# ---- design 1 ----
### Clock distribution, design 1

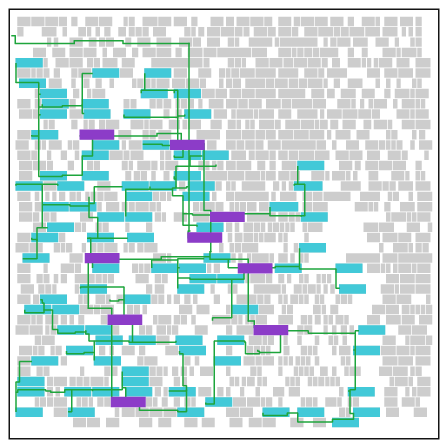
### I/O pins on the die edge, design 1

Pins as bars across the die edge, other pins in grey.
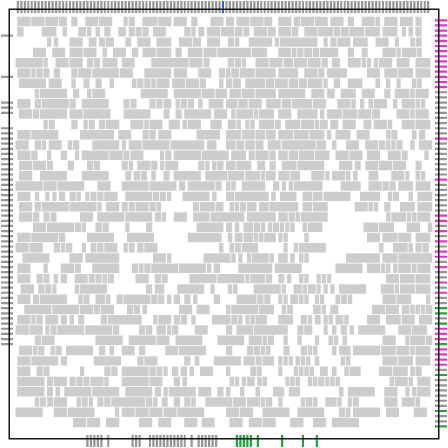
<file path="src/rtl/mem_port_arbiter.sv">
`default_nettype none
// ============================================================================
// Module   : mem_port_arbiter
// Purpose  : Round-robin sharing of a fixed-latency single-port memory
//            between the fetch (IF) and data (DM) pipeline ports.
// Revision : 1.0
// ============================================================================
module mem_port_arbiter #(
    parameter int ADDR_W  = 32,
    parameter int DATA_W  = 32,
    parameter int MEM_LAT = 2
) (
    input  logic              clk,
    input  logic              rst,
    input  logic              if_req,
    input  logic [ADDR_W-1:0] if_addr,
    output logic [DATA_W-1:0] if_rdata,
    output logic              if_ready,
    output logic              if_stall,
    input  logic              dm_read,
    input  logic              dm_write,
    input  logic [ADDR_W-1:0] dm_addr,
    input  logic [DATA_W-1:0] dm_wdata,
    output logic [DATA_W-1:0] dm_rdata,
    output logic              dm_ready,
    output logic              dm_stall,
    output logic              mem_en,
    output logic              mem_we,
    output logic [ADDR_W-1:0] mem_addr,
    output logic [DATA_W-1:0] mem_wdata,
    input  logic [DATA_W-1:0] mem_rdata,
    output logic [15:0]       conflict_cnt
);

    localparam logic [1:0] c_IDLE    = 2'd0;
    localparam logic [1:0] c_BUSY_IF = 2'd1;
    localparam logic [1:0] c_BUSY_DM = 2'd2;
    localparam logic [3:0] c_LAT     = 4'(MEM_LAT);

    logic [1:0]        r_state;
    logic [3:0]        r_cnt;
    logic              r_last_grant;
    logic              r_is_write;
    logic [DATA_W-1:0] r_if_rdata;
    logic [DATA_W-1:0] r_dm_rdata;
    logic              r_if_ready;
    logic              r_dm_ready;
    logic [15:0]       r_conflict_cnt;

    logic w_pend_if;
    logic w_pend_dm;
    logic w_idle;
    logic w_grant_if;
    logic w_grant_dm;
    logic w_done;
    logic w_conflict;

    // A port whose ready pulse is high has had its request consumed this cycle.
    assign w_pend_if  = if_req & ~r_if_ready;
    assign w_pend_dm  = (dm_read | dm_write) & ~r_dm_ready;
    assign w_idle     = (r_state == c_IDLE);
    assign w_grant_dm = w_idle & ~rst & w_pend_dm & (~w_pend_if | ~r_last_grant);
    assign w_grant_if = w_idle & ~rst & w_pend_if & ~w_grant_dm;
    assign w_done     = ~w_idle & (r_cnt == 4'd1);
    assign w_conflict = (w_idle & w_pend_if & w_pend_dm)
                      | ((r_state == c_BUSY_IF) & w_pend_dm)
                      | ((r_state == c_BUSY_DM) & w_pend_if);

    assign mem_en    = w_grant_if | w_grant_dm;
    assign mem_we    = w_grant_dm & dm_write;
    assign mem_addr  = w_grant_dm ? dm_addr : (w_grant_if ? if_addr : '0);
    assign mem_wdata = w_grant_dm ? dm_wdata : '0;

    assign if_rdata     = r_if_rdata;
    assign dm_rdata     = r_dm_rdata;
    assign if_ready     = r_if_ready;
    assign dm_ready     = r_dm_ready;
    assign if_stall     = if_req & ~r_if_ready;
    assign dm_stall     = (dm_read | dm_write) & ~r_dm_ready;
    assign conflict_cnt = r_conflict_cnt;

    always_ff @(posedge clk) begin
        if (rst) begin
            r_state        <= c_IDLE;
            r_cnt          <= 4'd0;
            r_last_grant   <= 1'b0;
            r_is_write     <= 1'b0;
            r_if_rdata     <= '0;
            r_dm_rdata     <= '0;
            r_if_ready     <= 1'b0;
            r_dm_ready     <= 1'b0;
            r_conflict_cnt <= 16'd0;
        end else begin
            r_if_ready <= 1'b0;
            r_dm_ready <= 1'b0;
            if (w_conflict && (r_conflict_cnt != 16'hFFFF)) begin
                r_conflict_cnt <= r_conflict_cnt + 16'd1;
            end
            case (r_state)
                c_IDLE: begin
                    if (w_grant_dm) begin
                        r_state      <= c_BUSY_DM;
                        r_cnt        <= c_LAT;
                        r_last_grant <= 1'b1;
                        r_is_write   <= dm_write;
                    end else if (w_grant_if) begin
                        r_state      <= c_BUSY_IF;
                        r_cnt        <= c_LAT;
                        r_last_grant <= 1'b0;
                        r_is_write   <= 1'b0;
                    end
                end
                c_BUSY_IF: begin
                    r_cnt <= r_cnt - 4'd1;
                    if (w_done) begin
                        r_if_rdata <= mem_rdata;
                        r_if_ready <= 1'b1;
                        r_state    <= c_IDLE;
                    end
                end
                c_BUSY_DM: begin
                    r_cnt <= r_cnt - 4'd1;
                    if (w_done) begin
                        // Stores complete with a pulse but keep the last load data.
                        if (!r_is_write) begin
                            r_dm_rdata <= mem_rdata;
                        end
                        r_dm_ready <= 1'b1;
                        r_state    <= c_IDLE;
                    end
                end
                default: r_state <= c_IDLE;
            endcase
        end
    end

endmodule
`default_nettype wire

</file>
<file path="config.mk">
export PLATFORM = sky130hd
export DESIGN_NAME = mem_port_arbiter
export DESIGN_NICKNAME = d
export VERILOG_FILES = /design/src/rtl/mem_port_arbiter.sv
export SDC_FILE = /design/constraint.sdc
export NUM_CORES = 1
export LEC_CHECK = 0
export ABC_AREA = 1
export CORE_UTILIZATION = 37
export CTS_CLUSTER_DIAMETER = 30
export CTS_CLUSTER_SIZE = 25
export DETAILED_ROUTE_END_ITERATION = 16
export GPL_TIMING_DRIVEN = 0
export PLACE_DENSITY_LB_ADDON = 0.05
export SLEW_MARGIN = 5
export SYNTH_ARGS = -nofsm -noshare
export SYNTH_HDL_FRONTEND = slang
export SYNTH_SLANG_ARGS = --single-unit
</file>
<file path="constraint.sdc">
create_clock -name clk -period 2.1 [get_ports clk]
set_clock_uncertainty 0.2 [all_clocks]
set_input_delay 0.42 -clock clk [delete_from_list [all_inputs] [get_ports clk]]
set_output_delay 0.42 -clock clk [all_outputs]
set_load 0.01 [all_outputs]
</file>
==> flow_summary.toml <==
# implementation run metrics
[final_timing]
timing.final.hold_violations = 0
peak_freq_mhz = 400
crit_share_post_route_pct = 119
timing.final.setup_violations = 66
final_worst_setup_slack_ns = -0.402
max_transition_viols_final = 0
tightest_slew_margin_relative_to_the_limit_pct = 59.8
tightestPinTransition_ns = 0.603

[global_routing]
largest_net_degree_at_the_start_of_global_routing = 14
grt_util_met2_pct = 43.0
most_used_routing_layer_in_global_routing = "met2"
grt.met3_usage_pct = 7.71
globalRouteOverflowTotal = 0

[synth]
adder_share_pct = 1.91
synth_area_in_simple_gates_pct = 25.7
post_synth_xor_area_fraction_pct = 1.53
ys_types = 33
synth.mux.area_fraction_pct = 0
synth.comb.largest_family = "simple AND/OR/NAND/NOR gates"
synth-edff-count = 0

[critical_path]
critical_path.startpoint_type = "flip-flop"
cp_num_cells = 12
rr_worst_depth = 14
crit_path_max_incr_delay_ns = 0.34
cp_cell_sequence = "inv_2, ha_4, inv_4, nor2_4, nand3_4, clkinv_4, buf_12, buf_12, buf_16, nand2_2, nand2_2, buf_6"
crit-reg2reg-launch = "r_state[1]"
crit_type = "flip-flop to primary output"
worst-path-buf-inv = 7
timing.critical_path.to = "mem_addr[28]"

[layout]
final_standard_cell_count_with_taps_included_and_fillers_excluded = 1177
drive_above_1_share_pct = 22.7

[clock_tree]
cts_htree_levels = 3
cts_max_path_buffers = 2
clock_latency_ns = 0.33
clock_pin_slew_of_the_registers_on_the_worst_case_setup_and_hold_paths_ns = 0.06

[hold_path]
worst_hold_startpoint = "rst"
whs_endpoint = "r_cnt[2]"

[placed_design]
dpl-instance-area_sq_um = 7570

[outcome]
violations_in_the_final_reports = "setup timing"
outcome = "complete, but fails checks"

[drt]
dr.first_iter.drc_count = 262

[floorplanning]
die-area_sq_um = 12800
About 'Clock distribution' of design 1:
[purple] clock-net drivers | count: 9
[green] clock wires | length: 1090 um
[cyan] flip-flops | count: 90
flops lie	all over the die
routed clock nets	10

About 'I/O pins on the die edge' of design 1:
colour	port	pins	direction	edge
blue	`dm_read`	1	input	top
green	`conflict_cnt`	16	output	9 bottom, 7 right
magenta	`mem_wdata`	32	output	right
all pins by edge	119 top, 80 right, 48 left, 36 bottom
die width: 113 um
PortBufs: 281
die y size: 113 um

==> what timing repair did <==
item | in CTS | in global routing
resized | 362 | 98
setup endpoints to repair | 69 | 99
gates cloned | 5 | 3
pin swaps | 24 | 14
setup buffers | 24 | 11
==> cell families after synthesis <==
logic type                 count (synthesis)
and+or+nand+nor                          271
buffers and inverters                    169
DFF                                       90
AOI/OAI and AO/OA                        149
xor gates and xnor gates                   8
adders and majority gates                  7
==> final cells by class <==
type	instances	area [sq um]
clock buffers	13	250
flip-flops and latches	90	1800
clock inverters	2	13.8
multi-input cells	435	2450
inverters	131	499
repair buffers	323	3160
plain buffers	36	305
fillers	971	3340
well taps	147	184
==> power groups by stage <==
stage	Combinational (mW)	Clock, mW	Sequential [mW]
after global placement	2.46	0	1.94
after detailed placement	2.46	0	1.95
after floorplan	1.25	0	1.95
after global routing	3.75	1.56	1.93
final	3.50	1.46	1.92
after CTS	2.98	1.49	1.91
==> routing by layer <==
metal  wire [um]  up-vias  part of all wire [%]
li1            -     2844                     -
met1        7620     2538                    43
met2        8640      197                    48
met3        1320       18                   7.4
met4         269        0                   1.5
met5           0        -                     0

# ---- design 2 ----
$ cat config.mk
export PLATFORM = sky130hd
export DESIGN_NAME = strobe_sequencer
export DESIGN_NICKNAME = d
export VERILOG_FILES = /design/src/rtl/strobe_sequencer.sv
export SDC_FILE = /design/constraint.sdc
export NUM_CORES = 1
export LEC_CHECK = 0
export CORE_MARGIN = 1
export CORE_UTILIZATION = 30
export DETAILED_ROUTE_END_ITERATION = 16
export PLACE_DENSITY = 0.54
export SETUP_SLACK_MARGIN = 0.4
export SLEW_MARGIN = 20
export SYNTH_ARGS = -nofsm -noshare
export SYNTH_HDL_FRONTEND = slang
export SYNTH_SLANG_ARGS = --single-unit
$ cat constraint.sdc
create_clock -name clk -period 3.6 [get_ports clk]
set_input_delay 0.54 -clock clk [delete_from_list [all_inputs] [get_ports clk]]
set_output_delay 0.54 -clock clk [all_outputs]
set_load 0.05 [all_outputs]
$ cat src/rtl/strobe_sequencer.sv
// Sequences a counter_with_strobe through a programmed list of terminal counts,
// gating upstream ticks into single-cycle enables and reloading on each strobe.
module strobe_sequencer #(
  parameter int WIDTH = 4,
  parameter int DEPTH = 4,
  parameter int AW    = $clog2(DEPTH)
) (
  input  logic             clk,
  input  logic             rst,
  input  logic             cfg_we,
  input  logic [AW-1:0]    cfg_addr,
  input  logic [WIDTH-1:0] cfg_data,
  input  logic [AW:0]      cfg_len,
  input  logic             cfg_loop,
  input  logic             start,
  input  logic             stop,
  input  logic             tick_in,
  output logic             ctr_rst,
  output logic             ctr_enable,
  output logic [WIDTH-1:0] ctr_reset_value,
  input  logic             ctr_strobe,
  input  logic             ctr_ready,
  input  logic             ctr_valid,
  output logic             busy,
  output logic [AW-1:0]    step_idx,
  output logic             step_done,
  output logic             seq_done,
  output logic             tick_drop,
  output logic             cfg_err
);

  typedef enum logic [1:0] {S_IDLE, S_LOAD, S_RUN} state_t;

  localparam logic [AW:0]      DEPTH_C = (AW+1)'(DEPTH);
  localparam logic [AW:0]      ONE_L   = (AW+1)'(1);
  localparam logic [WIDTH-1:0] MIN_TC  = WIDTH'(2);

  state_t           state_q, state_d;
  logic             ctr_enable_q, ctr_enable_d;
  logic [WIDTH-1:0] rv_q, rv_d;
  logic [AW-1:0]    idx_q, idx_d;
  logic [AW:0]      len_q, len_d;
  logic             loop_q, loop_d;
  logic             pending_q, pending_d;
  logic             after_load_q, after_load_d;
  logic             stop_rst_q, stop_rst_d;
  logic             step_done_q, step_done_d;
  logic             seq_done_q, seq_done_d;
  logic             tick_drop_q, tick_drop_d;
  logic             cfg_err_q, cfg_err_d;
  logic             tbl_we;
  logic [WIDTH-1:0] tbl_q [DEPTH];

  logic          pend_eff, issue, last_step;
  logic [AW-1:0] next_idx;

  assign pend_eff  = pending_q | tick_in;
  assign issue     = (state_q == S_RUN) && !stop && pend_eff && ctr_ready
                     && !ctr_enable_q && !after_load_q;
  assign last_step = ({1'b0, idx_q} == (len_q - ONE_L));
  assign next_idx  = idx_q + AW'(1);

  // NOTE: every always_comb output gets a default first so no path leaves it unassigned (no latch).
  always_comb begin
    state_d      = state_q;
    ctr_enable_d = 1'b0;
    rv_d         = rv_q;
    idx_d        = idx_q;
    len_d        = len_q;
    loop_d       = loop_q;
    pending_d    = pending_q;
    after_load_d = 1'b0;
    stop_rst_d   = 1'b0;
    step_done_d  = 1'b0;
    seq_done_d   = 1'b0;
    tick_drop_d  = 1'b0;
    cfg_err_d    = 1'b0;
    tbl_we       = 1'b0;

    if (cfg_we) begin
      if (state_q == S_IDLE && cfg_data >= MIN_TC && {1'b0, cfg_addr} < DEPTH_C)
        tbl_we = 1'b1;
      else
        cfg_err_d = 1'b1;
    end

    unique case (state_q)
      S_IDLE: begin
        pending_d = 1'b0;
        if (start && !stop) begin
          state_d = S_LOAD;
          len_d   = (cfg_len == '0 || cfg_len > DEPTH_C) ? DEPTH_C : cfg_len;
          loop_d  = cfg_loop;
          idx_d   = '0;
          rv_d    = tbl_q[0];
        end
      end
      S_LOAD: begin
        // LOAD already drives ctr_rst, so an abort here needs no extra pulse.
        if (stop) state_d = S_IDLE;
        else begin
          state_d      = S_RUN;
          after_load_d = 1'b1;
        end
      end
      S_RUN: begin
        if (stop) begin
          state_d    = S_IDLE;
          pending_d  = 1'b0;
          stop_rst_d = 1'b1;
        end else begin
          if (issue) begin
            ctr_enable_d = 1'b1;
            pending_d    = pending_q & tick_in;
          end else begin
            pending_d   = pend_eff;
            tick_drop_d = tick_in & pending_q;
          end
          if (ctr_strobe) begin
            step_done_d = 1'b1;
            if (!last_step) begin
              idx_d = next_idx;
              rv_d  = tbl_q[next_idx];
            end else if (loop_q) begin
              idx_d = '0;
              rv_d  = tbl_q[0];
            end else begin
              state_d      = S_IDLE;
              seq_done_d   = 1'b1;
              pending_d    = 1'b0;
              ctr_enable_d = 1'b0;
            end
          end
        end
      end
      default: state_d = S_IDLE;
    endcase
  end

  // NOTE: sequential state uses non-blocking assignments so every flop samples pre-edge values.
  always_ff @(posedge clk) begin
    if (rst) begin
      state_q      <= S_IDLE;
      ctr_enable_q <= 1'b0;
      rv_q         <= MIN_TC;
      idx_q        <= '0;
      len_q        <= DEPTH_C;
      loop_q       <= 1'b0;
      pending_q    <= 1'b0;
      after_load_q <= 1'b0;
      stop_rst_q   <= 1'b0;
      step_done_q  <= 1'b0;
      seq_done_q   <= 1'b0;
      tick_drop_q  <= 1'b0;
      cfg_err_q    <= 1'b0;
    end else begin
      state_q      <= state_d;
      ctr_enable_q <= ctr_enable_d;
      rv_q         <= rv_d;
      idx_q        <= idx_d;
      len_q        <= len_d;
      loop_q       <= loop_d;
      pending_q    <= pending_d;
      after_load_q <= after_load_d;
      stop_rst_q   <= stop_rst_d;
      step_done_q  <= step_done_d;
      seq_done_q   <= seq_done_d;
      tick_drop_q  <= tick_drop_d;
      cfg_err_q    <= cfg_err_d;
    end
  end

  // NOTE: the table is deliberately not reset; programmed counts survive rst.
  always_ff @(posedge clk) begin
    if (tbl_we) tbl_q[cfg_addr] <= cfg_data;
  end

  assign ctr_rst         = rst | (state_q == S_LOAD) | stop_rst_q;
  assign ctr_enable      = ctr_enable_q;
  assign ctr_reset_value = rv_q;
  assign busy            = (state_q != S_IDLE);
  assign step_idx        = idx_q;
  assign step_done       = step_done_q;
  assign seq_done        = seq_done_q;
  assign tick_drop       = tick_drop_q;
  assign cfg_err         = cfg_err_q;

  strobe_implies_valid: assert property (@(posedge clk) disable iff (rst) ctr_strobe |-> ctr_valid);

endmodule

### Wiring by layer, design 2

The bar under the picture is 20 um long.
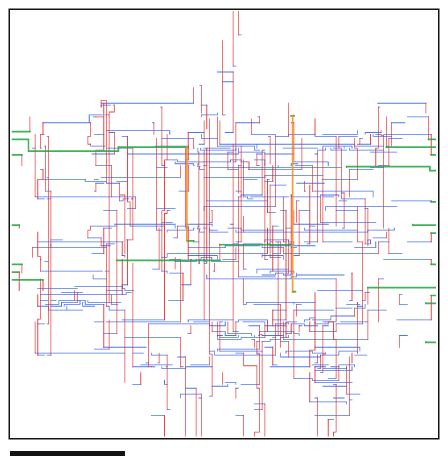
colour	layer	wire length
red	M2	1480 um
green	M3	127 um
orange	M4	46.9 um
blue	M1	1480 um

### I/O nets highlighted, design 2

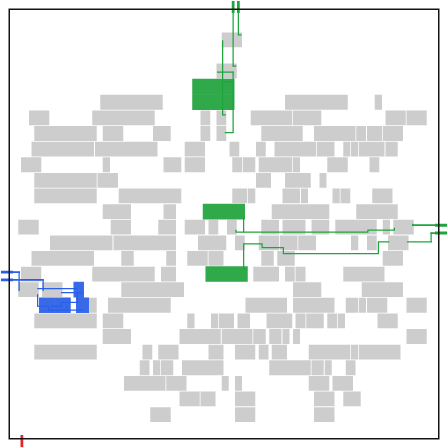
colour	port	direction	edge	end cells
green	`ctr_reset_value`	output	2 top, 2 right	4
red	`ctr_valid`	input	bottom	0
blue	`cfg_addr`	input	left	4

### I/O pins on the die edge, design 2

Pins as bars across the die edge, other pins in grey.
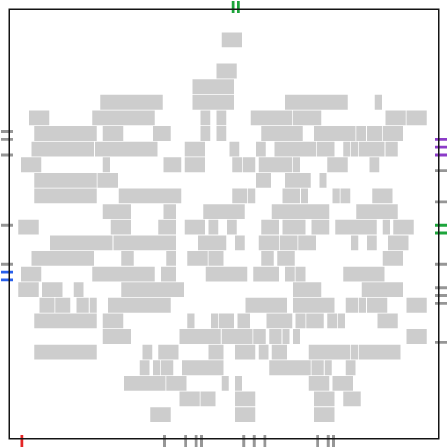
colour	port	pins	direction	edge
purple	`cfg_len`	3	input	right
red	`ctr_valid`	1	input	bottom
blue	`cfg_addr`	2	input	left
green	`ctr_reset_value`	4	output	2 top, 2 right
all pins by edge	12 right, 11 bottom, 7 left, 2 top
die width: 74.6 um
PortBufs: 30
die y size: 74.6 um

==> flow_summary.toml <==
# implementation run metrics
[global_routing]
most_used_routing_layer_in_global_routing = "met2"
grt_first_pass_wirelength_um = 5080
globalRouteOverflowTotal = 0

[outcome]
outcome = "completed"

[clock_tree]
cts_htree_levels = 2
clkSinkCount = 36

[final_timing]
tightestPinTransition_ns = 0.862

[layout]
fillers = 516
layout.non_clock_buffers = 31
most-common-layout-cells = "30 x sky130_fd_sc_hd__clkdlybuf4s50_1, 20 x sky130_fd_sc_hd__dfxtp_1, 16 x sky130_fd_sc_hd__edfxtp_1"

[floorplanning]
nWellTaps = 70
rows = 26
die-area_sq_um = 5560

[critical_path]
critical_path.top_delay_family = "buffers and inverters"
cp_cell_sequence = "clkdlybuf4s50_1, buf_4, nor2_1, nand2_1, clkdlybuf4s50_1"

[synth]
asyncSetResetFlopFracSynth_pct = 0
ys_types = 42
synth-edff-count = 16

[pwr]
power-per-cell-area_nw_per_um2 = 432

[drt]
routed_wl_um = 3130
==> worst paths after layout <==
| check | start | end | slack [ns] | cells past startpoint |
|---|---|---|---|---|
| max | rst | ctr_rst | 0.94 | 5 |
| max reg2reg | len_q[0] | step_idx[1] | 1.62 | 6 |
| min | len_q[1] | len_q[1] | 0.46 | 2 |
| min reg2reg | len_q[1] | len_q[1] | 0.46 | 2 |
==> where the power goes <==
part,switching (mW),internal [mW]
Combinational,0.0545,0.0428
Sequential,0.00746,0.439
Clock,0.139,0.205
Total,0.201,0.687
==> kinds of logic (layout without fill, tap and decap cells) <==
group                      count (synthesis)  after routing  synth area share [%]
and+or+nand+nor                           50             50                  18.0
DFF                                       36             36                  55.8
AOI/OAI and AO/OA                         26             26                  14.7
buffers and inverters                     13             47                  3.49
xor gates and xnor gates                   6              6                  3.33
muxes                                      4              4                  2.54
adders and majority gates                  3              3                  2.22
==> sequential cells by signal, summed over array words and instances, names as in the netlist <==
register         flops
after_load_q         1
cfg_err              1
ctr_enable           1
ctr_reset_value      4
len_q                3
loop_q               1
pending_q            1
seq_done             1
state_q              2
step_done            1
step_idx             2
stop_rst_q           1
tbl_q               16
tick_drop            1

# ---- design 3 ----
### config.mk
export PLATFORM = sky130hd
export DESIGN_NAME = pla_1588_tx_frame_check
export DESIGN_NICKNAME = d
export VERILOG_FILES = /design/src/rtl/pla_1588_xgmii_pkg.sv /design/src/rtl/pla_1588_sat_cnt16.sv /design/src/rtl/pla_1588_tx_frame_check.sv
export SDC_FILE = /design/constraint.sdc
export NUM_CORES = 1
export LEC_CHECK = 0
export CORE_MARGIN = 2
export CORE_UTILIZATION = 43
export DETAILED_ROUTE_END_ITERATION = 16
export MAX_ROUTING_LAYER = met4
export PLACE_DENSITY = 0.7
export SLEW_MARGIN = 10
export SYNTH_ARGS = -nofsm -noshare
export SYNTH_HDL_FRONTEND = slang
export SYNTH_SLANG_ARGS = --single-unit
### constraint.sdc
create_clock -name I_sys_312m_clk -period 5.5 [get_ports I_sys_312m_clk]
set_input_delay 0.825 -clock I_sys_312m_clk [delete_from_list [all_inputs] [get_ports I_sys_312m_clk]]
set_output_delay 0.825 -clock I_sys_312m_clk [all_outputs]
set_load 0.01 [all_outputs]
### src/rtl/pla_1588_xgmii_pkg.sv
// pla_1588_xgmii_pkg: XGMII control codes, preamble word and frame-check FSM encoding.
package pla_1588_xgmii_pkg;
  localparam logic [7:0]  XGMII_S   = 8'hFB;
  localparam logic [7:0]  XGMII_T   = 8'hFD;
  localparam logic [7:0]  XGMII_I   = 8'h07;
  localparam logic [7:0]  XGMII_E   = 8'hFE;
  localparam logic [31:0] PREAMBLE  = 32'hD5555555;
  localparam logic [31:0] IDLE_WORD = {4{XGMII_I}};
  typedef enum logic [1:0] {S_IDLE = 2'd0, S_PRE = 2'd1, S_DATA = 2'd2} state_t;
  function automatic logic [13:0] sat_add14(input logic [13:0] a, input logic [2:0] b);
    logic [14:0] s;
    s = {1'b0, a} + {12'b0, b};
    return s[14] ? 14'h3FFF : s[13:0];
  endfunction
endpackage

### src/rtl/pla_1588_sat_cnt16.sv
// pla_1588_sat_cnt16: saturating event counter, clear has priority over increment.
module pla_1588_sat_cnt16 #(
  parameter int W = 16
) (
  input  logic         i_clk,
  input  logic         i_rst,
  input  logic         i_inc,
  input  logic         i_clr,
  output logic [W-1:0] o_cnt
);
  logic [W-1:0] r_cnt;
  always_ff @(posedge i_clk) begin
    if (i_rst || i_clr) r_cnt <= '0;
    else if (i_inc && r_cnt != '1) r_cnt <= r_cnt + 1'b1;
  end
  assign o_cnt = r_cnt;
endmodule

### src/rtl/pla_1588_tx_frame_check.sv
// pla_1588_tx_frame_check: TX XGMII frame parser/classifier with 2-cycle pass-through.
// Define PLA_1588_TX_ERR_MARK_EN to stamp /E/ next to the /T/ of bad frames.
module pla_1588_tx_frame_check
  import pla_1588_xgmii_pkg::*;
#(
  parameter int MIN_LEN = 64,
  parameter int MAX_LEN = 1522
) (
  input  logic        I_sys_312m_clk,
  input  logic        I_fpga_reset,
  input  logic [3:0]  I_gmii_txc,
  input  logic [31:0] I_gmii_data,
  input  logic [3:0]  I_cnt_clr,
  output logic [3:0]  O_gmii_txc,
  output logic [31:0] O_gmii_data,
  output logic [15:0] O_good_frame_num,
  output logic [15:0] O_runt_num,
  output logic [15:0] O_oversize_num,
  output logic [15:0] O_ctrl_err_num,
  output logic [13:0] O_frame_len,
  output logic        O_frame_len_vld,
  output logic [7:0]  O_state
);
  localparam logic [13:0] L_MIN = 14'(MIN_LEN);
  localparam logic [13:0] L_MAX = 14'(MAX_LEN);
  state_t      r_state;
  logic [13:0] r_len, r_frame_len;
  logic        r_err, r_frame_len_vld;
  logic [3:0]  r_txc1, r_txc2;
  logic [31:0] r_data1, r_data2;
  logic [1:0]  w_tk;
  logic        w_has_t, w_sof, w_in, w_restart, w_close, w_err, w_over, w_runt;
  logic [3:0]  w_before, w_txc1, w_txc2;
  logic [2:0]  w_nzero, w_add;
  logic [13:0] w_len;
  logic [31:0] w_data1, w_data2;
  logic        w_inc_good, w_inc_runt, w_inc_over, w_inc_ctl;
  always_comb begin
    w_has_t = 1'b0;
    w_tk = 2'd0;
    for (int i = 3; i >= 0; i--)
      if (I_gmii_txc[i] && I_gmii_data[8*i +: 8] == XGMII_T) begin
        w_has_t = 1'b1;
        w_tk = 2'(i);
      end
  end
  // lanes preceding the first /T/ are the only ones whose control flags matter
  assign w_before  = w_has_t ? (4'b0001 << w_tk) - 4'b0001 : 4'hF;
  assign w_nzero   = 3'(!I_gmii_txc[0]) + 3'(!I_gmii_txc[1]) + 3'(!I_gmii_txc[2]) + 3'(!I_gmii_txc[3]);
  assign w_sof     = I_gmii_txc[0] && I_gmii_data[7:0] == XGMII_S;
  assign w_in      = r_state != S_IDLE;
  assign w_restart = w_in && w_sof;
  assign w_close   = w_restart || (w_in && w_has_t);
  assign w_add     = r_state == S_DATA ? (w_has_t ? {1'b0, w_tk} : w_nzero) : 3'd0;
  assign w_err     = w_restart || r_err
                   || (r_state == S_PRE && (I_gmii_txc != 4'h0 || I_gmii_data != PREAMBLE))
                   || (r_state == S_DATA && (I_gmii_txc & w_before) != 4'h0);
  assign w_len     = w_restart ? r_len : sat_add14(r_len, w_add);
  assign w_over    = w_len > L_MAX;
  assign w_runt    = w_len < L_MIN;
  assign w_inc_ctl  = w_close && w_err;
  assign w_inc_over = w_close && !w_err && w_over;
  assign w_inc_runt = w_close && !w_err && !w_over && w_runt;
  assign w_inc_good = w_close && !w_err && !w_over && !w_runt;
`ifdef PLA_1588_TX_ERR_MARK_EN
  logic w_bad;
  assign w_bad = w_close && !w_restart && (w_err || w_over || w_runt);
  // /T/ in lane 0 marks the last lane of the word already in stage 1
  always_comb begin
    w_txc1 = I_gmii_txc;
    w_data1 = I_gmii_data;
    w_txc2 = r_txc1;
    w_data2 = r_data1;
    for (int i = 0; i < 3; i++)
      if (w_bad && w_tk == 2'(i + 1)) begin
        w_txc1[i] = 1'b1;
        w_data1[8*i +: 8] = XGMII_E;
      end
    if (w_bad && w_tk == 2'd0) begin
      w_txc2[3] = 1'b1;
      w_data2[31:24] = XGMII_E;
    end
  end
`else
  assign w_txc1  = I_gmii_txc;
  assign w_data1 = I_gmii_data;
  assign w_txc2  = r_txc1;
  assign w_data2 = r_data1;
`endif
  always_ff @(posedge I_sys_312m_clk) begin
    if (I_fpga_reset) begin
      r_state <= S_IDLE;
      r_len <= '0;
      r_err <= 1'b0;
      r_frame_len <= '0;
      r_frame_len_vld <= 1'b0;
      r_txc1 <= 4'hF;
      r_txc2 <= 4'hF;
      r_data1 <= IDLE_WORD;
      r_data2 <= IDLE_WORD;
    end else begin
      r_txc1 <= w_txc1;
      r_txc2 <= w_txc2;
      r_data1 <= w_data1;
      r_data2 <= w_data2;
      r_frame_len_vld <= w_close;
      if (w_close) r_frame_len <= w_len;
      if (w_sof) begin
        r_state <= S_PRE;
        r_len <= '0;
        r_err <= 1'b0;
      end else if (w_in) begin
        r_state <= w_has_t ? S_IDLE : S_DATA;
        r_len <= w_len;
        r_err <= w_err;
      end
    end
  end
  pla_1588_sat_cnt16 u_good (.i_clk(I_sys_312m_clk), .i_rst(I_fpga_reset), .i_inc(w_inc_good), .i_clr(I_cnt_clr[0]), .o_cnt(O_good_frame_num));
  pla_1588_sat_cnt16 u_runt (.i_clk(I_sys_312m_clk), .i_rst(I_fpga_reset), .i_inc(w_inc_runt), .i_clr(I_cnt_clr[1]), .o_cnt(O_runt_num));
  pla_1588_sat_cnt16 u_over (.i_clk(I_sys_312m_clk), .i_rst(I_fpga_reset), .i_inc(w_inc_over), .i_clr(I_cnt_clr[2]), .o_cnt(O_oversize_num));
  pla_1588_sat_cnt16 u_ctl  (.i_clk(I_sys_312m_clk), .i_rst(I_fpga_reset), .i_inc(w_inc_ctl),  .i_clr(I_cnt_clr[3]), .o_cnt(O_ctrl_err_num));
  assign O_gmii_txc      = r_txc2;
  assign O_gmii_data     = r_data2;
  assign O_frame_len     = r_frame_len;
  assign O_frame_len_vld = r_frame_len_vld;
  assign O_state         = {5'd0, r_state != S_IDLE, r_state};
endmodule

### Wiring by layer, design 3

The bar under the picture is 50 um long.
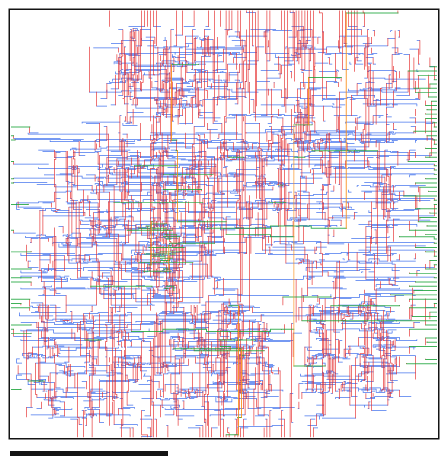
colour	layer	wire length
blue	M1	9140 um
green	M3	959 um
orange	M4	289 um
red	M2	8530 um

### I/O pins on the die edge, design 3

Pins as bars across the die edge, other pins in grey.
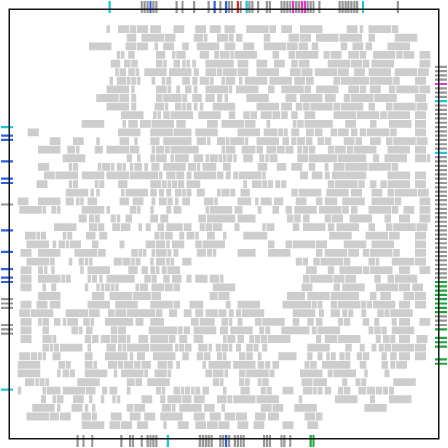
colour	port	pins	direction	edge
blue	`O_frame_len`	14	output	10 left, 3 top, 1 bottom
green	`O_oversize_num`	16	output	14 right, 2 bottom
red	`I_fpga_reset`	1	input	top
magenta	`O_gmii_txc`	4	output	3 top, 1 right
cyan	`O_state`	8	output	3 top, 2 right, 2 left, 1 bottom
all pins by edge	67 right, 46 top, 33 bottom, 19 left

==> flow_summary.toml <==
# implementation run metrics
[layout]
n_clock_buffer = 17
synth_to_final_area_change_pct = 34.1
stdcell_area_sq_um = 9930

[outcome]
outcome = "completed"

[hold_path]
hold-path-cell-count = 1

[clock_tree]
tritoncts = "built"
clkSinkCount = 168
cts_htree_levels = 4

[synth]
yosys.area.top_type = "sky130_fd_sc_hd__dfxtp_1"
ys_types = 69
synth_compound_gate_area_share_pct = 13.8
yosys_warnings = 0
synth_area_in_simple_gates_pct = 30.5
topCellsByArea = "sky130_fd_sc_hd__dfxtp_1 45%, sky130_fd_sc_hd__nor2_1 4.3%, sky130_fd_sc_hd__a21oi_1 3.9%"

[critical_path]
critical_path.top_delay_family = "simple AND/OR/NAND/NOR gates"
timing.critical_path.to = "u_good.o_cnt[14]"
r2r_slack_ns = 1.58

[final_timing]
layout_min_cycle_time_ns = 5.13
setup_total_negative_slack_ns = 0
grt_setup_unrepaired = "false"
timing.final.setup_violations = 0
max_transition_viols_final = 0

[drt]
detail_route.wl_per_cell_um = 15.1
routed-via-count = 6662

[global_routing]
most_used_routing_layer_in_global_routing = "met2"
grt.met3_usage_pct = 4.19

[placed_design]
dp.cells = 1220

[pwr]
comb_cell_power_mw = 0.128
internal_power_mw = 1.97
### I/O nets highlighted, design 3

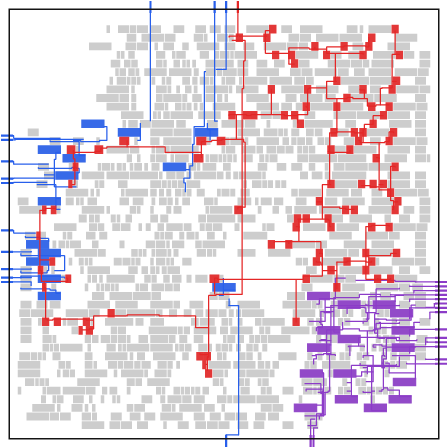
colour	port	direction	edge	end cells	wire
blue	`O_frame_len`	output	10 left, 3 top, 1 bottom	14	488 um
red	`I_fpga_reset`	input	top	102	893 um
purple	`O_oversize_num`	output	14 right, 2 bottom	16	723 um
number of top-level design ports: 165
PortBufs: 159

==> synth_stat cells, drive strengths merged, types with 3 or more instances <==
| cell | instances |
|---|---|
| nor2b | 45 |
| or3 | 31 |
| o41ai | 3 |
| dfxtp | 168 |
| buf | 15 |
| a31o | 7 |
| nand2b | 3 |
| xor2 | 16 |
| or4 | 7 |
| a21o | 6 |
| nor4b | 3 |
| nor3 | 9 |
| ha | 10 |
| nor2 | 85 |
| nor4 | 10 |
| a211oi | 8 |
| o21ai | 33 |
| and3 | 21 |
| nand4b | 3 |
| nor3b | 3 |
| o211ai | 6 |
| xnor2 | 5 |
| o31ai | 3 |
| and2 | 9 |
| a21oi | 58 |
| and4 | 9 |
| a311oi | 8 |
| a31oi | 6 |
| o21a | 3 |
| nand4 | 23 |
| nand3 | 42 |
| mux2i | 10 |
| inv | 22 |
| or2 | 40 |
| nand2 | 67 |
| clkbuf | 32 |
==> sequential cells by signal, indices dropped and copies added, names as in the netlist <==
register         count
O_gmii_data         32
r_data1             32
u_ctl.o_cnt         16
u_good.o_cnt        16
u_over.o_cnt        16
u_runt.o_cnt        16
O_frame_len         14
r_len               14
O_gmii_txc           4
r_txc1               4
r_state              2
O_frame_len_vld      1
r_err                1

# ---- design 4 ----
### Wiring by layer, design 4

The bar under the picture is 50 um long.
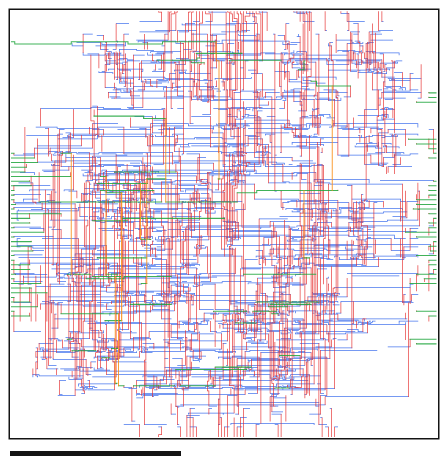
### I/O nets highlighted, design 4

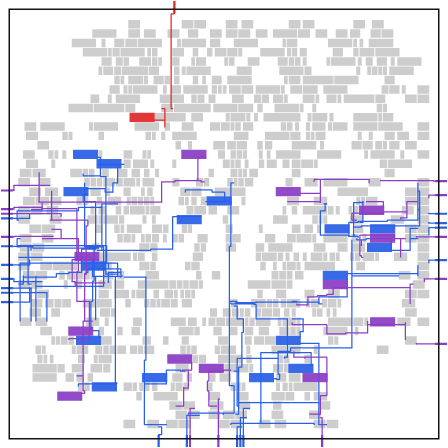
`config.mk`:
```
export PLATFORM = sky130hd
export DESIGN_NAME = mu0_core_p
export DESIGN_NICKNAME = d
export VERILOG_FILES = /design/src/rtl/mu0_pkg.sv /design/src/rtl/mu0_alu_p.sv /design/src/rtl/mu0_core_p.sv
export SDC_FILE = /design/constraint.sdc
export NUM_CORES = 1
export LEC_CHECK = 0
export CAP_MARGIN = 5
export CORE_MARGIN = 2
export CORE_UTILIZATION = 35
export CTS_BUF_LIST = sky130_fd_sc_hd__clkbuf_16
export CTS_CLUSTER_DIAMETER = 150
export DETAILED_ROUTE_END_ITERATION = 6
export GPL_TIMING_DRIVEN = 1
export SYNTH_ARGS = -nofsm -noshare
export SYNTH_HDL_FRONTEND = slang
export SYNTH_SLANG_ARGS = --single-unit
```
`constraint.sdc`:
```
create_clock -name clk -period 5 [get_ports clk]
set_input_delay 1.5 -clock clk [delete_from_list [all_inputs] [get_ports clk]]
set_output_delay 1.5 -clock clk [all_outputs]
set_load 0.01 [all_outputs]
```
`src/rtl/mu0_pkg.sv`:
```
// ---------------------------------------------------------------------------
// mu0_pkg
// Shared definitions for the parametrised MU0 core:
//   - 4-bit opcode constants for the 8-instruction ISA
//   - 2-bit FSM state encoding (also exported on the core's state port)
//   - ALU operation selector used by mu0_alu_p
//   - isMemOp(): true for instructions that issue a memory request in EXEC
// ---------------------------------------------------------------------------
package mu0_pkg;

    // Opcodes live in the top four bits of the instruction register.
    localparam logic [3:0] OP_LDA = 4'd0;
    localparam logic [3:0] OP_STO = 4'd1;
    localparam logic [3:0] OP_ADD = 4'd2;
    localparam logic [3:0] OP_SUB = 4'd3;
    localparam logic [3:0] OP_JMP = 4'd4;
    localparam logic [3:0] OP_JGE = 4'd5;
    localparam logic [3:0] OP_JNE = 4'd6;
    localparam logic [3:0] OP_STP = 4'd7;

    // State encoding is visible to the host, so the values are fixed.
    localparam logic [1:0] ST_IDLE  = 2'd0;
    localparam logic [1:0] ST_FETCH = 2'd1;
    localparam logic [1:0] ST_EXEC  = 2'd2;
    localparam logic [1:0] ST_HALT  = 2'd3;

    typedef enum logic [2:0] {
        ALU_ZERO,
        ALU_ADD,
        ALU_SUB,
        ALU_INC,
        ALU_PASS_B
    } aluOpT;

    // LDA, STO, ADD and SUB are exactly the opcodes 0..3.
    function automatic logic isMemOp(input logic [3:0] op);
        return (op[3:2] == 2'b00);
    endfunction

endpackage

```
`src/rtl/mu0_alu_p.sv`:
```
// ---------------------------------------------------------------------------
// mu0_alu_p
// Combinational ALU shared by the program-counter increment (FETCH) and the
// accumulator operations (EXEC). All results wrap modulo 2^DATA_W.
// Ports:
//   op  in  aluOpT   operation select
//   a   in  DATA_W   first operand (pc or acc)
//   b   in  DATA_W   second operand (memory read data)
//   y   out DATA_W   result
// ---------------------------------------------------------------------------
module mu0_alu_p
    import mu0_pkg::*;
#(
    parameter int DATA_W = 16
) (
    input  aluOpT             op,
    input  logic [DATA_W-1:0] a,
    input  logic [DATA_W-1:0] b,
    output logic [DATA_W-1:0] y
);

    localparam logic [DATA_W-1:0] ONE = {{(DATA_W-1){1'b0}}, 1'b1};

    always_comb begin
        // NOTE: default assignment first so every path drives y; no latch.
        y = '0;
        case (op)
            ALU_ADD:    y = a + b;
            ALU_SUB:    y = a - b;
            ALU_INC:    y = a + ONE;
            ALU_PASS_B: y = b;
            default:    y = '0;
        endcase
    end

endmodule

```
`src/rtl/mu0_core_p.sv`:
```
// ---------------------------------------------------------------------------
// mu0_core_p
// Parametrised MU0 accumulator core. Memory is external behind a req/ready
// handshake; a request is held until mem_ready completes it, so any number of
// wait states is tolerated.
// Ports:
//   clk, reset            core clock, synchronous active-high reset
//   start                 level in IDLE, rising edge in HALT; launches at RESET_PC
//   mem_req/mem_we        request strobe and direction (1 = write)
//   mem_addr/mem_wdata    request address and write data (acc)
//   mem_rdata/mem_ready   read data and completion from memory
//   pc, acc, ir, state    architectural state for observation
//   halted                1 while in HALT
//   illegal               sticky; halt was caused by opcode 8..15
//   retired               instructions completed since start
// ---------------------------------------------------------------------------
module mu0_core_p
    import mu0_pkg::*;
#(
    parameter int                DATA_W   = 16,
    parameter int                ADDR_W   = 12,
    parameter logic [ADDR_W-1:0] RESET_PC = '0,
    parameter int                CNT_W    = 32
) (
    input  logic              clk,
    input  logic              reset,
    input  logic              start,
    output logic              mem_req,
    output logic              mem_we,
    output logic [ADDR_W-1:0] mem_addr,
    output logic [DATA_W-1:0] mem_wdata,
    input  logic [DATA_W-1:0] mem_rdata,
    input  logic              mem_ready,
    output logic [ADDR_W-1:0] pc,
    output logic [DATA_W-1:0] acc,
    output logic [DATA_W-1:0] ir,
    output logic [1:0]        state,
    output logic              halted,
    output logic              illegal,
    output logic [CNT_W-1:0]  retired
);

    localparam logic [CNT_W-1:0] CNT_ONE = {{(CNT_W-1){1'b0}}, 1'b1};

    logic [3:0]        opcode;
    logic [ADDR_W-1:0] operand;
    logic              startPrev;
    logic              launch;
    aluOpT             aluOp;
    logic [DATA_W-1:0] aluA;
    logic [DATA_W-1:0] aluY;

    assign opcode  = ir[DATA_W-1 -: 4];
    assign operand = ir[ADDR_W-1:0];   // bits between operand and opcode are ignored
    assign halted  = (state == ST_HALT);

    // IDLE launches on the start level; HALT only on a 0->1 transition so a
    // start held high through a run cannot immediately restart it.
    assign launch = ((state == ST_IDLE) && start) ||
                    ((state == ST_HALT) && start && !startPrev);

    // Bus outputs depend only on registered state (state, pc, ir, acc).
    always_comb begin
        mem_req   = 1'b0;
        mem_we    = 1'b0;
        mem_addr  = pc;
        mem_wdata = acc;
        if (state == ST_FETCH) begin
            mem_req = 1'b1;
        end else if ((state == ST_EXEC) && isMemOp(opcode)) begin
            mem_req  = 1'b1;
            mem_we   = (opcode == OP_STO);
            mem_addr = operand;
        end
    end

    // One ALU: increments pc in FETCH, computes the acc result in EXEC.
    always_comb begin
        aluOp = ALU_INC;
        aluA  = {{(DATA_W-ADDR_W){1'b0}}, pc};
        if (state == ST_EXEC) begin
            aluA = acc;
            case (opcode)
                OP_LDA:  aluOp = ALU_PASS_B;
                OP_ADD:  aluOp = ALU_ADD;
                OP_SUB:  aluOp = ALU_SUB;
                default: aluOp = ALU_ZERO;
            endcase
        end
    end

    mu0_alu_p #(
        .DATA_W (DATA_W)
    ) u_alu (
        .op (aluOp),
        .a  (aluA),
        .b  (mem_rdata),
        .y  (aluY)
    );

    // NOTE: sequential state uses non-blocking assignments only, so every
    // register samples the pre-edge values regardless of statement order.
    always_ff @(posedge clk) begin
        startPrev <= start;
        if (reset) begin
            state     <= ST_IDLE;
            pc        <= RESET_PC;
            acc       <= '0;
            ir        <= '0;
            illegal   <= 1'b0;
            retired   <= '0;
            startPrev <= 1'b0;
        end else if (launch) begin
            state   <= ST_FETCH;
            pc      <= RESET_PC;
            acc     <= '0;
            retired <= '0;
            illegal <= 1'b0;
        end else begin
            case (state)
                ST_FETCH: begin
                    if (mem_ready) begin
                        ir    <= mem_rdata;
                        pc    <= aluY[ADDR_W-1:0];   // wraps mod 2^ADDR_W
                        state <= ST_EXEC;
                    end
                end

                ST_EXEC: begin
                    case (opcode)
                        OP_LDA, OP_ADD, OP_SUB: if (mem_ready) acc <= aluY;
                        OP_JMP:                 pc <= operand;
                        OP_JGE:                 if (!acc[DATA_W-1]) pc <= operand;
                        OP_JNE:                 if (acc != '0) pc <= operand;
                        default:                ;
                    endcase

                    if (opcode[3]) begin
                        // Opcodes 8..15 trap without retiring.
                        state   <= ST_HALT;
                        illegal <= 1'b1;
                    end else if (opcode == OP_STP) begin
                        state   <= ST_HALT;
                        retired <= retired + CNT_ONE;
                    end else if (!isMemOp(opcode) || mem_ready) begin
                        state   <= ST_FETCH;
                        retired <= retired + CNT_ONE;
                    end
                end

                default: ;   // IDLE and HALT wait for launch
            endcase
        end
    end

endmodule

```
==> flow_summary.toml <==
# implementation run metrics
[final_timing]
peak_freq_mhz = 218
max_transition_viols_final = 0
timing.final.setup_violations = 0
setup_total_negative_slack_ns = 0
grt_setup_unrepaired = "false"
crit_share_post_route_pct = 91.9

[critical_path]
worst-endpoint-required_ns = 5.28
cp_cell_sequence = "clkdlybuf4s50_1, or3_4, nor3_1, a21oi_1, xnor2_1, nor2_1, ha_1, nand4_1, a211oi_1, o21ai_0, nand3_1, or3b_2, a21oi_1"
endpoint_kind = "flip-flop"
timing.critical_path.arrival_ns = 4.87

[pwr]
swShare_pct = 34.5
internal_power_mw = 1.48
p_sw_mw = 0.779

[drt]
topRoutingLayerUsed = "met4"
drt_pass1_iterations = 4
dr.first_iter.drc_count = 252

[synth]
synth.most_common_cell = "sky130_fd_sc_hd__dfxtp_1"
adder_share_pct = 5.50
synth_seq_share_pct = 31.1
synth-area-yosys_sq_um = 5140

[floorplanning]
die-area_sq_um = 15700
core_util_floorplan_pct = 35.7

[hold_path]
min_path_type = "flip-flop to flip-flop"

[placed_design]
dpl_worst_slack_ns = 0.108

[clock_tree]
clock_pin_slew_of_the_registers_on_the_worst_case_setup_and_hold_paths_ns = 0.07
cts-buffers-inserted = 9

[layout]
stdcell_area_sq_um = 6890
logic_gates = 506
final_standard_cell_count_with_taps_included_and_fillers_excluded = 952
fillers = 1413

[global_routing]
grt_util_met2_pct = 34.5
grt_first_pass_wirelength_um = 26600

[outcome]
outcome = "completed"
About 'Wiring by layer' of design 4:
colour	layer	wire length
green	M3	889 um
red	M2	7630 um
blue	M1	7970 um
orange	M4	316 um
post-detailed-route wirelength per cell: 17.7 um
Routed Wire Length: 16800 um
via count of the routed design: 5082
total track usage: 21.2%

About 'I/O nets highlighted' of design 4:
colour	port	direction	edge	end cells	wire
purple	`pc`	output	5 right, 4 left, 3 bottom	12	644 um
red	`illegal`	output	top	1	39.4 um
blue	`acc`	output	7 left, 5 bottom, 4 right	16	1370 um

layout by cell type (no fill, tap or decap), types with 10 or more instances in the layout:
master	synthesis	layout
sky130_fd_sc_hd__a21oi_1	59	59
sky130_fd_sc_hd__buf_4	17	20
sky130_fd_sc_hd__dfxtp_1	80	80
sky130_fd_sc_hd__nor2_1	74	74
sky130_fd_sc_hd__nand2_1	76	76
sky130_fd_sc_hd__xnor2_1	33	33
sky130_fd_sc_hd__ha_1	21	21
sky130_fd_sc_hd__clkdlybuf4s50_1	0	129
sky130_fd_sc_hd__xor2_1	14	14
sky130_fd_sc_hd__mux2i_1	11	11
sky130_fd_sc_hd__a31oi_1	10	10
sky130_fd_sc_hd__inv_1	17	17
sky130_fd_sc_hd__mux2_2	24	24
sky130_fd_sc_hd__nand3_1	17	17
sky130_fd_sc_hd__o21ai_0	42	42
sky130_fd_sc_hd__nor3_1	14	14
final timing paths:
check                    start      end  slack [ns]  cells past startpoint
setup reg to reg      state[0]  acc[10]        1.16                     12
setup / recovery  mem_rdata[5]  acc[11]        0.40                     13
hold reg to reg          ir[4]    ir[4]        0.50                      2
hold / removal           ir[4]    ir[4]        0.50                      2

# ---- design 5 ----
### Wiring by layer, design 5

The bar under the picture is 20 um long.
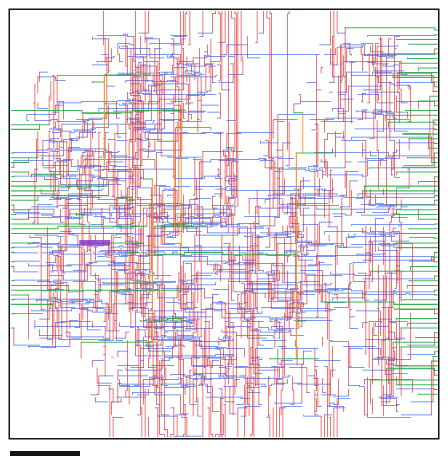
### I/O nets highlighted, design 5

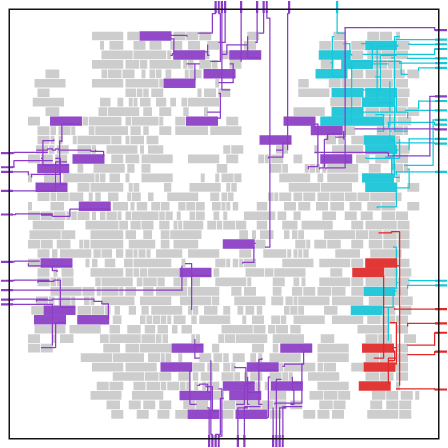
[src/rtl/instr_fetch_if.sv]
// rtl/instr_fetch_if.sv - instruction-memory read bus between fetch stage and memory
interface instr_fetch_if #(
  parameter int ADDR_W = 32
);
  logic              imem_req;
  logic [ADDR_W-1:0] imem_addr;
  logic              imem_ack;
  logic [31:0]       imem_rdata;

  modport master (
    output imem_req,
    output imem_addr,
    input  imem_ack,
    input  imem_rdata
  );

  modport slave (
    input  imem_req,
    input  imem_addr,
    output imem_ack,
    output imem_rdata
  );
endinterface

[src/rtl/instr_fetch.sv]
// rtl/instr_fetch.sv - fetch stage: PC, imem req/ack, instruction register, stalls and redirects
module instr_fetch #(
  parameter int                ADDR_W   = 32,
  parameter logic [ADDR_W-1:0] RESET_PC = '0
) (
  input  logic              clk,
  input  logic              rst_n,
  instr_fetch_if.master     imem,
  input  logic              hold,
  input  logic              unhold,
  input  logic              redirect,
  input  logic [ADDR_W-1:0] redirect_pc,
  output logic              id_valid,
  input  logic              id_ready,
  output logic [5:0]        op,
  output logic [4:0]        rs,
  output logic [4:0]        rt,
  output logic [4:0]        rd,
  output logic [15:0]       imm,
  output logic [ADDR_W-1:0] id_pc
);

  typedef enum logic [1:0] {
    S_FETCH = 2'd0,
    S_VALID = 2'd1,
    S_HOLD  = 2'd2
  } state_t;

  state_t            state;
  logic [ADDR_W-1:0] pc;
  logic [ADDR_W-1:0] addr_q;
  logic              req_q;
  logic              flush_pend;
  logic              valid_q;
  logic [31:0]       ir;
  logic [ADDR_W-1:0] id_pc_q;
  logic [ADDR_W-1:0] target;

  // Redirect targets are forced word-aligned; masking keeps every input bit in use.
  assign target = redirect_pc & ~(ADDR_W'(3));

  // Fetch FSM; a redirect overrides every state, and a request already on the
  // bus is never withdrawn, so its word is discarded via flush_pend instead.
  always_ff @(posedge clk or negedge rst_n) begin
    if (!rst_n) begin
      state      <= S_FETCH;
      pc         <= RESET_PC;
      addr_q     <= RESET_PC;
      req_q      <= 1'b0;
      flush_pend <= 1'b0;
      valid_q    <= 1'b0;
      ir         <= '0;
      id_pc_q    <= '0;
    end else if (redirect) begin
      pc      <= target;
      valid_q <= 1'b0;
      state   <= S_FETCH;
      if (state == S_FETCH && req_q && !imem.imem_ack) begin
        flush_pend <= 1'b1;
      end else if (state == S_FETCH && req_q && imem.imem_ack) begin
        req_q      <= 1'b0;
        flush_pend <= 1'b0;
      end else begin
        req_q      <= 1'b1;
        addr_q     <= target;
        flush_pend <= 1'b0;
      end
    end else begin
      case (state)
        S_FETCH: begin
          if (!req_q) begin
            req_q  <= 1'b1;
            addr_q <= pc;
          end else if (imem.imem_ack) begin
            req_q <= 1'b0;
            if (flush_pend) begin
              flush_pend <= 1'b0;
            end else begin
              ir      <= imem.imem_rdata;
              id_pc_q <= pc;
              pc      <= pc + ADDR_W'(4);
              valid_q <= 1'b1;
              state   <= S_VALID;
            end
          end
        end
        S_VALID: begin
          if (hold) begin
            state <= S_HOLD;
          end else if (id_ready) begin
            valid_q <= 1'b0;
            req_q   <= 1'b1;
            addr_q  <= pc;
            state   <= S_FETCH;
          end
        end
        S_HOLD: begin
          if (unhold) begin
            state <= S_VALID;
          end
        end
        default: begin
          state <= S_FETCH;
        end
      endcase
    end
  end

  assign imem.imem_req  = req_q;
  assign imem.imem_addr = addr_q;
  assign id_valid       = valid_q;
  assign id_pc          = id_pc_q;
  assign op             = ir[31:26];
  assign rs             = ir[25:21];
  assign rt             = ir[20:16];
  assign rd             = ir[15:11];
  assign imm            = ir[15:0];

endmodule
[src/flat_wrapper.sv]
// flat-port wrapper written by rule: the top's interface ports become plain ports
module instr_fetch_flat 
#(
  parameter int                ADDR_W   = 32,
  parameter logic [ADDR_W-1:0] RESET_PC = '0
)
  (clk, rst_n, hold, unhold, redirect, redirect_pc, id_valid, id_ready, op, rs, rt, rd, imm, id_pc, imem_imem_req, imem_imem_addr, imem_imem_ack, imem_imem_rdata);
  instr_fetch_if #(.ADDR_W(ADDR_W)) imem_i ();
  input  logic clk;
  input  logic rst_n;
  input  logic hold;
  input  logic unhold;
  input  logic redirect;
  input  logic [ADDR_W-1:0] redirect_pc;
  output logic id_valid;
  input  logic id_ready;
  output logic [5:0] op;
  output logic [4:0] rs;
  output logic [4:0] rt;
  output logic [4:0] rd;
  output logic [15:0] imm;
  output logic [ADDR_W-1:0] id_pc;
  output wire logic [$bits(imem_i.imem_req)-1:0] imem_imem_req;
  output wire logic [$bits(imem_i.imem_addr)-1:0] imem_imem_addr;
  input wire logic [$bits(imem_i.imem_ack)-1:0] imem_imem_ack;
  input wire logic [$bits(imem_i.imem_rdata)-1:0] imem_imem_rdata;
  assign imem_imem_req = imem_i.imem_req;
  assign imem_imem_addr = imem_i.imem_addr;
  assign imem_i.imem_ack = imem_imem_ack;
  assign imem_i.imem_rdata = imem_imem_rdata;
  instr_fetch #(.ADDR_W(ADDR_W), .RESET_PC(RESET_PC)) u_core (.clk(clk), .rst_n(rst_n), .imem(imem_i), .hold(hold), .unhold(unhold), .redirect(redirect), .redirect_pc(redirect_pc), .id_valid(id_valid), .id_ready(id_ready), .op(op), .rs(rs), .rt(rt), .rd(rd), .imm(imm), .id_pc(id_pc));
endmodule
[config.mk]
export PLATFORM = sky130hd
export DESIGN_NAME = instr_fetch_flat
export DESIGN_NICKNAME = d
export VERILOG_FILES = /design/src/rtl/instr_fetch_if.sv /design/src/rtl/instr_fetch.sv /design/src/flat_wrapper.sv
export SDC_FILE = /design/constraint.sdc
export NUM_CORES = 1
export LEC_CHECK = 0
export CORE_MARGIN = 5
export CORE_UTILIZATION = 45
export CTS_CLUSTER_DIAMETER = 50
export DETAILED_ROUTE_END_ITERATION = 10
export HOLD_SLACK_MARGIN = 0.03
export PLACE_DENSITY = 0.82
export RECOVER_POWER = 50
export SETUP_SLACK_MARGIN = 0.4
export SKIP_LAST_GASP = 1
export SLEW_MARGIN = 10
export SYNTH_ARGS = -nofsm -noshare
export SYNTH_HDL_FRONTEND = slang
export SYNTH_SLANG_ARGS = --single-unit
[constraint.sdc]
create_clock -name clk -period 2.55 [get_ports clk]
set_clock_uncertainty 0.2 [all_clocks]
set_input_delay 0.51 -clock clk [delete_from_list [all_inputs] [get_ports clk]]
set_output_delay 0.51 -clock clk [all_outputs]
set_load 0.02 [all_outputs]
==> flow_summary.toml <==
# implementation run metrics
[outcome]
outcome = "completed"

[critical_path]
setup.worst_path.start = "u_core.state[0]"
critPathMostFrequentCell = "sky130_fd_sc_hd__buf_12"
critical_path.top_delay_family = "simple AND/OR/NAND/NOR gates"
rr_worst_depth = 5
worstPathMaxFanout = 28
cp_num_cells = 5

[placed_design]
gp_congestion = 0.795
dp.cells = 815

[synth]
synth-cells-yosys = 493
numSynthFlops = 128
asyncSetResetFlopFracSynth_pct = 100
synth.comb.largest_family = "multiplexers"
synth.mux.area_fraction_pct = 18.0

[hold_path]
hold-path-cell-count = 2
worst_hold_startpoint = "redirect"

[layout]
num_antenna_cells = 0
seq_area_sq_um = 3220
logic_gates = 331
final_standard_cell_count_with_taps_included_and_fillers_excluded = 855
logic_area_sq_um = 2430
n_all_inverters = 2
sh_comb_area_pct = 29.5
dominant-cell-class = "flip-flops and latches"
synth_to_final_area_change_pct = 43.4

[final_timing]
setup_total_negative_slack_ns = 0
timing.final.setup_violations = 0
peak_freq_mhz = 452

[pwr]
vdd_drop_max_uv = 590
fin_total_pwr_mw = 9.19
swShare_pct = 34.2
clk_network_pwr_share_pct = 25.4
power-per-cell-area_nw_per_um2 = 1110

[drt]
route.antenna.remaining_nets = 0
drt_drc_violations_left = 0

[clock_tree]
tritoncts = "built"
cts_hold_buf = 1
postCtsSetupRepairBufs = 1

[global_routing]
vias_in_the_first_global_route = 4622
## Picture notes: 'Wiring by layer' of design 5
colour	layer	wire length
orange	M4	224 um
green	M3	1170 um
purple	M5	7.40 um
red	M2	7460 um
blue	M1	6200 um

## Picture notes: 'I/O nets highlighted' of design 5
colour	port	direction	edge	end cells	wire
red	`rs`	output	right	5	163 um
cyan	`imm`	output	15 right, 1 top	16	484 um
purple	`imem_imem_addr`	output	10 left, 10 bottom, 9 top, 3 right	31	1140 um

## logic make-up after synthesis
family | after synthesis
mux | 96
simple gates | 140
other cells | 1
fa+ha+maj | 1
compound gates | 73
xor+xnor | 19
flops | 128
buf+inv | 35
## layer usage
| layer | global-route usage (%) | wire length, um |
|---|---|---|
| met5 | 0 | 7 |
| met4 | 6.78 | 223 |
| met3 | 7.09 | 1170 |
| met2 | 34.1 | 7460 |
| met1 | 24.7 | 6200 |
## through the flow
| step | worst slack, ns | hold slack [ns] | instance area (sq um) |
|---|---|---|---|
| 5_1_grt | 0.206 | 0.217 | 8250 |
| 6_report | 0.336 | 0.228 | 8250 |
| 3_3_place_gp | 0.0948 | 0.255 | 7640 |
| 2_1_floorplan | 0.521 | 0.0144 | 5760 |
| 3_5_place_dp | 0.0120 | 0.268 | 7640 |
| 4_1_cts | 0.372 | 0.208 | 8250 |
## power by group through the flow
stage          Clock, mW  Combinational (mW)  Sequential (mW)
6_report            2.34                3.59             3.26
5_1_grt             2.49                3.81             3.38
4_1_cts             2.39                3.74             3.27
3_5_place_dp           0                3.74             3.29
3_3_place_gp           0                3.66             3.24
2_1_floorplan          0               0.969             4.09

# ---- design 6 ----
### Placed standard cells, design 6

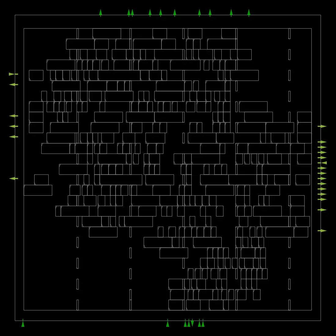
### I/O nets highlighted, design 6

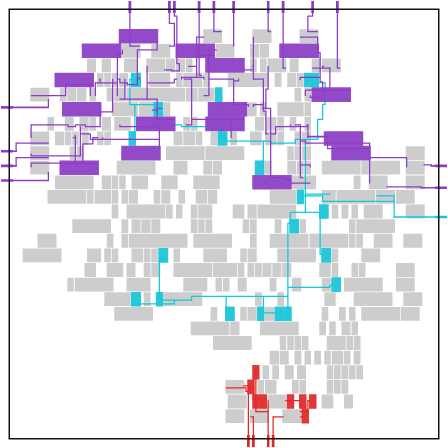
### Wiring by layer, design 6

The bar under the picture is 20 um long.
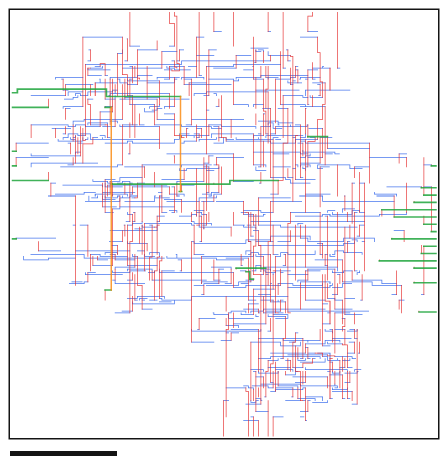
==> src/rtl/gemm_job_arbiter.sv <==
// gemm_job_arbiter: round-robin owner selection for one shared gemm_top engine.
// It grants a single requester, pulses the engine start, and waits for done
// under a watchdog. It then returns a one-cycle completion (with error flag)
// to the owner. All outputs come straight from flops.
module gemm_job_arbiter #(
    parameter int NUM_REQ        = 4,
    parameter int SEL_W          = $clog2(NUM_REQ),
    parameter int TIMEOUT_CYCLES = 1024,
    parameter int CNT_W          = 16
) (
    input  logic               iclk,
    input  logic               irst,
    input  logic [NUM_REQ-1:0] ireq_valid,
    output logic [NUM_REQ-1:0] ogrant,
    output logic [SEL_W-1:0]   osel,
    output logic               ogemm_start,
    input  logic               igemm_busy,
    input  logic               igemm_done,
    output logic               ogemm_abort,
    output logic [NUM_REQ-1:0] ocomplete,
    output logic               oerr,
    output logic [CNT_W-1:0]   ojob_count,
    output logic               obusy
);
    localparam int WD_W = $clog2(TIMEOUT_CYCLES);

    typedef enum logic [1:0] {
        S_IDLE   = 2'd0,
        S_LAUNCH = 2'd1,
        S_WAIT   = 2'd2,
        S_RESP   = 2'd3
    } state_t;

    state_t             r_state, w_next;
    logic [NUM_REQ-1:0] r_grant, w_grant;
    logic [SEL_W-1:0]   r_sel, w_sel;
    logic [SEL_W-1:0]   r_ptr, w_ptr;
    logic [WD_W-1:0]    r_wd, w_wd;
    logic [CNT_W-1:0]   r_cnt, w_cnt;
    logic [NUM_REQ-1:0] r_cpl, w_cpl;
    logic               r_start, w_start;
    logic               r_abort, w_abort;
    logic               r_err, w_err;
    logic               r_busy, w_busy;
    logic [SEL_W-1:0]   w_pick;
    logic               w_any;
    logic               w_wd_last;

    // Engine busy is informational only; nothing in the schedule depends on it.
    logic w_unused_busy;
    assign w_unused_busy = igemm_busy;

    // Requester index 'off' positions after 'base', wrapping at NUM_REQ.
    function automatic logic [SEL_W-1:0] rr_idx(input logic [SEL_W-1:0] base, input int off);
        int t;
        t = (int'(base) + off) % NUM_REQ;
        return SEL_W'(t);
    endfunction

    assign w_any     = |ireq_valid;
    assign w_wd_last = (r_wd == WD_W'(TIMEOUT_CYCLES - 1));

    // Round-robin pick: first pending requester after the last owner. The
    // loop runs from farthest to nearest so the nearest set bit wins.
    always_comb begin
        w_pick = '0;
        for (int i = NUM_REQ; i >= 1; i--) begin
            if (ireq_valid[rr_idx(r_ptr, i)]) w_pick = rr_idx(r_ptr, i);
        end
    end

    // State register; synchronous reset drops any in-flight job silently.
    always_ff @(posedge iclk) begin
        if (irst) r_state <= S_IDLE;
        else      r_state <= w_next;
    end

    // Next-state logic; done beats the watchdog when both land together.
    always_comb begin
        w_next = r_state;
        case (r_state)
            S_IDLE:   if (w_any) w_next = S_LAUNCH;
            S_LAUNCH: w_next = S_WAIT;
            S_WAIT:   if (igemm_done || w_wd_last) w_next = S_RESP;
            S_RESP:   w_next = S_IDLE;
            default:  w_next = S_IDLE;
        endcase
    end

    // Output/datapath next values, registered below so every output is a flop.
    always_comb begin
        w_grant = r_grant;
        w_sel   = r_sel;
        w_ptr   = r_ptr;
        w_wd    = r_wd;
        w_cnt   = r_cnt;
        w_cpl   = '0;
        w_start = 1'b0;
        w_abort = 1'b0;
        w_err   = 1'b0;
        w_busy  = (w_next != S_IDLE);
        case (r_state)
            S_IDLE: begin
                if (w_any) begin
                    w_grant         = '0;
                    w_grant[w_pick] = 1'b1;
                    w_sel           = w_pick;
                    w_start         = 1'b1;
                end
            end
            S_LAUNCH: w_wd = '0;
            S_WAIT: begin
                w_wd = r_wd + 1'b1;
                if (igemm_done) begin
                    w_cpl = r_grant;
                    w_cnt = r_cnt + 1'b1;
                end else if (w_wd_last) begin
                    w_cpl   = r_grant;
                    w_err   = 1'b1;
                    w_abort = 1'b1;
                end
            end
            S_RESP: begin
                // osel is left as-is; ogrant=0 already marks the engine free.
                w_ptr   = r_sel;
                w_grant = '0;
            end
            default: ;
        endcase
    end

    // Output and bookkeeping registers.
    always_ff @(posedge iclk) begin
        if (irst) begin
            r_grant <= '0;
            r_sel   <= '0;
            r_ptr   <= SEL_W'(NUM_REQ - 1);
            r_wd    <= '0;
            r_cnt   <= '0;
            r_cpl   <= '0;
            r_start <= 1'b0;
            r_abort <= 1'b0;
            r_err   <= 1'b0;
            r_busy  <= 1'b0;
        end else begin
            r_grant <= w_grant;
            r_sel   <= w_sel;
            r_ptr   <= w_ptr;
            r_wd    <= w_wd;
            r_cnt   <= w_cnt;
            r_cpl   <= w_cpl;
            r_start <= w_start;
            r_abort <= w_abort;
            r_err   <= w_err;
            r_busy  <= w_busy;
        end
    end

    assign ogrant      = r_grant;
    assign osel        = r_sel;
    assign ogemm_start = r_start;
    assign ogemm_abort = r_abort;
    assign ocomplete   = r_cpl;
    assign oerr        = r_err;
    assign ojob_count  = r_cnt;
    assign obusy       = r_busy;
endmodule
==> config.mk <==
export PLATFORM = sky130hd
export DESIGN_NAME = gemm_job_arbiter
export DESIGN_NICKNAME = d
export VERILOG_FILES = /design/src/rtl/gemm_job_arbiter.sv
export SDC_FILE = /design/constraint.sdc
export NUM_CORES = 1
export LEC_CHECK = 0
export ABC_AREA = 1
export CORE_MARGIN = 2
export CORE_UTILIZATION = 35
export DETAILED_ROUTE_END_ITERATION = 8
export PLACE_DENSITY = 0.66
export SLEW_MARGIN = 0
export SYNTH_ARGS = -nofsm -noshare
export SYNTH_HDL_FRONTEND = slang
export SYNTH_SLANG_ARGS = --single-unit
==> constraint.sdc <==
create_clock -name iclk -period 3.1 [get_ports iclk]
set_clock_uncertainty 0.1 [all_clocks]
set_input_delay 0.465 -clock iclk [delete_from_list [all_inputs] [get_ports iclk]]
set_output_delay 0.465 -clock iclk [all_outputs]
set_load 0.02 [all_outputs]
==> flow_summary.toml <==
# implementation run metrics
[critical_path]
cp_cell_sequence = "inv_1, ha_1, nand4_1, nor2_1, nand2_1, nor2_1, and3_1, nor3_1"
endpoint_kind = "flip-flop"
crit_path_max_incr_delay_ns = 0.39
worst-path-buf-inv = 1
timing.critical_path.arrival_ns = 2.02
critical_path.startpoint_type = "flip-flop"

[placed_design]
dpl-instance-area_sq_um = 2440
gp_congestion = 0.740
dpl_worst_slack_ns = 0.866
estimated_wirelength_of_the_detail_placed_design_um = 3040

[final_timing]
crit_share_post_route_pct = 63.1
layout_min_cycle_time_ns = 1.96
peak_freq_mhz = 511
grt_setup_unrepaired = "false"
max_transition_viols_final = 0

[synth]
asyncSetResetFlopFracSynth_pct = 0
yosys.area.top_type = "sky130_fd_sc_hd__dfxtp_1"
numSynthFlops = 43
top_area_share_pct = 42.9
syn_area_per_cell_sq_um = 7.11
synth_seq_share_pct = 42.9
ys_types = 29
synth.top_cells.by_count = "69 x sky130_fd_sc_hd__nand2_1, 43 x sky130_fd_sc_hd__dfxtp_1, 41 x sky130_fd_sc_hd__inv_1, 26 x sky130_fd_sc_hd__nor2_1, 25 x sky130_fd_sc_hd__a21oi_1"
synthesized_netlist_net_count = 295
synth-area-yosys_sq_um = 2000
adder_share_pct = 3.12
synth.most_common_cell = "sky130_fd_sc_hd__nand2_1"

[clock_tree]
cts-buffers-inserted = 5
cts_htree_levels = 2
cts_max_path_buffers = 2
tritoncts = "built"

[global_routing]
globalRouteOverflowTotal = 0
grt_first_pass_wirelength_um = 7100
most_used_routing_layer_in_global_routing = "met2"
grt.met3_usage_pct = 3.39
grt_util_met2_pct = 21.9

[layout]
stdcell_area_sq_um = 2580
most-common-layout-cells = "69 x sky130_fd_sc_hd__nand2_1, 43 x sky130_fd_sc_hd__dfxtp_1, 41 x sky130_fd_sc_hd__inv_1"

[outcome]
outcome = "completed"

[pwr]
total_leakage_power_nw = 1.11

[drt]
detail_route.vias_per_cell = 4.65
drt_drc_violations_left = 0

[floorplanning]
die-area_sq_um = 6350
die.size.x_um = 79.7

[run]
warnings = 29
Notes on 'Placed standard cells' of design 6 above:
Seq cells: 43
Rows: 27
sequential cell area share: 33.4%
Fillers: 554

Notes on 'I/O nets highlighted' of design 6 above:
colour	port	direction	edge	end cells	wire
purple	`ojob_count`	output	10 top, 4 left, 2 right	16	539 um
cyan	`irst`	input	right	19	224 um
red	`ireq_valid`	input	bottom	8	52.7 um
number of top-level design ports: 38
PortBufs: 36

Notes on 'Wiring by layer' of design 6 above:
colour	layer	wire length
green	M3	161 um
orange	M4	51.7 um
red	M2	1790 um
blue	M1	2080 um
via count of the routed design: 1838
total track usage: 14.0%
Routed Wire Length: 4080 um
post-detailed-route wirelength per cell: 10.3 um

## layout make-up
type,count,area (sq um),share of cell area (%)
Clock buffer,6,72.6,2.82
Clock inverter,2,60.1,2.33
Inverter,43,161,6.27
Multi-Input combinational cell,192,963,37.4
Sequential cell,43,861,33.4
Tap cell,72,90.1,3.50
Timing Repair Buffer,37,368,14.3
## state kept, by name, indices dropped and copies added (netlist names)
signal       flops
ojob_count      16
r_wd            10
ocomplete        4
ogrant           4
osel             2
r_ptr            2
r_state          2
obusy            1
oerr             1
ogemm_start      1
## power by group
group / switching, mW / total, mW / internal, mW
Clock: 0.189 / 0.511 / 0.322
Sequential: 0.0511 / 0.674 / 0.623
Combinational: 0.350 / 0.567 / 0.217
## routing by layer
metal	vias up	routed length (um)	share of wire (%)
met2	31	1790	44
li1	982	-	-
met1	820	2080	51
met3	5	160	3.9
met4	0	51	1.2
met5	-	0	0
## worst paths after layout
check | cells after the start | to | startpoint | slack [ns]
setup / recovery | 8 | r_wd[9] | r_state[0] | 1.14
hold / removal | 2 | ocomplete[0] | ogrant[0] | 0.36
setup reg to reg | 8 | r_wd[9] | r_state[0] | 1.14
hold reg to reg | 2 | ocomplete[0] | ogrant[0] | 0.36

# ---- design 7 ----
### I/O nets highlighted, design 7

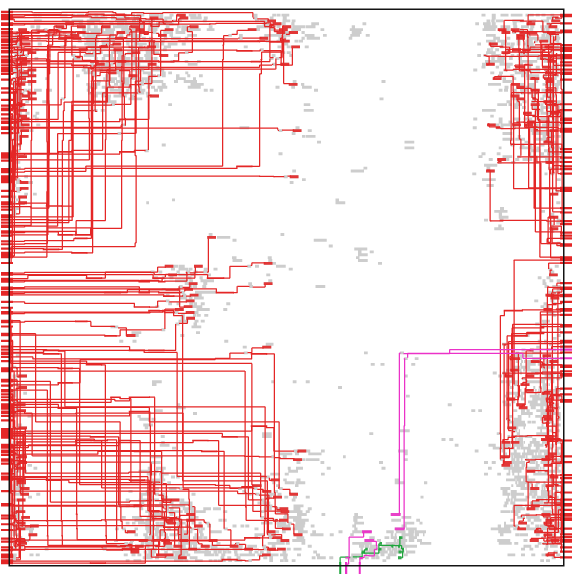
### I/O pins on the die edge, design 7

Pins as bars across the die edge, other pins in grey.
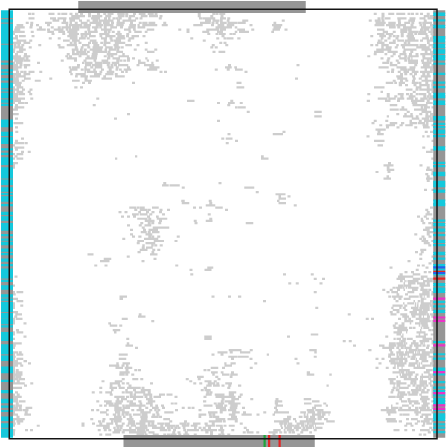
<file path="src/rtl/op_select_controller.sv">
// op_select_controller: menu-driven sequencer for the calculator operation
// modules. It scrolls an operation menu, clears the chosen module, and then
// runs it alone. While the module runs, its text is shown and button pulses
// are forwarded to it. Control returns to the menu on done or abort.
module op_select_controller #(
  parameter int TEXT_W = 257,
  parameter int N_OPS  = 4
) (
  input  logic              Clk,
  input  logic              reset,
  input  logic              btn_next,
  input  logic              btn_up,
  input  logic              btn_down,
  input  logic              btn_back,
  input  logic [N_OPS-1:0]  mod_done,
  input  logic [TEXT_W-1:0] mod_text0,
  input  logic [TEXT_W-1:0] mod_text1,
  input  logic [TEXT_W-1:0] mod_text2,
  input  logic [TEXT_W-1:0] mod_text3,
  output logic [N_OPS-1:0]  mod_enable,
  output logic [N_OPS-1:0]  mod_next,
  output logic [N_OPS-1:0]  mod_reset,
  output logic [TEXT_W-1:0] textOut,
  output logic [1:0]        sel,
  output logic              busy,
  output logic [7:0]        op_count
);

  typedef enum logic [3:0] {
    MENU     = 4'b0001,
    ARM      = 4'b0010,
    RUN      = 4'b0100,
    FINISHED = 4'b1000
  } state_t;

  state_t state, state_n;

  logic [N_OPS-1:0][TEXT_W-1:0] mod_text_a;
  logic [N_OPS-1:0]             sel_oh;
  logic [1:0]                   sel_n;
  logic [7:0]                   cnt_n;
  logic [TEXT_W-1:0]            text_n;
  logic [N_OPS-1:0]             enable_d, next_d, mreset_d;
  logic                         busy_d;

  assign mod_text_a[0] = mod_text0;
  assign mod_text_a[1] = mod_text1;
  assign mod_text_a[2] = mod_text2;
  assign mod_text_a[3] = mod_text3;

  assign sel_oh = {{(N_OPS-1){1'b0}}, 1'b1} << sel;

  // Menu screen: fixed header line, padded operation name on the second line.
  // The top text bit stays 0 for menu content.
  function automatic logic [TEXT_W-1:0] menu_text(input logic [1:0] s);
    logic [127:0] nm;
    logic [255:0] full;
    case (s)
      2'd0:    nm = {"Add",      {13{8'h20}}};
      2'd1:    nm = {"Subtract", {8{8'h20}}};
      2'd2:    nm = {"Multiply", {8{8'h20}}};
      default: nm = {"Divide",   {10{8'h20}}};
    endcase
    full = {"Select Op:", {6{8'h20}}, nm};
    return TEXT_W'(full);
  endfunction

  // State register
  always_ff @(posedge Clk or posedge reset) begin
    if (reset) state <= MENU;
    else       state <= state_n;
  end

  // Next state and next values of all registered outputs
  always_comb begin
    state_n  = state;
    sel_n    = sel;
    cnt_n    = op_count;
    text_n   = textOut;
    next_d   = '0;
    mreset_d = '0;
    case (state)
      MENU: begin
        // select wins over scrolling; up+down together cancel
        if (btn_next) begin
          state_n  = ARM;
          mreset_d = sel_oh;
        end else if (btn_up && !btn_down) begin
          sel_n = sel + 2'd1;
        end else if (btn_down && !btn_up) begin
          sel_n = sel - 2'd1;
        end
        text_n = menu_text(sel_n);
      end
      ARM: state_n = RUN;
      RUN: begin
        text_n = mod_text_a[sel];
        if (btn_next) next_d = sel_oh;
        // done beats abort when both arrive together
        if (mod_done[sel]) begin
          state_n = FINISHED;
          if (op_count != 8'hFF) cnt_n = op_count + 8'd1;
        end else if (btn_back) begin
          state_n  = MENU;
          mreset_d = sel_oh;
        end
      end
      FINISHED: begin
        text_n = mod_text_a[sel];
        if (btn_next || btn_back) state_n = MENU;
      end
      default: state_n = MENU;
    endcase
    enable_d = (state_n == RUN || state_n == FINISHED) ? sel_oh : '0;
    busy_d   = (state_n != MENU);
  end

  // Registered outputs
  always_ff @(posedge Clk or posedge reset) begin
    if (reset) begin
      sel        <= 2'd0;
      mod_enable <= '0;
      mod_next   <= '0;
      mod_reset  <= '0;
      busy       <= 1'b0;
      op_count   <= 8'd0;
      textOut    <= '0;
    end else begin
      sel        <= sel_n;
      mod_enable <= enable_d;
      mod_next   <= next_d;
      mod_reset  <= mreset_d;
      busy       <= busy_d;
      op_count   <= cnt_n;
      textOut    <= text_n;
    end
  end

endmodule

</file>
<file path="config.mk">
export PLATFORM = sky130hd
export DESIGN_NAME = op_select_controller
export DESIGN_NICKNAME = d
export VERILOG_FILES = /design/src/rtl/op_select_controller.sv
export SDC_FILE = /design/constraint.sdc
export NUM_CORES = 1
export LEC_CHECK = 0
export CORE_AREA = 2 2 519 521
export CTS_CLUSTER_DIAMETER = 100
export DETAILED_ROUTE_END_ITERATION = 6
export DIE_AREA = 0 0 521 523
export SLEW_MARGIN = 10
export SYNTH_ARGS = -nofsm -noshare
export SYNTH_HDL_FRONTEND = slang
export SYNTH_SLANG_ARGS = --single-unit
</file>
<file path="constraint.sdc">
create_clock -name Clk -period 27.8 [get_ports Clk]
set_input_delay 4.17 -clock Clk [delete_from_list [all_inputs] [get_ports Clk]]
set_output_delay 4.17 -clock Clk [all_outputs]
set_load 0.01 [all_outputs]
</file>
==> flow_summary.toml <==
# implementation run metrics
[outcome]
outcome = "completed"

[layout]
layout.non_clock_buffers = 1344
logic_area_sq_um = 8970
registers.top_by_ff_count = "textOut"
nets = 3411
stdcell_area_sq_um = 35900
seq_area_sq_um = 7120
final_standard_cell_count_with_taps_included_and_fillers_excluded = 6058
n_clock_buffer = 57

[floorplanning]
die.size.y_um = 523
die-area_sq_um = 272000

[drt]
route.antenna.remaining_nets = 0
dr.first_iter.drc_count = 1554
routed-via-count = 20400
routed-wl-met2_um = 105000

[final_timing]
max_transition_viols_final = 0
setup_total_negative_slack_ns = 0

[clock_tree]
clock_pin_slew_of_the_registers_on_the_worst_case_setup_and_hold_paths_ns = 0.07

[placed_design]
dp.cells = 5866
dpl_worst_slack_ns = 20.45
gp_congestion = 0.992

[run]
max-cap-violations = 0

[pwr]
internal_power_mw = 1.51
total_leakage_power_nw = 12.2

[global_routing]
vias_in_the_first_global_route = 19300
most_used_routing_layer_in_global_routing = "met2"
grt.met3_usage_pct = 13.0

[synth]
adder_share_pct = 0.751
synth-edff-count = 0
synth.comb.largest_family = "multiplexers"
asyncSetResetFlopFracSynth_pct = 100

[hold_path]
worst_hold_startpoint = "textOut[73]"

[critical_path]
setup.worst_path.start = "btn_next"
Notes on 'I/O nets highlighted' of design 7 above:
colour	port	direction	edge	end cells	wire
green	`btn_next`	input	bottom	10	107 um
red	`mod_text2`	input	159 left, 98 right	257	37.3 mm
magenta	`mod_reset`	output	2 bottom, 2 right	4	723 um
PortBufs: 1317
number of top-level design ports: 1318

Notes on 'I/O pins on the die edge' of design 7 above:
colour	port	pins	direction	edge
cyan	`mod_text2`	257	input	159 left, 98 right
red	`mod_reset`	4	output	2 bottom, 2 right
magenta	`op_count`	8	output	right
blue	`sel`	2	output	right
green	`btn_next`	1	input	bottom

-- critical path, stage by stage --
cell and delay, ns:
sky130_fd_sc_hd__clkdlybuf4s50_1 0.70, sky130_fd_sc_hd__inv_1 0.17, sky130_fd_sc_hd__a221o_1 0.36, sky130_fd_sc_hd__a22oi_1 0.63
sky130_fd_sc_hd__inv_1 0.22, sky130_fd_sc_hd__ha_1 0.27, sky130_fd_sc_hd__nor3_1 0.41, sky130_fd_sc_hd__a21oi_1 0.08
sky130_fd_sc_hd__o21ai_0 0.18
-- cell usage in the layout, fill, tap and decap left out, drive strengths merged, types with 2 or more instances in the layout --
cell	count
a22oi	4
nand3b	2
nand3	5
xor2	2
a21oi	36
o21ai	43
clkdlybuf4s50	1317
clkinv	9
nand4	4
xnor2	8
inv	18
mux2	2
and3	7
diode	106
mux4	258
a22o	158
dfrtp	283
and2	9
ha	10
nor2b	2
o22a	61
nand2	39
clkinvlp	4
nor4b	4
nor3b	3
nor2	5
clkbuf	57
nor3	4
buf	27
bufinv	5
nand2b	3
-- cell families after synthesis --
family,count (synthesis)
AND-OR/OR-AND,311
XOR/XNOR,10
AND/OR/NAND/NOR,88
adder cells (fa/ha/maj),10
buffers and inverters,131
flip-flops,284
multiplexers,260

# ---- design 8 ----
### Clock distribution, design 8

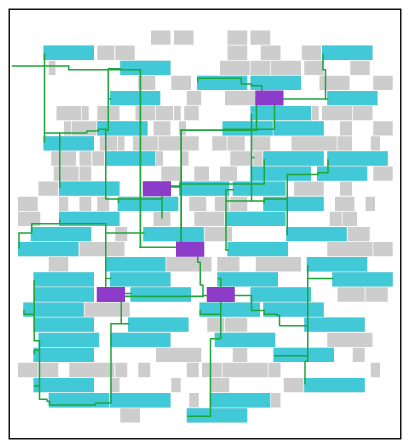
`config.mk`:
```
export PLATFORM = sky130hd
export DESIGN_NAME = logic_op_issue_queue
export DESIGN_NICKNAME = d
export VERILOG_FILES = /design/src/rtl/logic_op_issue_queue.sv
export SDC_FILE = /design/constraint.sdc
export NUM_CORES = 1
export LEC_CHECK = 0
export CELL_PAD_IN_SITES_DETAIL_PLACEMENT = 0
export CELL_PAD_IN_SITES_GLOBAL_PLACEMENT = 1
export CORE_ASPECT_RATIO = 1.1
export CORE_UTILIZATION = 44
export DETAILED_ROUTE_END_ITERATION = 8
export GPL_TIMING_DRIVEN = 1
export PLACE_DENSITY_LB_ADDON = 0.15
export SETUP_SLACK_MARGIN = 0.2
export SYNTH_ARGS = -nofsm -noshare
export SYNTH_HDL_FRONTEND = slang
export SYNTH_SLANG_ARGS = --single-unit
```
`constraint.sdc`:
```
create_clock -name clk -period 2.5 [get_ports clk]
set_clock_uncertainty 0.1 [all_clocks]
set_input_delay 0.5 -clock clk [delete_from_list [all_inputs] [get_ports clk]]
set_output_delay 0.5 -clock clk [all_outputs]
set_load 0.01 [all_outputs]
```
`src/rtl/logic_op_issue_queue.sv`:
```
// Purpose : command FIFO feeding the 4-bit logic unit (AND/OR/XOR/NOT-a), with a registered result port.
// Latency : a command pushed at edge N into an empty queue with an idle result register is valid after edge N+1.
// Backpr. : cmd_ready drops at DEPTH entries; a stalled result (res_valid && !res_ready) holds and blocks pops.
//
// Ports:
//   clk, rst_n                    clock, asynchronous active-low reset
//   cmd_valid/cmd_ready           command handshake; cmd_a, cmd_b, cmd_sel carry the command
//   alu_a, alu_b, alu_sel         head entry to the logic unit (zero when the queue is empty)
//   alu_y                         combinational return from the logic unit
//   res_valid/res_ready           result handshake; res_y, res_sel carry the result and its op
//   count                         current FIFO occupancy
module logic_op_issue_queue #(
  parameter int DEPTH = 4,
  parameter int W     = 4
) (
  input  logic                     clk,
  input  logic                     rst_n,
  input  logic                     cmd_valid,
  output logic                     cmd_ready,
  input  logic [W-1:0]             cmd_a,
  input  logic [W-1:0]             cmd_b,
  input  logic [1:0]               cmd_sel,
  output logic [W-1:0]             alu_a,
  output logic [W-1:0]             alu_b,
  output logic [1:0]               alu_sel,
  input  logic [W-1:0]             alu_y,
  output logic                     res_valid,
  input  logic                     res_ready,
  output logic [W-1:0]             res_y,
  output logic [1:0]               res_sel,
  output logic [$clog2(DEPTH):0]   count
);

  localparam int AW = $clog2(DEPTH);
  localparam int CW = AW + 1;

  typedef struct packed {
    logic [1:0]   sel;
    logic [W-1:0] a;
    logic [W-1:0] b;
  } entry_t;

  entry_t          mem [DEPTH];
  entry_t          head;
  logic [AW-1:0]   wr_ptr;
  logic [AW-1:0]   rd_ptr;
  logic [CW-1:0]   cnt;
  logic            rdy_en;
  logic            not_empty;
  logic            push;
  logic            pop;

  assign not_empty = (cnt != '0);

  // rdy_en keeps cmd_ready low while in reset and for the release cycle;
  // it rises on the first clock edge after rst_n deasserts.
  assign cmd_ready = rdy_en && (cnt < CW'(DEPTH));
  assign push      = cmd_valid && cmd_ready;
  // The result register is free when empty or being consumed this cycle.
  assign pop       = not_empty && (!res_valid || res_ready);

  assign head    = mem[rd_ptr];
  // Storage is not reset, so the unit inputs are gated to avoid exposing X.
  assign alu_a   = not_empty ? head.a   : '0;
  assign alu_b   = not_empty ? head.b   : '0;
  assign alu_sel = not_empty ? head.sel : '0;
  assign count   = cnt;

  always_ff @(posedge clk) begin
    if (push) begin
      mem[wr_ptr] <= '{sel: cmd_sel, a: cmd_a, b: cmd_b};
    end
  end

  always_ff @(posedge clk or negedge rst_n) begin
    if (!rst_n) begin
      rdy_en <= 1'b0;
      wr_ptr <= '0;
      rd_ptr <= '0;
      cnt    <= '0;
    end else begin
      rdy_en <= 1'b1;
      // Pointers are power-of-two sized, so the increment wraps on its own.
      if (push) wr_ptr <= wr_ptr + AW'(1);
      if (pop)  rd_ptr <= rd_ptr + AW'(1);
      case ({push, pop})
        2'b10:   cnt <= cnt + CW'(1);
        2'b01:   cnt <= cnt - CW'(1);
        default: cnt <= cnt;
      endcase
    end
  end

  always_ff @(posedge clk or negedge rst_n) begin
    if (!rst_n) begin
      res_valid <= 1'b0;
      res_y     <= '0;
      res_sel   <= '0;
    end else if (pop) begin
      res_valid <= 1'b1;
      res_y     <= alu_y;
      res_sel   <= head.sel;
    end else if (res_valid && res_ready) begin
      // Consumed with nothing behind it: drop valid, keep the last data.
      res_valid <= 1'b0;
    end
  end

endmodule

```
==> flow_summary.toml <==
# implementation run metrics
[synth]
ys_types = 24
yosys_warnings = 0

[outcome]
outcome = "completed"

[drt]
routed-wl-met2_um = 1970
routed_wl_um = 3820

[layout]
n_sequential_cell = 55
layout.non_clock_buffers = 51
seq_share_pct = 55.2
final_standard_cell_count_with_taps_included_and_fillers_excluded = 229
drive_above_1_share_pct = 31.2
fin_util_pct = 59.8

[floorplanning]
floorplan.core_area_sq_um = 4780

[clock_tree]
tritoncts = "built"

[final_timing]
hold-worst-slack_ns = 0.421
final_worst_setup_slack_ns = 0.200
tightestPinTransition_ns = 0.694

[global_routing]
most_used_routing_layer_in_global_routing = "met2"
grt_first_pass_wirelength_um = 6520

[critical_path]
setup.worst_path.start = "rd_ptr[0]"
critPathMostFrequentCell = "sky130_fd_sc_hd__buf_6"
crit_path_max_incr_delay_ns = 0.49
worst-path-buf-inv = 3

[pwr]
total_leakage_power_nw = 1.11

[hold_path]
worst_hold_startpoint = "res_sel[1]"

[placed_design]
dpl-instance-area_sq_um = 2710
About 'Clock distribution' of design 8:
[green] clock wires | length: 560 um
[purple] clock-net drivers | count: 5
[cyan] flip-flops | count: 55
flops lie	all over the die
routed clock nets	6

-- logic make-up (layout without fill, tap and decap cells) --
kind of cell,after synthesis,after routing,synth area share (%)
AND/OR/NAND/NOR,22,22,6.50
other,1,1,0.166
flip-flops,55,55,70.0
adder cells (fa/ha/maj),6,6,3.66
multiplexers,18,18,14.9
XOR/XNOR,6,6,2.33
buffers and inverters,10,65,2.44
-- sequential cells by signal, summed over array words and instances (netlist names) --
signal     flops
mem           40
res_y          4
count          3
rd_ptr         2
res_sel        2
wr_ptr         2
rdy_en         1
res_valid      1
-- layout by cell type, fill, tap and decap left out, types with 6 or more instances in the layout --
cell / netlist / routed
sky130_fd_sc_hd__mux2_4: 6 / 6
sky130_fd_sc_hd__dfrtp_1: 15 / 14
sky130_fd_sc_hd__nor2b_1: 11 / 8
sky130_fd_sc_hd__buf_6: 2 / 6
sky130_fd_sc_hd__mux4_2: 10 / 10
sky130_fd_sc_hd__clkdlybuf4s50_1: 0 / 28
sky130_fd_sc_hd__buf_4: 0 / 8
sky130_fd_sc_hd__buf_2: 2 / 8
sky130_fd_sc_hd__edfxtp_1: 40 / 40

# ---- design 9 ----
### Clock distribution, design 9

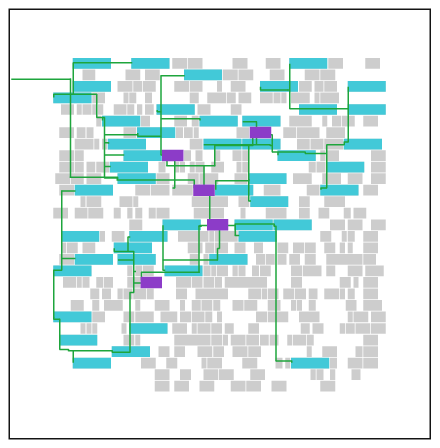
### I/O pins on the die edge, design 9

Pins as bars across the die edge, other pins in grey.
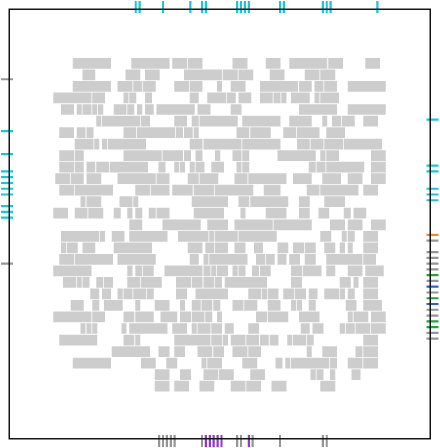
--- config.mk ---
export PLATFORM = sky130hd
export DESIGN_NAME = multicycle_control_fsm
export DESIGN_NICKNAME = d
export VERILOG_FILES = /design/src/rtl/multicycle_control_fsm.sv
export SDC_FILE = /design/constraint.sdc
export NUM_CORES = 1
export LEC_CHECK = 0
export CORE_AREA = 10 10 89 91
export DETAILED_ROUTE_END_ITERATION = 12
export DIE_AREA = 0 0 99 101
export PLACE_DENSITY_LB_ADDON = 0.05
export REMOVE_ABC_BUFFERS = 1
export SLEW_MARGIN = 20
export SYNTH_ARGS = -nofsm -noshare
export SYNTH_HDL_FRONTEND = slang
export SYNTH_SLANG_ARGS = --single-unit
export TNS_END_PERCENT = 10
--- constraint.sdc ---
create_clock -name clk -period 2.25 [get_ports clk]
set_input_delay 0.225 -clock clk [delete_from_list [all_inputs] [get_ports clk]]
set_output_delay 0.225 -clock clk [all_outputs]
set_load 0.005 [all_outputs]
--- src/rtl/multicycle_control_fsm.sv ---
// Multi-cycle MIPS controller: sequences FETCH..WRITEBACK per instruction, stalls on mem_ready,
// traps unsupported opcodes and hung memory accesses, and counts retired instructions.
module multicycle_control_fsm #(
    parameter int WAIT_LIMIT = 255,
    parameter int CNT_W      = 32
) (
    input  logic             clk,
    input  logic             reset,
    input  logic [5:0]       opcode,
    input  logic [5:0]       func,
    input  logic             mem_ready,
    output logic             pc_write,
    output logic             pc_write_cond,
    output logic             branch_ne,
    output logic [1:0]       pc_source,
    output logic             i_or_d,
    output logic             mem_read,
    output logic             mem_write,
    output logic             ir_write,
    output logic             reg_dst,
    output logic             mem_to_reg,
    output logic             reg_write,
    output logic             alu_src_a,
    output logic [1:0]       alu_src_b,
    output logic [1:0]       alu_op,
    output logic             illegal_op,
    output logic             bus_err,
    output logic [CNT_W-1:0] instr_count,
    output logic [3:0]       o_dbg_state
);

    localparam int WAIT_W = $clog2(WAIT_LIMIT + 1);
    localparam logic [WAIT_W-1:0] WAIT_LAST = WAIT_W'(WAIT_LIMIT - 1);

    typedef enum logic [3:0] {
        S_IDLE     = 4'd0,
        S_FETCH    = 4'd1,
        S_DECODE   = 4'd2,
        S_R_EXEC   = 4'd3,
        S_R_WB     = 4'd4,
        S_I_EXEC   = 4'd5,
        S_I_WB     = 4'd6,
        S_MEM_ADDR = 4'd7,
        S_MEM_RD   = 4'd8,
        S_MEM_WB   = 4'd9,
        S_MEM_WR   = 4'd10,
        S_BRANCH   = 4'd11,
        S_JUMP     = 4'd12,
        S_TRAP     = 4'd13
    } state_t;

    state_t             r_state;
    state_t             w_next;
    logic [WAIT_W-1:0]  r_wait;
    logic [CNT_W-1:0]   r_count;
    logic               r_is_sw;
    logic               r_is_bne;
    logic               r_trap_bus;
    logic               w_timeout;
    logic               w_func_ok;
    logic               w_mem_state;
    logic               w_retire;

    assign w_timeout   = !mem_ready && (r_wait == WAIT_LAST);
    assign w_func_ok   = func inside {6'h20, 6'h22, 6'h24, 6'h25, 6'h2A, 6'h00, 6'h02};
    assign w_mem_state = r_state inside {S_FETCH, S_MEM_RD, S_MEM_WR};
    assign w_retire    = (w_next == S_FETCH) &&
                         (r_state inside {S_R_WB, S_I_WB, S_MEM_WB, S_MEM_WR, S_BRANCH, S_JUMP});

    always_ff @(posedge clk or posedge reset) begin
        if (reset) begin
            r_state <= S_IDLE;
        end else begin
            r_state <= w_next;
        end
    end

    always_comb begin
        w_next = S_IDLE;
        case (r_state)
            S_IDLE:   w_next = S_FETCH;
            S_FETCH:  w_next = mem_ready ? S_DECODE : (w_timeout ? S_TRAP : S_FETCH);
            S_DECODE: begin
                case (opcode)
                    6'h00:               w_next = w_func_ok ? S_R_EXEC : S_TRAP;
                    6'h23, 6'h2B:        w_next = S_MEM_ADDR;
                    6'h04, 6'h05:        w_next = S_BRANCH;
                    6'h02:               w_next = S_JUMP;
                    6'h08, 6'h0C, 6'h0D,
                    6'h0A:               w_next = S_I_EXEC;
                    default:             w_next = S_TRAP;
                endcase
            end
            S_R_EXEC:   w_next = S_R_WB;
            S_R_WB:     w_next = S_FETCH;
            S_I_EXEC:   w_next = S_I_WB;
            S_I_WB:     w_next = S_FETCH;
            S_MEM_ADDR: w_next = r_is_sw ? S_MEM_WR : S_MEM_RD;
            S_MEM_RD:   w_next = mem_ready ? S_MEM_WB : (w_timeout ? S_TRAP : S_MEM_RD);
            S_MEM_WB:   w_next = S_FETCH;
            S_MEM_WR:   w_next = mem_ready ? S_FETCH : (w_timeout ? S_TRAP : S_MEM_WR);
            S_BRANCH:   w_next = S_FETCH;
            S_JUMP:     w_next = S_FETCH;
            S_TRAP:     w_next = S_FETCH;
            default:    w_next = S_IDLE;
        endcase
    end

    // Wait counter restarts whenever a memory state is entered; it only counts while stalled.
    always_ff @(posedge clk or posedge reset) begin
        if (reset) begin
            r_wait     <= '0;
            r_count    <= '0;
            r_is_sw    <= 1'b0;
            r_is_bne   <= 1'b0;
            r_trap_bus <= 1'b0;
        end else begin
            if ((w_next == r_state) && w_mem_state) begin
                r_wait <= r_wait + WAIT_W'(1);
            end else begin
                r_wait <= '0;
            end
            if (w_retire) begin
                r_count <= r_count + CNT_W'(1);
            end
            if (r_state == S_DECODE) begin
                r_is_sw  <= (opcode == 6'h2B);
                r_is_bne <= (opcode == 6'h05);
            end
            if (w_next == S_TRAP) begin
                r_trap_bus <= (r_state != S_DECODE);
            end
        end
    end

    always_comb begin
        pc_write      = 1'b0;
        pc_write_cond = 1'b0;
        branch_ne     = 1'b0;
        pc_source     = 2'd0;
        i_or_d        = 1'b0;
        mem_read      = 1'b0;
        mem_write     = 1'b0;
        ir_write      = 1'b0;
        reg_dst       = 1'b0;
        mem_to_reg    = 1'b0;
        reg_write     = 1'b0;
        alu_src_a     = 1'b0;
        alu_src_b     = 2'd0;
        alu_op        = 2'd0;
        illegal_op    = 1'b0;
        bus_err       = 1'b0;
        case (r_state)
            S_FETCH: begin
                // PC and IR only load in the cycle the fetch actually completes.
                mem_read  = 1'b1;
                ir_write  = mem_ready;
                pc_write  = mem_ready;
                alu_src_b = 2'd1;
            end
            S_DECODE: alu_src_b = 2'd3;
            S_R_EXEC: begin
                alu_src_a = 1'b1;
                alu_op    = 2'b10;
            end
            S_R_WB: begin
                reg_dst   = 1'b1;
                reg_write = 1'b1;
            end
            S_I_EXEC: begin
                alu_src_a = 1'b1;
                alu_src_b = 2'd2;
                alu_op    = 2'b11;
            end
            S_I_WB: reg_write = 1'b1;
            S_MEM_ADDR: begin
                alu_src_a = 1'b1;
                alu_src_b = 2'd2;
            end
            S_MEM_RD: begin
                mem_read = 1'b1;
                i_or_d   = 1'b1;
            end
            S_MEM_WB: begin
                reg_write  = 1'b1;
                mem_to_reg = 1'b1;
            end
            S_MEM_WR: begin
                mem_write = 1'b1;
                i_or_d    = 1'b1;
            end
            S_BRANCH: begin
                alu_src_a     = 1'b1;
                alu_op        = 2'b01;
                pc_source     = 2'd1;
                pc_write_cond = !r_is_bne;
                branch_ne     = r_is_bne;
            end
            S_JUMP: begin
                pc_source = 2'd2;
                pc_write  = 1'b1;
            end
            S_TRAP: begin
                pc_source  = 2'd3;
                pc_write   = 1'b1;
                illegal_op = !r_trap_bus;
                bus_err    = r_trap_bus;
            end
            default: ;
        endcase
    end

    assign instr_count = r_count;
    assign o_dbg_state = r_state;

endmodule
==> flow_summary.toml <==
# implementation run metrics
[final_timing]
max_transition_viols_final = 0
tightest_slew_margin_relative_to_the_limit_pct = 59.4
timing.final.setup_violations = 0

[placed_design]
dp.cells = 443
dpl_worst_slack_ns = -0.326

[outcome]
outcome = "completed"

[global_routing]
most_used_routing_layer_in_global_routing = "met2"
grt_first_pass_wirelength_um = 11700
grt_util_all_layers_pct = 13.9
use_met1_pct = 17.1
largest_net_degree_at_the_start_of_global_routing = 48

[layout]
n_sequential_cell = 47
n_all_inverters = 11
signal_buffer_area_fraction_pct = 25.1

[critical_path]
critical_path.top_delay_family = "simple AND/OR/NAND/NOR gates"
timing.critical_path.arrival_ns = 2.41

[clock_tree]
clkSinkCount = 47

[pwr]
largestPowerGroup = "combinational cells"

[floorplanning]
io_pins = 70
core_util_floorplan_pct = 43.1

[drt]
routed-wl-met2_um = 3390
About 'Clock distribution' of design 9:
[cyan] flip-flops | count: 47
[purple] clock-net drivers | count: 5
[green] clock wires | length: 596 um
routed clock nets	6

About 'I/O pins on the die edge' of design 9:
colour	port	pins	direction	edge
orange	`bus_err`	1	output	right
blue	`alu_src_b`	2	output	right
purple	`opcode`	6	input	bottom
cyan	`instr_count`	32	output	16 top, 10 left, 6 right
green	`o_dbg_state`	4	output	right
all pins by edge	24 right, 18 bottom, 16 top, 12 left
PortBufs: 69
die width: 99 um
die y size: 101 um

[worst min-delay path, delay by kind of cell]
kind                   cells  cell delay, ns
buffers and inverters      3            0.95
[path summary, 6_finish.rpt]
check	depth (start not counted)	slack (ns)	end	startpoint
min in group clk	1	0.48	instr_count[31]	instr_count[31]
min reg2reg	1	0.48	instr_count[31]	instr_count[31]
min	3	0.40	r_wait[4]	reset
max reg2reg	6	0.02	r_trap_bus	o_dbg_state[0]
max in group asynchronous	3	1.44	o_dbg_state[2]	reset
max	6	0.02	r_trap_bus	o_dbg_state[0]
[state kept, by name, indices dropped and copies added, names as in the netlist]
name	cells
o_dbg_state	4
r_is_sw	1
instr_count	32
r_trap_bus	1
r_is_bne	1
r_wait	8
[kinds of logic after synthesis]
| kind of cell | Yosys count | synth area share [%] |
|---|---|---|
| AND-OR/OR-AND | 27 | 7.72 |
| buffers and inverters | 23 | 3.84 |
| flip-flops | 47 | 44.0 |
| AND/OR/NAND/NOR | 135 | 29.4 |
| multiplexers | 3 | 1.17 |
| XOR/XNOR | 38 | 12.4 |
| adder cells (fa/ha/maj) | 3 | 1.40 |

# ---- design 10 ----
### Clock distribution, design 10

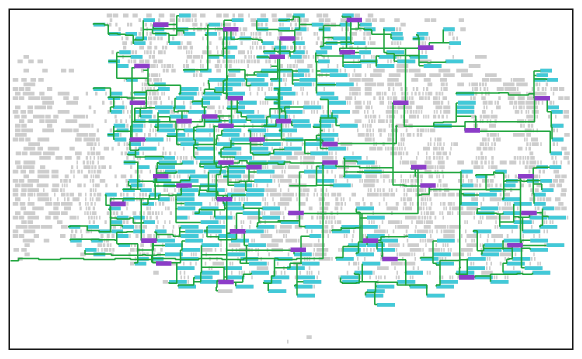
### config.mk
export PLATFORM = sky130hd
export DESIGN_NAME = cfar_window_detector
export DESIGN_NICKNAME = d
export VERILOG_FILES = /design/src/rtl/cfar_window_detector.sv
export SDC_FILE = /design/constraint.sdc
export NUM_CORES = 1
export LEC_CHECK = 0
export ABC_AREA = 1
export ABC_CLOCK_PERIOD_IN_PS = 35700
export CORE_ASPECT_RATIO = 0.6
export CORE_UTILIZATION = 35
export DETAILED_ROUTE_END_ITERATION = 12
export RECOVER_POWER = 25
export SKIP_CTS_REPAIR_TIMING = 1
export SYNTH_ARGS = -nofsm -noshare
export SYNTH_HDL_FRONTEND = slang
export SYNTH_SLANG_ARGS = --single-unit
### constraint.sdc
create_clock -name clk -period 35.7 [get_ports clk]
set_clock_uncertainty 0.05 [all_clocks]
set_input_delay 10.71 -clock clk [delete_from_list [all_inputs] [get_ports clk]]
set_output_delay 10.71 -clock clk [all_outputs]
set_load 0.01 [all_outputs]
### src/rtl/cfar_window_detector.sv
// Cell-averaging CFAR detector over a sliding window of 5-row column sums.
// Each beat contributes one column (j=0) of a 5x2 block; a result appears three
// cycles after every beat that completes a full contiguous window.
// Optional feature: define CFAR_DET_COUNT_EN to add the det_count output.
module cfar_window_detector #(
    parameter int unsigned DATA_WIDTH = 16,
    parameter int unsigned WIN_COLS   = 9,
    parameter int unsigned GUARD      = 1,
    parameter logic [7:0]  ALPHA_Q    = 8'd48
) (
    input  logic                       clk,
    input  logic                       rst,
    input  logic                       valid_in,
    input  logic [11:0]                row_in,
    input  logic [11:0]                col_in,
    input  logic [10*DATA_WIDTH-1:0]   pixel_in,
    output logic                       det_valid,
    output logic                       det_flag,
    output logic [11:0]                det_row,
    output logic [11:0]                det_col,
    output logic [DATA_WIDTH-1:0]      cut_value,
    output logic [DATA_WIDTH+7:0]      ref_sum
`ifdef CFAR_DET_COUNT_EN
    ,
    output logic [31:0]                det_count
`endif
);

    localparam int unsigned CS_W       = DATA_WIDTH + 3;
    localparam int unsigned REF_W      = DATA_WIDTH + 8;
    localparam int unsigned PROD_W     = DATA_WIDTH + 16;
    localparam int unsigned CENTRE     = (WIN_COLS - 1) / 2;
    localparam int unsigned N_REF      = 5 * (WIN_COLS - 2 * GUARD - 1);
    localparam int          GUARD_LO   = int'(CENTRE - GUARD);
    localparam int          GUARD_HI   = int'(CENTRE + GUARD);
    localparam logic [3:0]  FILL_FULL  = 4'(WIN_COLS);
    localparam logic [11:0] CENTRE_COL = 12'(CENTRE);
    // CUT is scaled by N_REF and by 16 to match the Q4.4 threshold factor.
    localparam logic [PROD_W-1:0] CUT_SCALE = PROD_W'(N_REF * 16);

    // Stage 1 registers
    logic                  r_s1_valid;
    logic [CS_W-1:0]       r_s1_cs;
    logic [DATA_WIDTH-1:0] r_s1_cut;
    logic [11:0]           r_s1_row;
    logic [11:0]           r_s1_col;

    // Stage 2 registers (window history, newest at index 0)
    logic                  r_s2_valid;
    logic [CS_W-1:0]       r_hist_cs  [WIN_COLS];
    logic [DATA_WIDTH-1:0] r_hist_pix [WIN_COLS];
    logic [3:0]            r_fill;
    logic [11:0]           r_s2_row;
    logic [11:0]           r_s2_col;

    // Combinational nets
    logic [CS_W-1:0]       w_cs;
    logic                  w_unused;
    logic [3:0]            w_fill_next;
    logic                  w_s2_fire;
    logic [REF_W-1:0]      w_ref_sum;
    logic [DATA_WIDTH-1:0] w_cut;
    logic [PROD_W-1:0]     w_lhs;
    logic [PROD_W-1:0]     w_rhs;
    logic                  w_flag;

    // Column sum over the five rows of column 0; column 1 is deliberately dropped.
    always_comb begin
        w_cs     = '0;
        w_unused = 1'b0;
        for (int i = 0; i < 5; i++) begin
            w_cs     = w_cs + {3'b000, pixel_in[(2*i)*DATA_WIDTH +: DATA_WIDTH]};
            w_unused = w_unused ^ (^pixel_in[(2*i+1)*DATA_WIDTH +: DATA_WIDTH]);
        end
    end

    // Stage 1: capture column sum, CUT candidate and coordinates of a beat.
    always_ff @(posedge clk) begin
        if (rst) begin
            r_s1_valid <= 1'b0;
            r_s1_cs    <= '0;
            r_s1_cut   <= '0;
            r_s1_row   <= '0;
            r_s1_col   <= '0;
        end else begin
            r_s1_valid <= valid_in;
            if (valid_in) begin
                r_s1_cs  <= w_cs;
                r_s1_cut <= pixel_in[4*DATA_WIDTH +: DATA_WIDTH];
                r_s1_row <= row_in;
                r_s1_col <= col_in;
            end
        end
    end

    // Fill count restarts on a new row (col 0) or any column gap; r_s2_col is the
    // column of the previously accepted beat.
    always_comb begin
        w_fill_next = r_fill;
        if ((r_s1_col == 12'd0) || (r_s1_col != r_s2_col + 12'd1)) begin
            w_fill_next = 4'd1;
        end else if (r_fill != FILL_FULL) begin
            w_fill_next = r_fill + 4'd1;
        end
    end

    // Stage 2: shift the new column into the window history.
    always_ff @(posedge clk) begin
        if (rst) begin
            r_s2_valid <= 1'b0;
            r_fill     <= '0;
            r_s2_row   <= '0;
            r_s2_col   <= '0;
            for (int k = 0; k < int'(WIN_COLS); k++) begin
                r_hist_cs[k]  <= '0;
                r_hist_pix[k] <= '0;
            end
        end else begin
            r_s2_valid <= r_s1_valid;
            if (r_s1_valid) begin
                r_hist_cs[0]  <= r_s1_cs;
                r_hist_pix[0] <= r_s1_cut;
                for (int k = 1; k < int'(WIN_COLS); k++) begin
                    r_hist_cs[k]  <= r_hist_cs[k-1];
                    r_hist_pix[k] <= r_hist_pix[k-1];
                end
                r_fill   <= w_fill_next;
                r_s2_row <= r_s1_row;
                r_s2_col <= r_s1_col;
            end
        end
    end

    assign w_s2_fire = r_s2_valid && (r_fill == FILL_FULL);
    assign w_cut     = r_hist_pix[CENTRE];

    // Reference sum skips the CUT and its guard columns.
    always_comb begin
        w_ref_sum = '0;
        for (int k = 0; k < int'(WIN_COLS); k++) begin
            if ((k < GUARD_LO) || (k > GUARD_HI)) begin
                w_ref_sum = w_ref_sum + {5'b00000, r_hist_cs[k]};
            end
        end
    end

    // Full-width products so the strict compare never loses precision.
    always_comb begin
        w_lhs  = {16'd0, w_cut} * CUT_SCALE;
        w_rhs  = {{(PROD_W-8){1'b0}}, ALPHA_Q} * {8'd0, w_ref_sum};
        w_flag = (w_lhs > w_rhs);
    end

    // Stage 3: publish a result; data outputs hold between results.
    always_ff @(posedge clk) begin
        if (rst) begin
            det_valid <= 1'b0;
            det_flag  <= 1'b0;
            det_row   <= '0;
            det_col   <= '0;
            cut_value <= '0;
            ref_sum   <= '0;
        end else begin
            det_valid <= w_s2_fire;
            if (w_s2_fire) begin
                det_flag  <= w_flag;
                det_row   <= r_s2_row + 12'd2;
                det_col   <= r_s2_col - CENTRE_COL;
                cut_value <= w_cut;
                ref_sum   <= w_ref_sum;
            end
        end
    end

`ifdef CFAR_DET_COUNT_EN
    // Saturating count of flagged results; a row-0/col-0 beat starts a new frame.
    always_ff @(posedge clk) begin
        if (rst) begin
            det_count <= '0;
        end else if (valid_in && (row_in == 12'd0) && (col_in == 12'd0)) begin
            det_count <= '0;
        end else if (w_s2_fire && w_flag && (det_count != 32'hFFFF_FFFF)) begin
            det_count <= det_count + 32'd1;
        end
    end
`endif

endmodule

==> flow_summary.toml <==
# implementation run metrics
[outcome]
outcome = "complete, but fails checks"
violations_in_the_final_reports = "capacitance limit, slew limit"

[global_routing]
largest_net_degree_at_the_start_of_global_routing = 97
use_met1_pct = 26.1
grt_antenna_before_repair = 5
grt_util_met2_pct = 22.0

[critical_path]
critical_path.top_delay_family = "buffers and inverters"
crit_path_top_delay_cell = "sky130_fd_sc_hd__clkbuf_1"
endpoint_kind = "flip-flop"
rr_worst_depth = 33
timing.critical_path.arrival_ns = 17.63
critical_path.startpoint_type = "primary input"
crit-reg2reg-launch = "r_hist_cs[0][2]"

[final_timing]
crit_share_post_route_pct = 49.0
peak_freq_mhz = 57.1
max_transition_viols_final = 235

[drt]
detail_route.vias_per_cell = 4.64
drt_pass1_iterations = 5

[clock_tree]
cts-buffers-inserted = 41

[run]
max-cap-violations = 3

[pwr]
vdd_drop_max_uv = 108

[floorplanning]
floorplan.core_area_sq_um = 64700
io_pins = 253

[synth]
synth_seq_share_pct = 46.1
post_synth_inst_count = 2412

[layout]
final_common_cell = "sky130_fd_sc_hd__inv_1"
most-common-layout-cells = "533 x sky130_fd_sc_hd__inv_1, 319 x sky130_fd_sc_hd__nor2_1, 251 x sky130_fd_sc_hd__edfxtp_1"

[hold_path]
min_path_type = "flip-flop to flip-flop"
Notes on 'Clock distribution' of design 10 above:
[purple] clock-net drivers | count: 41
[cyan] flip-flops | count: 404
[green] clock wires | length: 5400 um
routed clock nets	42
flops lie	all over the die

[cell type report]
class                           instances  area share [%]
Tap cell                              851            3.96
Clock inverter                         17           0.628
Sequential cell                       404            39.4
Inverter                              542            7.57
Clock buffer                           59            4.45
Timing Repair Buffer                  180            6.56
Multi-Input combinational cell       1391            37.4
[logic make-up (layout without fill, tap and decap cells)]
kind of cell | count (synthesis) | after routing | synth area share, %
other | 1 | 2 | 0.0163
flip-flops | 404 | 404 | 46.1
buffers and inverters | 618 | 798 | 10.1
XOR/XNOR | 87 | 87 | 3.32
adder cells (fa/ha/maj) | 261 | 261 | 19.2
AND-OR/OR-AND | 382 | 382 | 9.25
AND/OR/NAND/NOR | 659 | 659 | 11.9
[registers in the layout, indices dropped and copies added, names as in the netlist, 16 cells and up]
register,count
cut_value,16
ref_sum,22
r_s1_cs,19
r_s1_cut,16
r_hist_cs,171
r_hist_pix,80
[power by group]
part           internal, mW  switching, mW
clock                 0.250          0.189
sequential            0.525         0.0151
combinational         0.556          0.908
total                  1.33           1.11

# ---- design 11 ----
### Placed standard cells, design 11

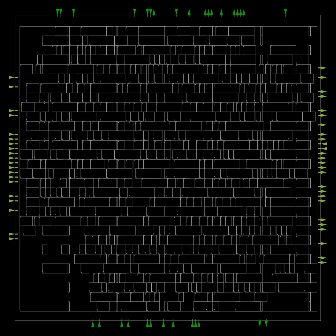
### I/O pins on the die edge, design 11

Pins as bars across the die edge, other pins in grey.
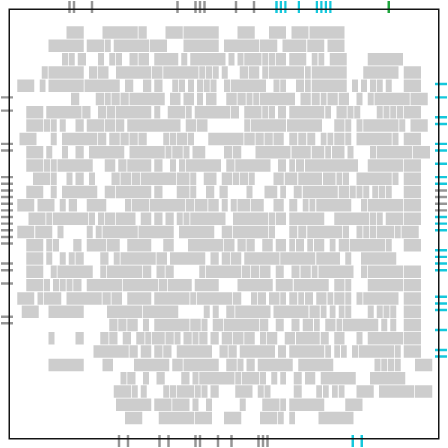
File: config.mk
export PLATFORM = sky130hd
export DESIGN_NAME = jtag_dbg_mailbox_dr
export DESIGN_NICKNAME = d
export VERILOG_FILES = /design/src/rtl/jtag_dbg_mailbox_dr.sv
export SDC_FILE = /design/constraint.sdc
export NUM_CORES = 1
export LEC_CHECK = 0
export ABC_AREA = 1
export CORE_UTILIZATION = 55
export CTS_CLUSTER_SIZE = 12
export DETAILED_ROUTE_END_ITERATION = 8
export PLACE_DENSITY = 0.84
export SLEW_MARGIN = 20
export SYNTH_ARGS = -nofsm -noshare
export SYNTH_HDL_FRONTEND = slang
export SYNTH_SLANG_ARGS = --single-unit
File: constraint.sdc
create_clock -name tck_pad_i -period 1.9 [get_ports tck_pad_i]
set_input_delay 0.38 -clock tck_pad_i [delete_from_list [all_inputs] [get_ports tck_pad_i]]
set_output_delay 0.38 -clock tck_pad_i [all_outputs]
set_load 0.03 [all_outputs]
File: src/rtl/jtag_dbg_mailbox_dr.sv
// JTAG debug data register bridging TAP DR shifts to a system mailbox:
// a valid/ready write channel out and a single-entry read buffer in.
module jtag_dbg_mailbox_dr #(
  parameter int DATA_W = 32
) (
  input  logic              tck_pad_i,
  input  logic              trst_pad_i,
  input  logic              debug_select_i,
  input  logic              capture_dr_i,
  input  logic              shift_dr_i,
  input  logic              update_dr_i,
  input  logic              tdi_pad_i,
  output logic              debug_tdo_o,
  output logic              wr_valid_o,
  output logic [DATA_W-1:0] wr_data_o,
  input  logic              wr_ready_i,
  input  logic              rd_valid_i,
  input  logic [DATA_W-1:0] rd_data_i,
  output logic              rd_ready_o,
  output logic              overflow_o
);

  localparam int DR_W = DATA_W + 2;

  logic [DR_W-1:0]   sr_r;
  logic              rd_full_r;
  logic [DATA_W-1:0] rd_buf_r;

  logic cap_s;
  logic shift_s;
  logic upd_s;
  logic wr_req_s;
  logic clr_ovf_s;
  logic slot_free_s;
  logic wr_accept_s;
  logic wr_drop_s;
  logic push_s;

  // Strobe priority (capture > shift > update) and update decode
  always_comb begin
    cap_s       = debug_select_i & capture_dr_i;
    shift_s     = debug_select_i & shift_dr_i & ~capture_dr_i;
    upd_s       = debug_select_i & update_dr_i & ~capture_dr_i & ~shift_dr_i;
    wr_req_s    = sr_r[DR_W-1];
    clr_ovf_s   = sr_r[DATA_W];
    slot_free_s = ~wr_valid_o | wr_ready_i;
    wr_accept_s = upd_s & wr_req_s & slot_free_s;
    wr_drop_s   = upd_s & wr_req_s & ~slot_free_s;
    push_s      = rd_valid_i & rd_ready_o;
  end

  // Read buffer stays closed to the system while reset is held
  assign rd_ready_o  = ~trst_pad_i & ~rd_full_r;
  assign debug_tdo_o = sr_r[0];

  // Shift register, write channel, overflow flag and read buffer
  always_ff @(posedge tck_pad_i) begin
    if (trst_pad_i) begin
      sr_r       <= '0;
      wr_valid_o <= 1'b0;
      wr_data_o  <= '0;
      rd_full_r  <= 1'b0;
      rd_buf_r   <= '0;
      overflow_o <= 1'b0;
    end else begin
      if (cap_s) begin
        sr_r <= {overflow_o, rd_full_r, rd_buf_r};
      end else if (shift_s) begin
        sr_r <= {tdi_pad_i, sr_r[DR_W-1:1]};
      end else begin
        sr_r <= sr_r;
      end

      if (wr_accept_s) begin
        wr_valid_o <= 1'b1;
        wr_data_o  <= sr_r[DATA_W-1:0];
      end else if (wr_valid_o & wr_ready_i) begin
        wr_valid_o <= 1'b0;
      end else begin
        wr_valid_o <= wr_valid_o;
      end

      // A dropped write sets the flag even if the same update asks to clear it
      if (wr_drop_s) begin
        overflow_o <= 1'b1;
      end else if (upd_s & clr_ovf_s) begin
        overflow_o <= 1'b0;
      end else begin
        overflow_o <= overflow_o;
      end

      // Push only happens when empty, so it never collides with the consume
      if (push_s) begin
        rd_buf_r  <= rd_data_i;
        rd_full_r <= 1'b1;
      end else if (cap_s) begin
        rd_full_r <= 1'b0;
      end else begin
        rd_full_r <= rd_full_r;
      end
    end
  end

endmodule

==> flow_summary.toml <==
# implementation run metrics
[pwr]
p_seq_mw = 2.32

[clock_tree]
cts.repair.resized = 0
cts.root.buffer_cell = "sky130_fd_sc_hd__clkbuf_8"

[outcome]
outcome = "completed"

[floorplanning]
die.size.x_um = 87.6
die.size.y_um = 87.6
io_pins = 77

[hold_path]
hold-path-cell-count = 2

[placed_design]
estimated_wirelength_of_the_detail_placed_design_um = 6260

[global_routing]
grt_util_met2_pct = 39.6

[synth]
syn_area_per_cell_sq_um = 7.63
synth.most_common_cell = "sky130_fd_sc_hd__nand2_1"
synth.top_cells.by_count = "103 x sky130_fd_sc_hd__nand2_1, 101 x sky130_fd_sc_hd__dfxtp_1, 65 x sky130_fd_sc_hd__nor2_1, 37 x sky130_fd_sc_hd__inv_1, 36 x sky130_fd_sc_hd__a21oi_1"
synth-edff-count = 0
synth.mux.area_fraction_pct = 0
yosys_most_used_dff = "sky130_fd_sc_hd__dfxtp_1"

[critical_path]
crit-reg2reg-launch = "sr_r[33]"

[layout]
dominant-cell-class = "flip-flops and latches"
n_clock_buffer = 11

[run]
warnings = 26

[final_timing]
max_transition_viols_final = 0
Notes on 'Placed standard cells' of design 11 above:
sequential cell area share: 39.8%
Tapcells: 96
post-layout utilization of the core: 73.2%

Notes on 'I/O pins on the die edge' of design 11 above:
colour	port	pins	direction	edge
cyan	`wr_data_o`	32	output	22 right, 8 top, 2 bottom
green	`tck_pad_i`	1	input	top
all pins by edge	26 right, 20 left, 18 top, 13 bottom

sequential cells by signal, indices dropped and copies added, names as in the netlist:
name / cells
rd_full_r: 1
wr_valid_o: 1
sr_r: 34
overflow_o: 1
rd_buf_r: 32
wr_data_o: 32
stage by stage:
step	hold WS, ns	total power [mW]	util (%)	worst slack [ns]
after floorplan	0.443	2.65	-	0.387
after global placement	0.456	2.84	70.1	0.188
after detailed placement	0.457	2.86	70.1	0.135
after CTS	0.470	4.28	73.2	0.0866
after global routing	0.497	4.44	73.2	0.0459
final	0.466	4.27	73.2	0.0942
worst max path at each step:
| stage | start | to | slack, ns | cells after the start |
|---|---|---|---|---|
| 6_report | overflow_o | overflow_o | 0.09 | 1 |
| 4_1_cts | sr_r[0] | debug_tdo_o | 0.09 | 1 |
| 3_3_place_gp | capture_dr_i | wr_data_o[19] | 0.19 | 7 |
| 3_5_place_dp | debug_select_i | wr_data_o[6] | 0.13 | 8 |
| 2_1_floorplan | trst_pad_i | rd_buf_r[10] | 0.39 | 5 |
| 5_1_grt | overflow_o | overflow_o | 0.05 | 1 |

# ---- design 12 ----
### Wiring by layer, design 12

The bar under the picture is 20 um long.
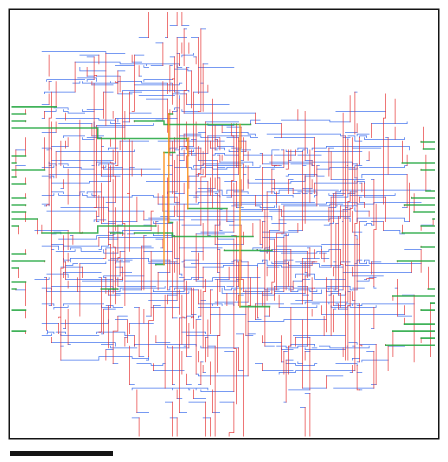
### Placed standard cells, design 12

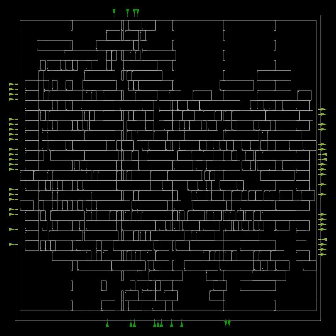
$ cat config.mk
export PLATFORM = sky130hd
export DESIGN_NAME = nibble_serial_adder
export DESIGN_NICKNAME = d
export VERILOG_FILES = /design/src/rtl/nibble_serial_adder.sv
export SDC_FILE = /design/constraint.sdc
export NUM_CORES = 1
export LEC_CHECK = 0
export CAP_MARGIN = 5
export CORE_UTILIZATION = 40
export DETAILED_ROUTE_END_ITERATION = 10
export GPL_TIMING_DRIVEN = 0
export PLACE_DENSITY = 0.75
export SLEW_MARGIN = 20
export SYNTH_ARGS = -nofsm -noshare
export SYNTH_HDL_FRONTEND = slang
export SYNTH_SLANG_ARGS = --single-unit
export TNS_END_PERCENT = 20
$ cat constraint.sdc
create_clock -name clk -period 3.6 [get_ports clk]
set_input_delay 0.9 -clock clk [delete_from_list [all_inputs] [get_ports clk]]
set_output_delay 0.9 -clock clk [all_outputs]
set_load 0.05 [all_outputs]
$ cat src/rtl/nibble_serial_adder.sv
// Multi-cycle WIDTH-bit adder: one 4-bit nibble per clock, LS nibble first.
// Each nibble is computed for both carry-in values and the registered carry
// from the previous nibble picks the result (carry-select).
// WIDTH must be a multiple of 4 and at least 8.
module nibble_serial_adder #(
  parameter int unsigned WIDTH = 16
) (
  input  logic             clk,
  input  logic             rst_n,
  input  logic             start,
  input  logic [WIDTH-1:0] a,
  input  logic [WIDTH-1:0] b,
  input  logic             cin,
  output logic             busy,
  output logic             done,
  output logic [WIDTH-1:0] sum,
  output logic             cout,
  output logic             ovf
);

  localparam int unsigned NIBBLES = WIDTH / 4;
  localparam int unsigned IdxW    = $clog2(NIBBLES);
  localparam logic [IdxW-1:0] LastIdx = IdxW'(NIBBLES - 1);

  typedef enum logic [1:0] {StIdle, StRun, StDone} state_e;

  state_e           state_q, state_d;
  logic [IdxW-1:0]  idx_q, idx_d;
  logic             cr_q, cr_d;
  logic [WIDTH-1:0] a_q, a_d;
  logic [WIDTH-1:0] b_q, b_d;
  logic [WIDTH-1:0] sum_q, sum_d;
  logic             cout_q, cout_d;
  logic             ovf_q, ovf_d;

  logic [3:0] a_nib, b_nib;
  logic [4:0] s0, s1, s;
  logic       c3;

  // Current nibble slice and both carry-select candidates.
  assign a_nib = a_q[{idx_q, 2'b00} +: 4];
  assign b_nib = b_q[{idx_q, 2'b00} +: 4];
  assign s0    = {1'b0, a_nib} + {1'b0, b_nib};
  assign s1    = s0 + 5'd1;
  assign s     = cr_q ? s1 : s0;
  // Carry into bit 3 of the nibble, recovered from the sum bit.
  assign c3    = a_nib[3] ^ b_nib[3] ^ s[3];

  // Next-state and datapath update.
  always_comb begin
    state_d = state_q;
    idx_d   = idx_q;
    cr_d    = cr_q;
    a_d     = a_q;
    b_d     = b_q;
    sum_d   = sum_q;
    cout_d  = cout_q;
    ovf_d   = ovf_q;
    unique case (state_q)
      StIdle, StDone: begin
        if (start) begin
          a_d     = a;
          b_d     = b;
          cr_d    = cin;
          idx_d   = '0;
          sum_d   = '0;
          cout_d  = 1'b0;
          ovf_d   = 1'b0;
          state_d = StRun;
        end else if (state_q == StDone) begin
          state_d = StIdle;
        end
      end
      StRun: begin
        sum_d[{idx_q, 2'b00} +: 4] = s[3:0];
        cr_d = s[4];
        if (idx_q == LastIdx) begin
          idx_d   = '0;
          cout_d  = s[4];
          ovf_d   = c3 ^ s[4];
          state_d = StDone;
        end else begin
          idx_d = idx_q + 1'b1;
        end
      end
      default: state_d = StIdle;
    endcase
  end

  // State and datapath registers; reset discards any partial add.
  always_ff @(posedge clk or negedge rst_n) begin
    if (!rst_n) begin
      state_q <= StIdle;
      idx_q   <= '0;
      cr_q    <= 1'b0;
      a_q     <= '0;
      b_q     <= '0;
      sum_q   <= '0;
      cout_q  <= 1'b0;
      ovf_q   <= 1'b0;
    end else begin
      state_q <= state_d;
      idx_q   <= idx_d;
      cr_q    <= cr_d;
      a_q     <= a_d;
      b_q     <= b_d;
      sum_q   <= sum_d;
      cout_q  <= cout_d;
      ovf_q   <= ovf_d;
    end
  end

  assign busy = (state_q == StRun);
  assign done = (state_q == StDone);
  assign sum  = sum_q;
  assign cout = cout_q;
  assign ovf  = ovf_q;

endmodule

==> flow_summary.toml <==
# implementation run metrics
[layout]
logic_gates = 196
final_common_cell = "sky130_fd_sc_hd__nand2_1"
sh_comb_area_pct = 34.5
dominant-cell-class = "flip-flops and latches"
nets = 380
clock_distribution_area_overhead_in_the_final_layout_pct = 3.46
logic_area_sq_um = 1170
most-common-layout-cells = "112 x sky130_fd_sc_hd__nand2_1, 55 x sky130_fd_sc_hd__dfrtp_1, 54 x sky130_fd_sc_hd__clkdlybuf4s50_1"
seq_area_sq_um = 1380

[final_timing]
timing.final.hold_violations = 0
peak_freq_mhz = 301
timing.final.setup_violations = 0
final_worst_setup_slack_ns = 0.283
fin_skew_ns = 0.00893

[floorplanning]
io_pins = 56
nWellTaps = 77
core_util_floorplan_pct = 41.4
die.size.y_um = 83.1

[outcome]
outcome = "completed"

[synth]
synth_seq_share_pct = 52.4
synth_compound_gate_area_share_pct = 8.71
syn_area_per_cell_sq_um = 9.66
yosys_most_used_dff = "sky130_fd_sc_hd__dfrtp_1"
netlist_area_sq_um = 2630
post_synth_xor_area_fraction_pct = 1.95
yosys.area.top_type = "sky130_fd_sc_hd__dfrtp_1"
ys_types = 36
synth.most_common_cell = "sky130_fd_sc_hd__nand2_1"
topCellsByArea = "sky130_fd_sc_hd__dfrtp_1 52%, sky130_fd_sc_hd__nand2_1 16%, sky130_fd_sc_hd__mux4_2 6.9%"

[clock_tree]
cts.root.buffer_cell = "sky130_fd_sc_hd__clkbuf_8"
postCtsSetupRepairBufs = 0
cts.repair.resized = 0
cts-buffers-inserted = 5

[drt]
drt_pass1_iterations = 4

[pwr]
power-per-cell-area_nw_per_um2 = 1060
total_leakage_power_nw = 1.63

[hold_path]
min_path_type = "flip-flop to flip-flop"

[placed_design]
portbufs = 55

[critical_path]
crit_path_top_delay_cell = "sky130_fd_sc_hd__fa_1"
critical_path.startpoint_type = "flip-flop"

[run]
max-cap-violations = 0

[global_routing]
vias_in_the_first_global_route = 2198
Notes on 'Wiring by layer' of design 12 above:
colour	layer	wire length
orange	M4	91.8 um
red	M2	2610 um
blue	M1	2540 um
green	M3	283 um

Notes on 'Placed standard cells' of design 12 above:
area of the core region: 6350 sq um
final standard cell count with taps included and fillers excluded: 412
sequential cell area share: 40.5%
Fillers: 595
Rows: 29

routing by layer:
layer  vias to the layer above  GRT usage, %  wire, um
met5                         -             0         0
met4                         0          5.17        91
met3                         9          5.07       283
met2                        60          29.1      2610
met1                       972          22.9      2540
li1                       1030             -         -
registers in the layout (all words and copies together) (netlist names):
signal   cells
state_q      2
cout         1
b_q         16
idx_q        2
a_q         16
ovf          1
cr_q         1
sum         16
cells by family (layout without fill, tap and decap cells):
kind of cell,after synthesis,count (layout)
mux,10,10
compound gates,35,35
flops,55,55
buf+inv,21,84
xor+xnor,5,5
fa+ha+maj,10,10
simple gates,136,136
path summary, 6_finish.rpt:
check / startpoint / to / slack, ns / cells after the start
worst max-delay path: idx_q[1] / ovf / 0.28 / 10
worst min-delay path: a_q[7] / a_q[7] / 0.48 / 2
worst max register to register: idx_q[1] / ovf / 0.28 / 10
worst min register to register: a_q[7] / a_q[7] / 0.48 / 2
max in group asynchronous: rst_n / b_q[15] / 2.52 / 1
min in group asynchronous: rst_n / sum[8] / 0.61 / 1
where the power goes:
group	internal, mW	switching, mW
logic	0.841	1.34
clock network	0.225	0.202
registers	0.875	0.133


==> layout pictures side by side <==
I/O nets highlighted.
shot_01.png
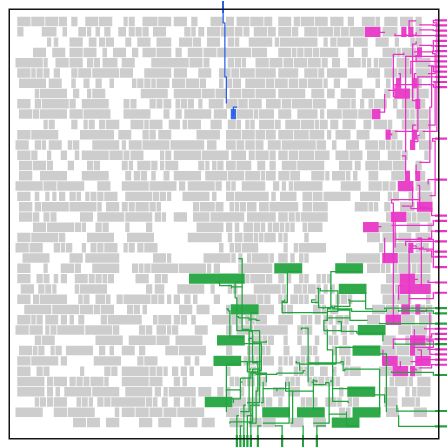
shot_02.png
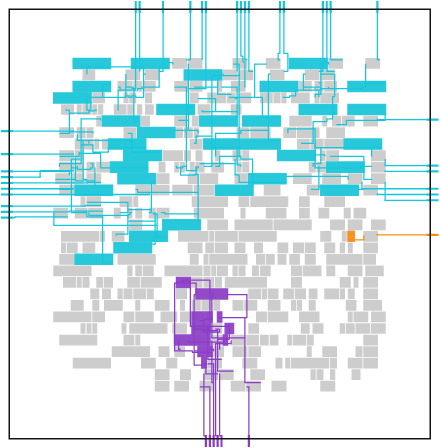
shot_03.png
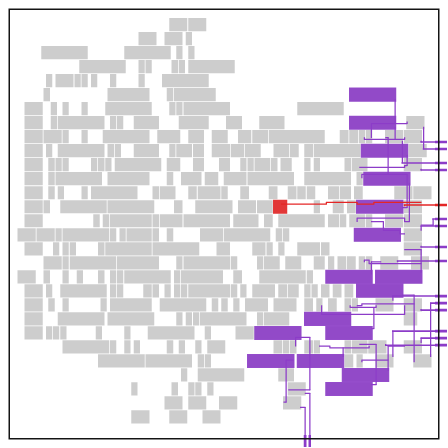
shot_04.png
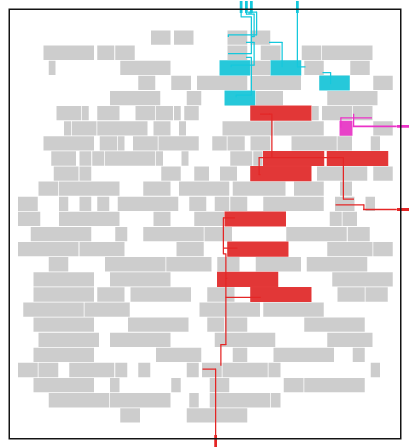
shot_05.png
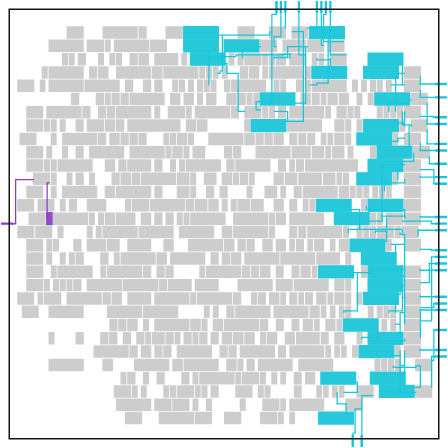
shot_06.png
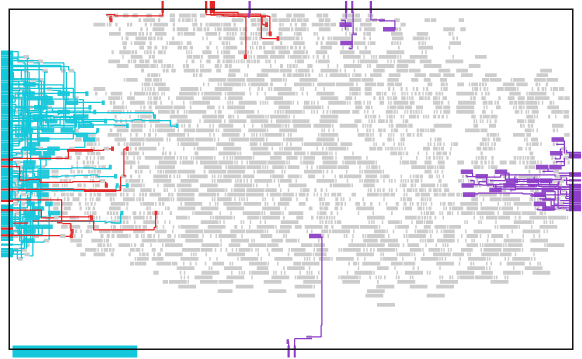
- shot_04.png = design 8
- shot_06.png = design 10
- shot_02.png = design 9
- shot_03.png = design 12
- shot_05.png = design 11
- shot_01.png = design 1
Of these, most cells: shot_06.png

Key to shot_06.png:
colour	port	direction	edge	end cells	wire
cyan	`pixel_in`	input	80 left, 80 bottom	64	3130 um
purple	`ref_sum`	output	18 right, 4 top, 2 bottom	24	810 um
red	`row_in`	input	7 left, 5 top	12	690 um


## Gallery

Wiring by layer.
(a)
The bar under the picture is 100 um long.
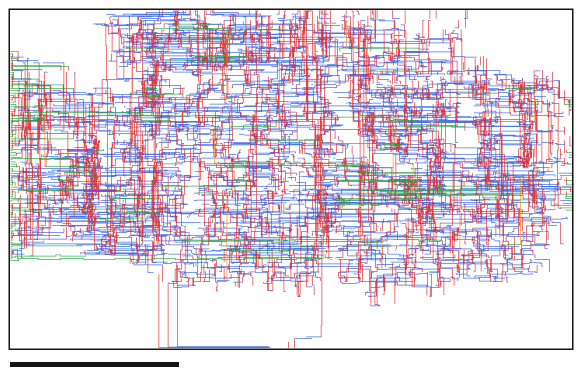
(b)
The bar under the picture is 20 um long.
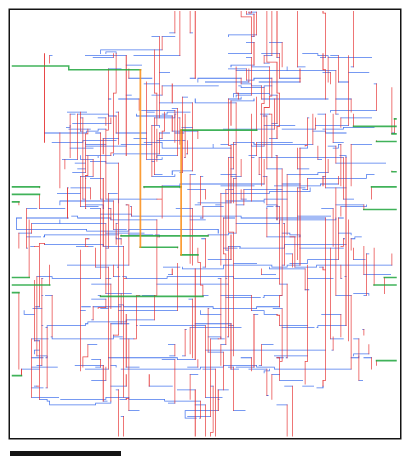
(c)
The bar under the picture is 20 um long.
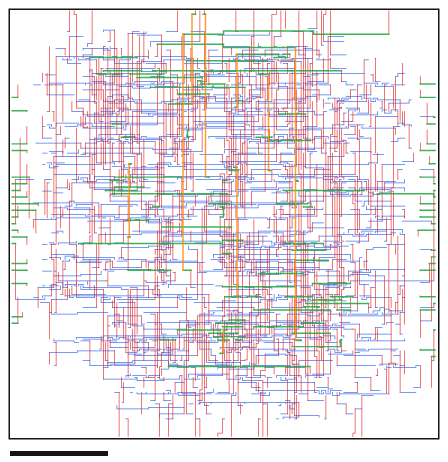
(d)
The bar under the picture is 20 um long.
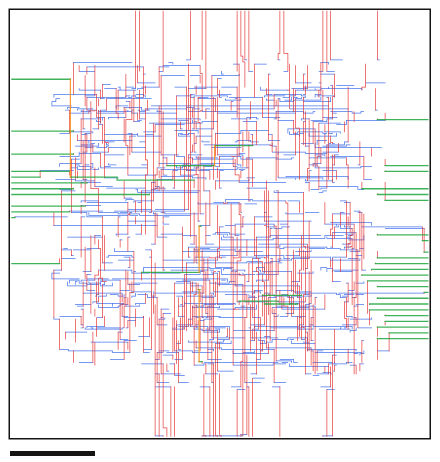
(e)
The bar under the picture is 20 um long.
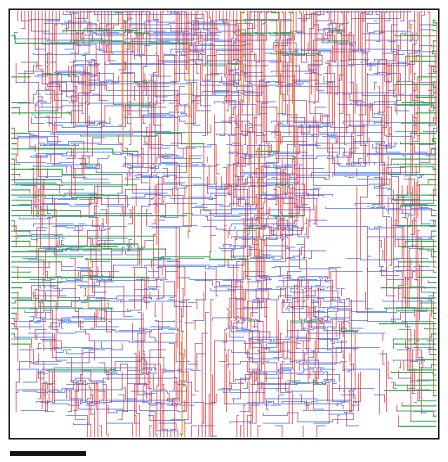
(f)
The bar under the picture is 200 um long.
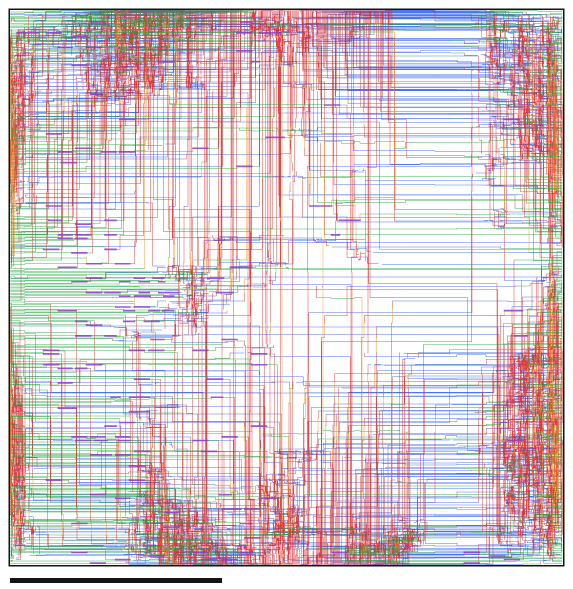
(d) is design 9.
(f) is design 7.
(a) is design 10.
(c) is design 11.
(b) is design 8.
(e) is design 1.
- smallest die: (b)
- largest die: (f)

Power figures rest on the tool's default switching activity, not on a simulated workload.
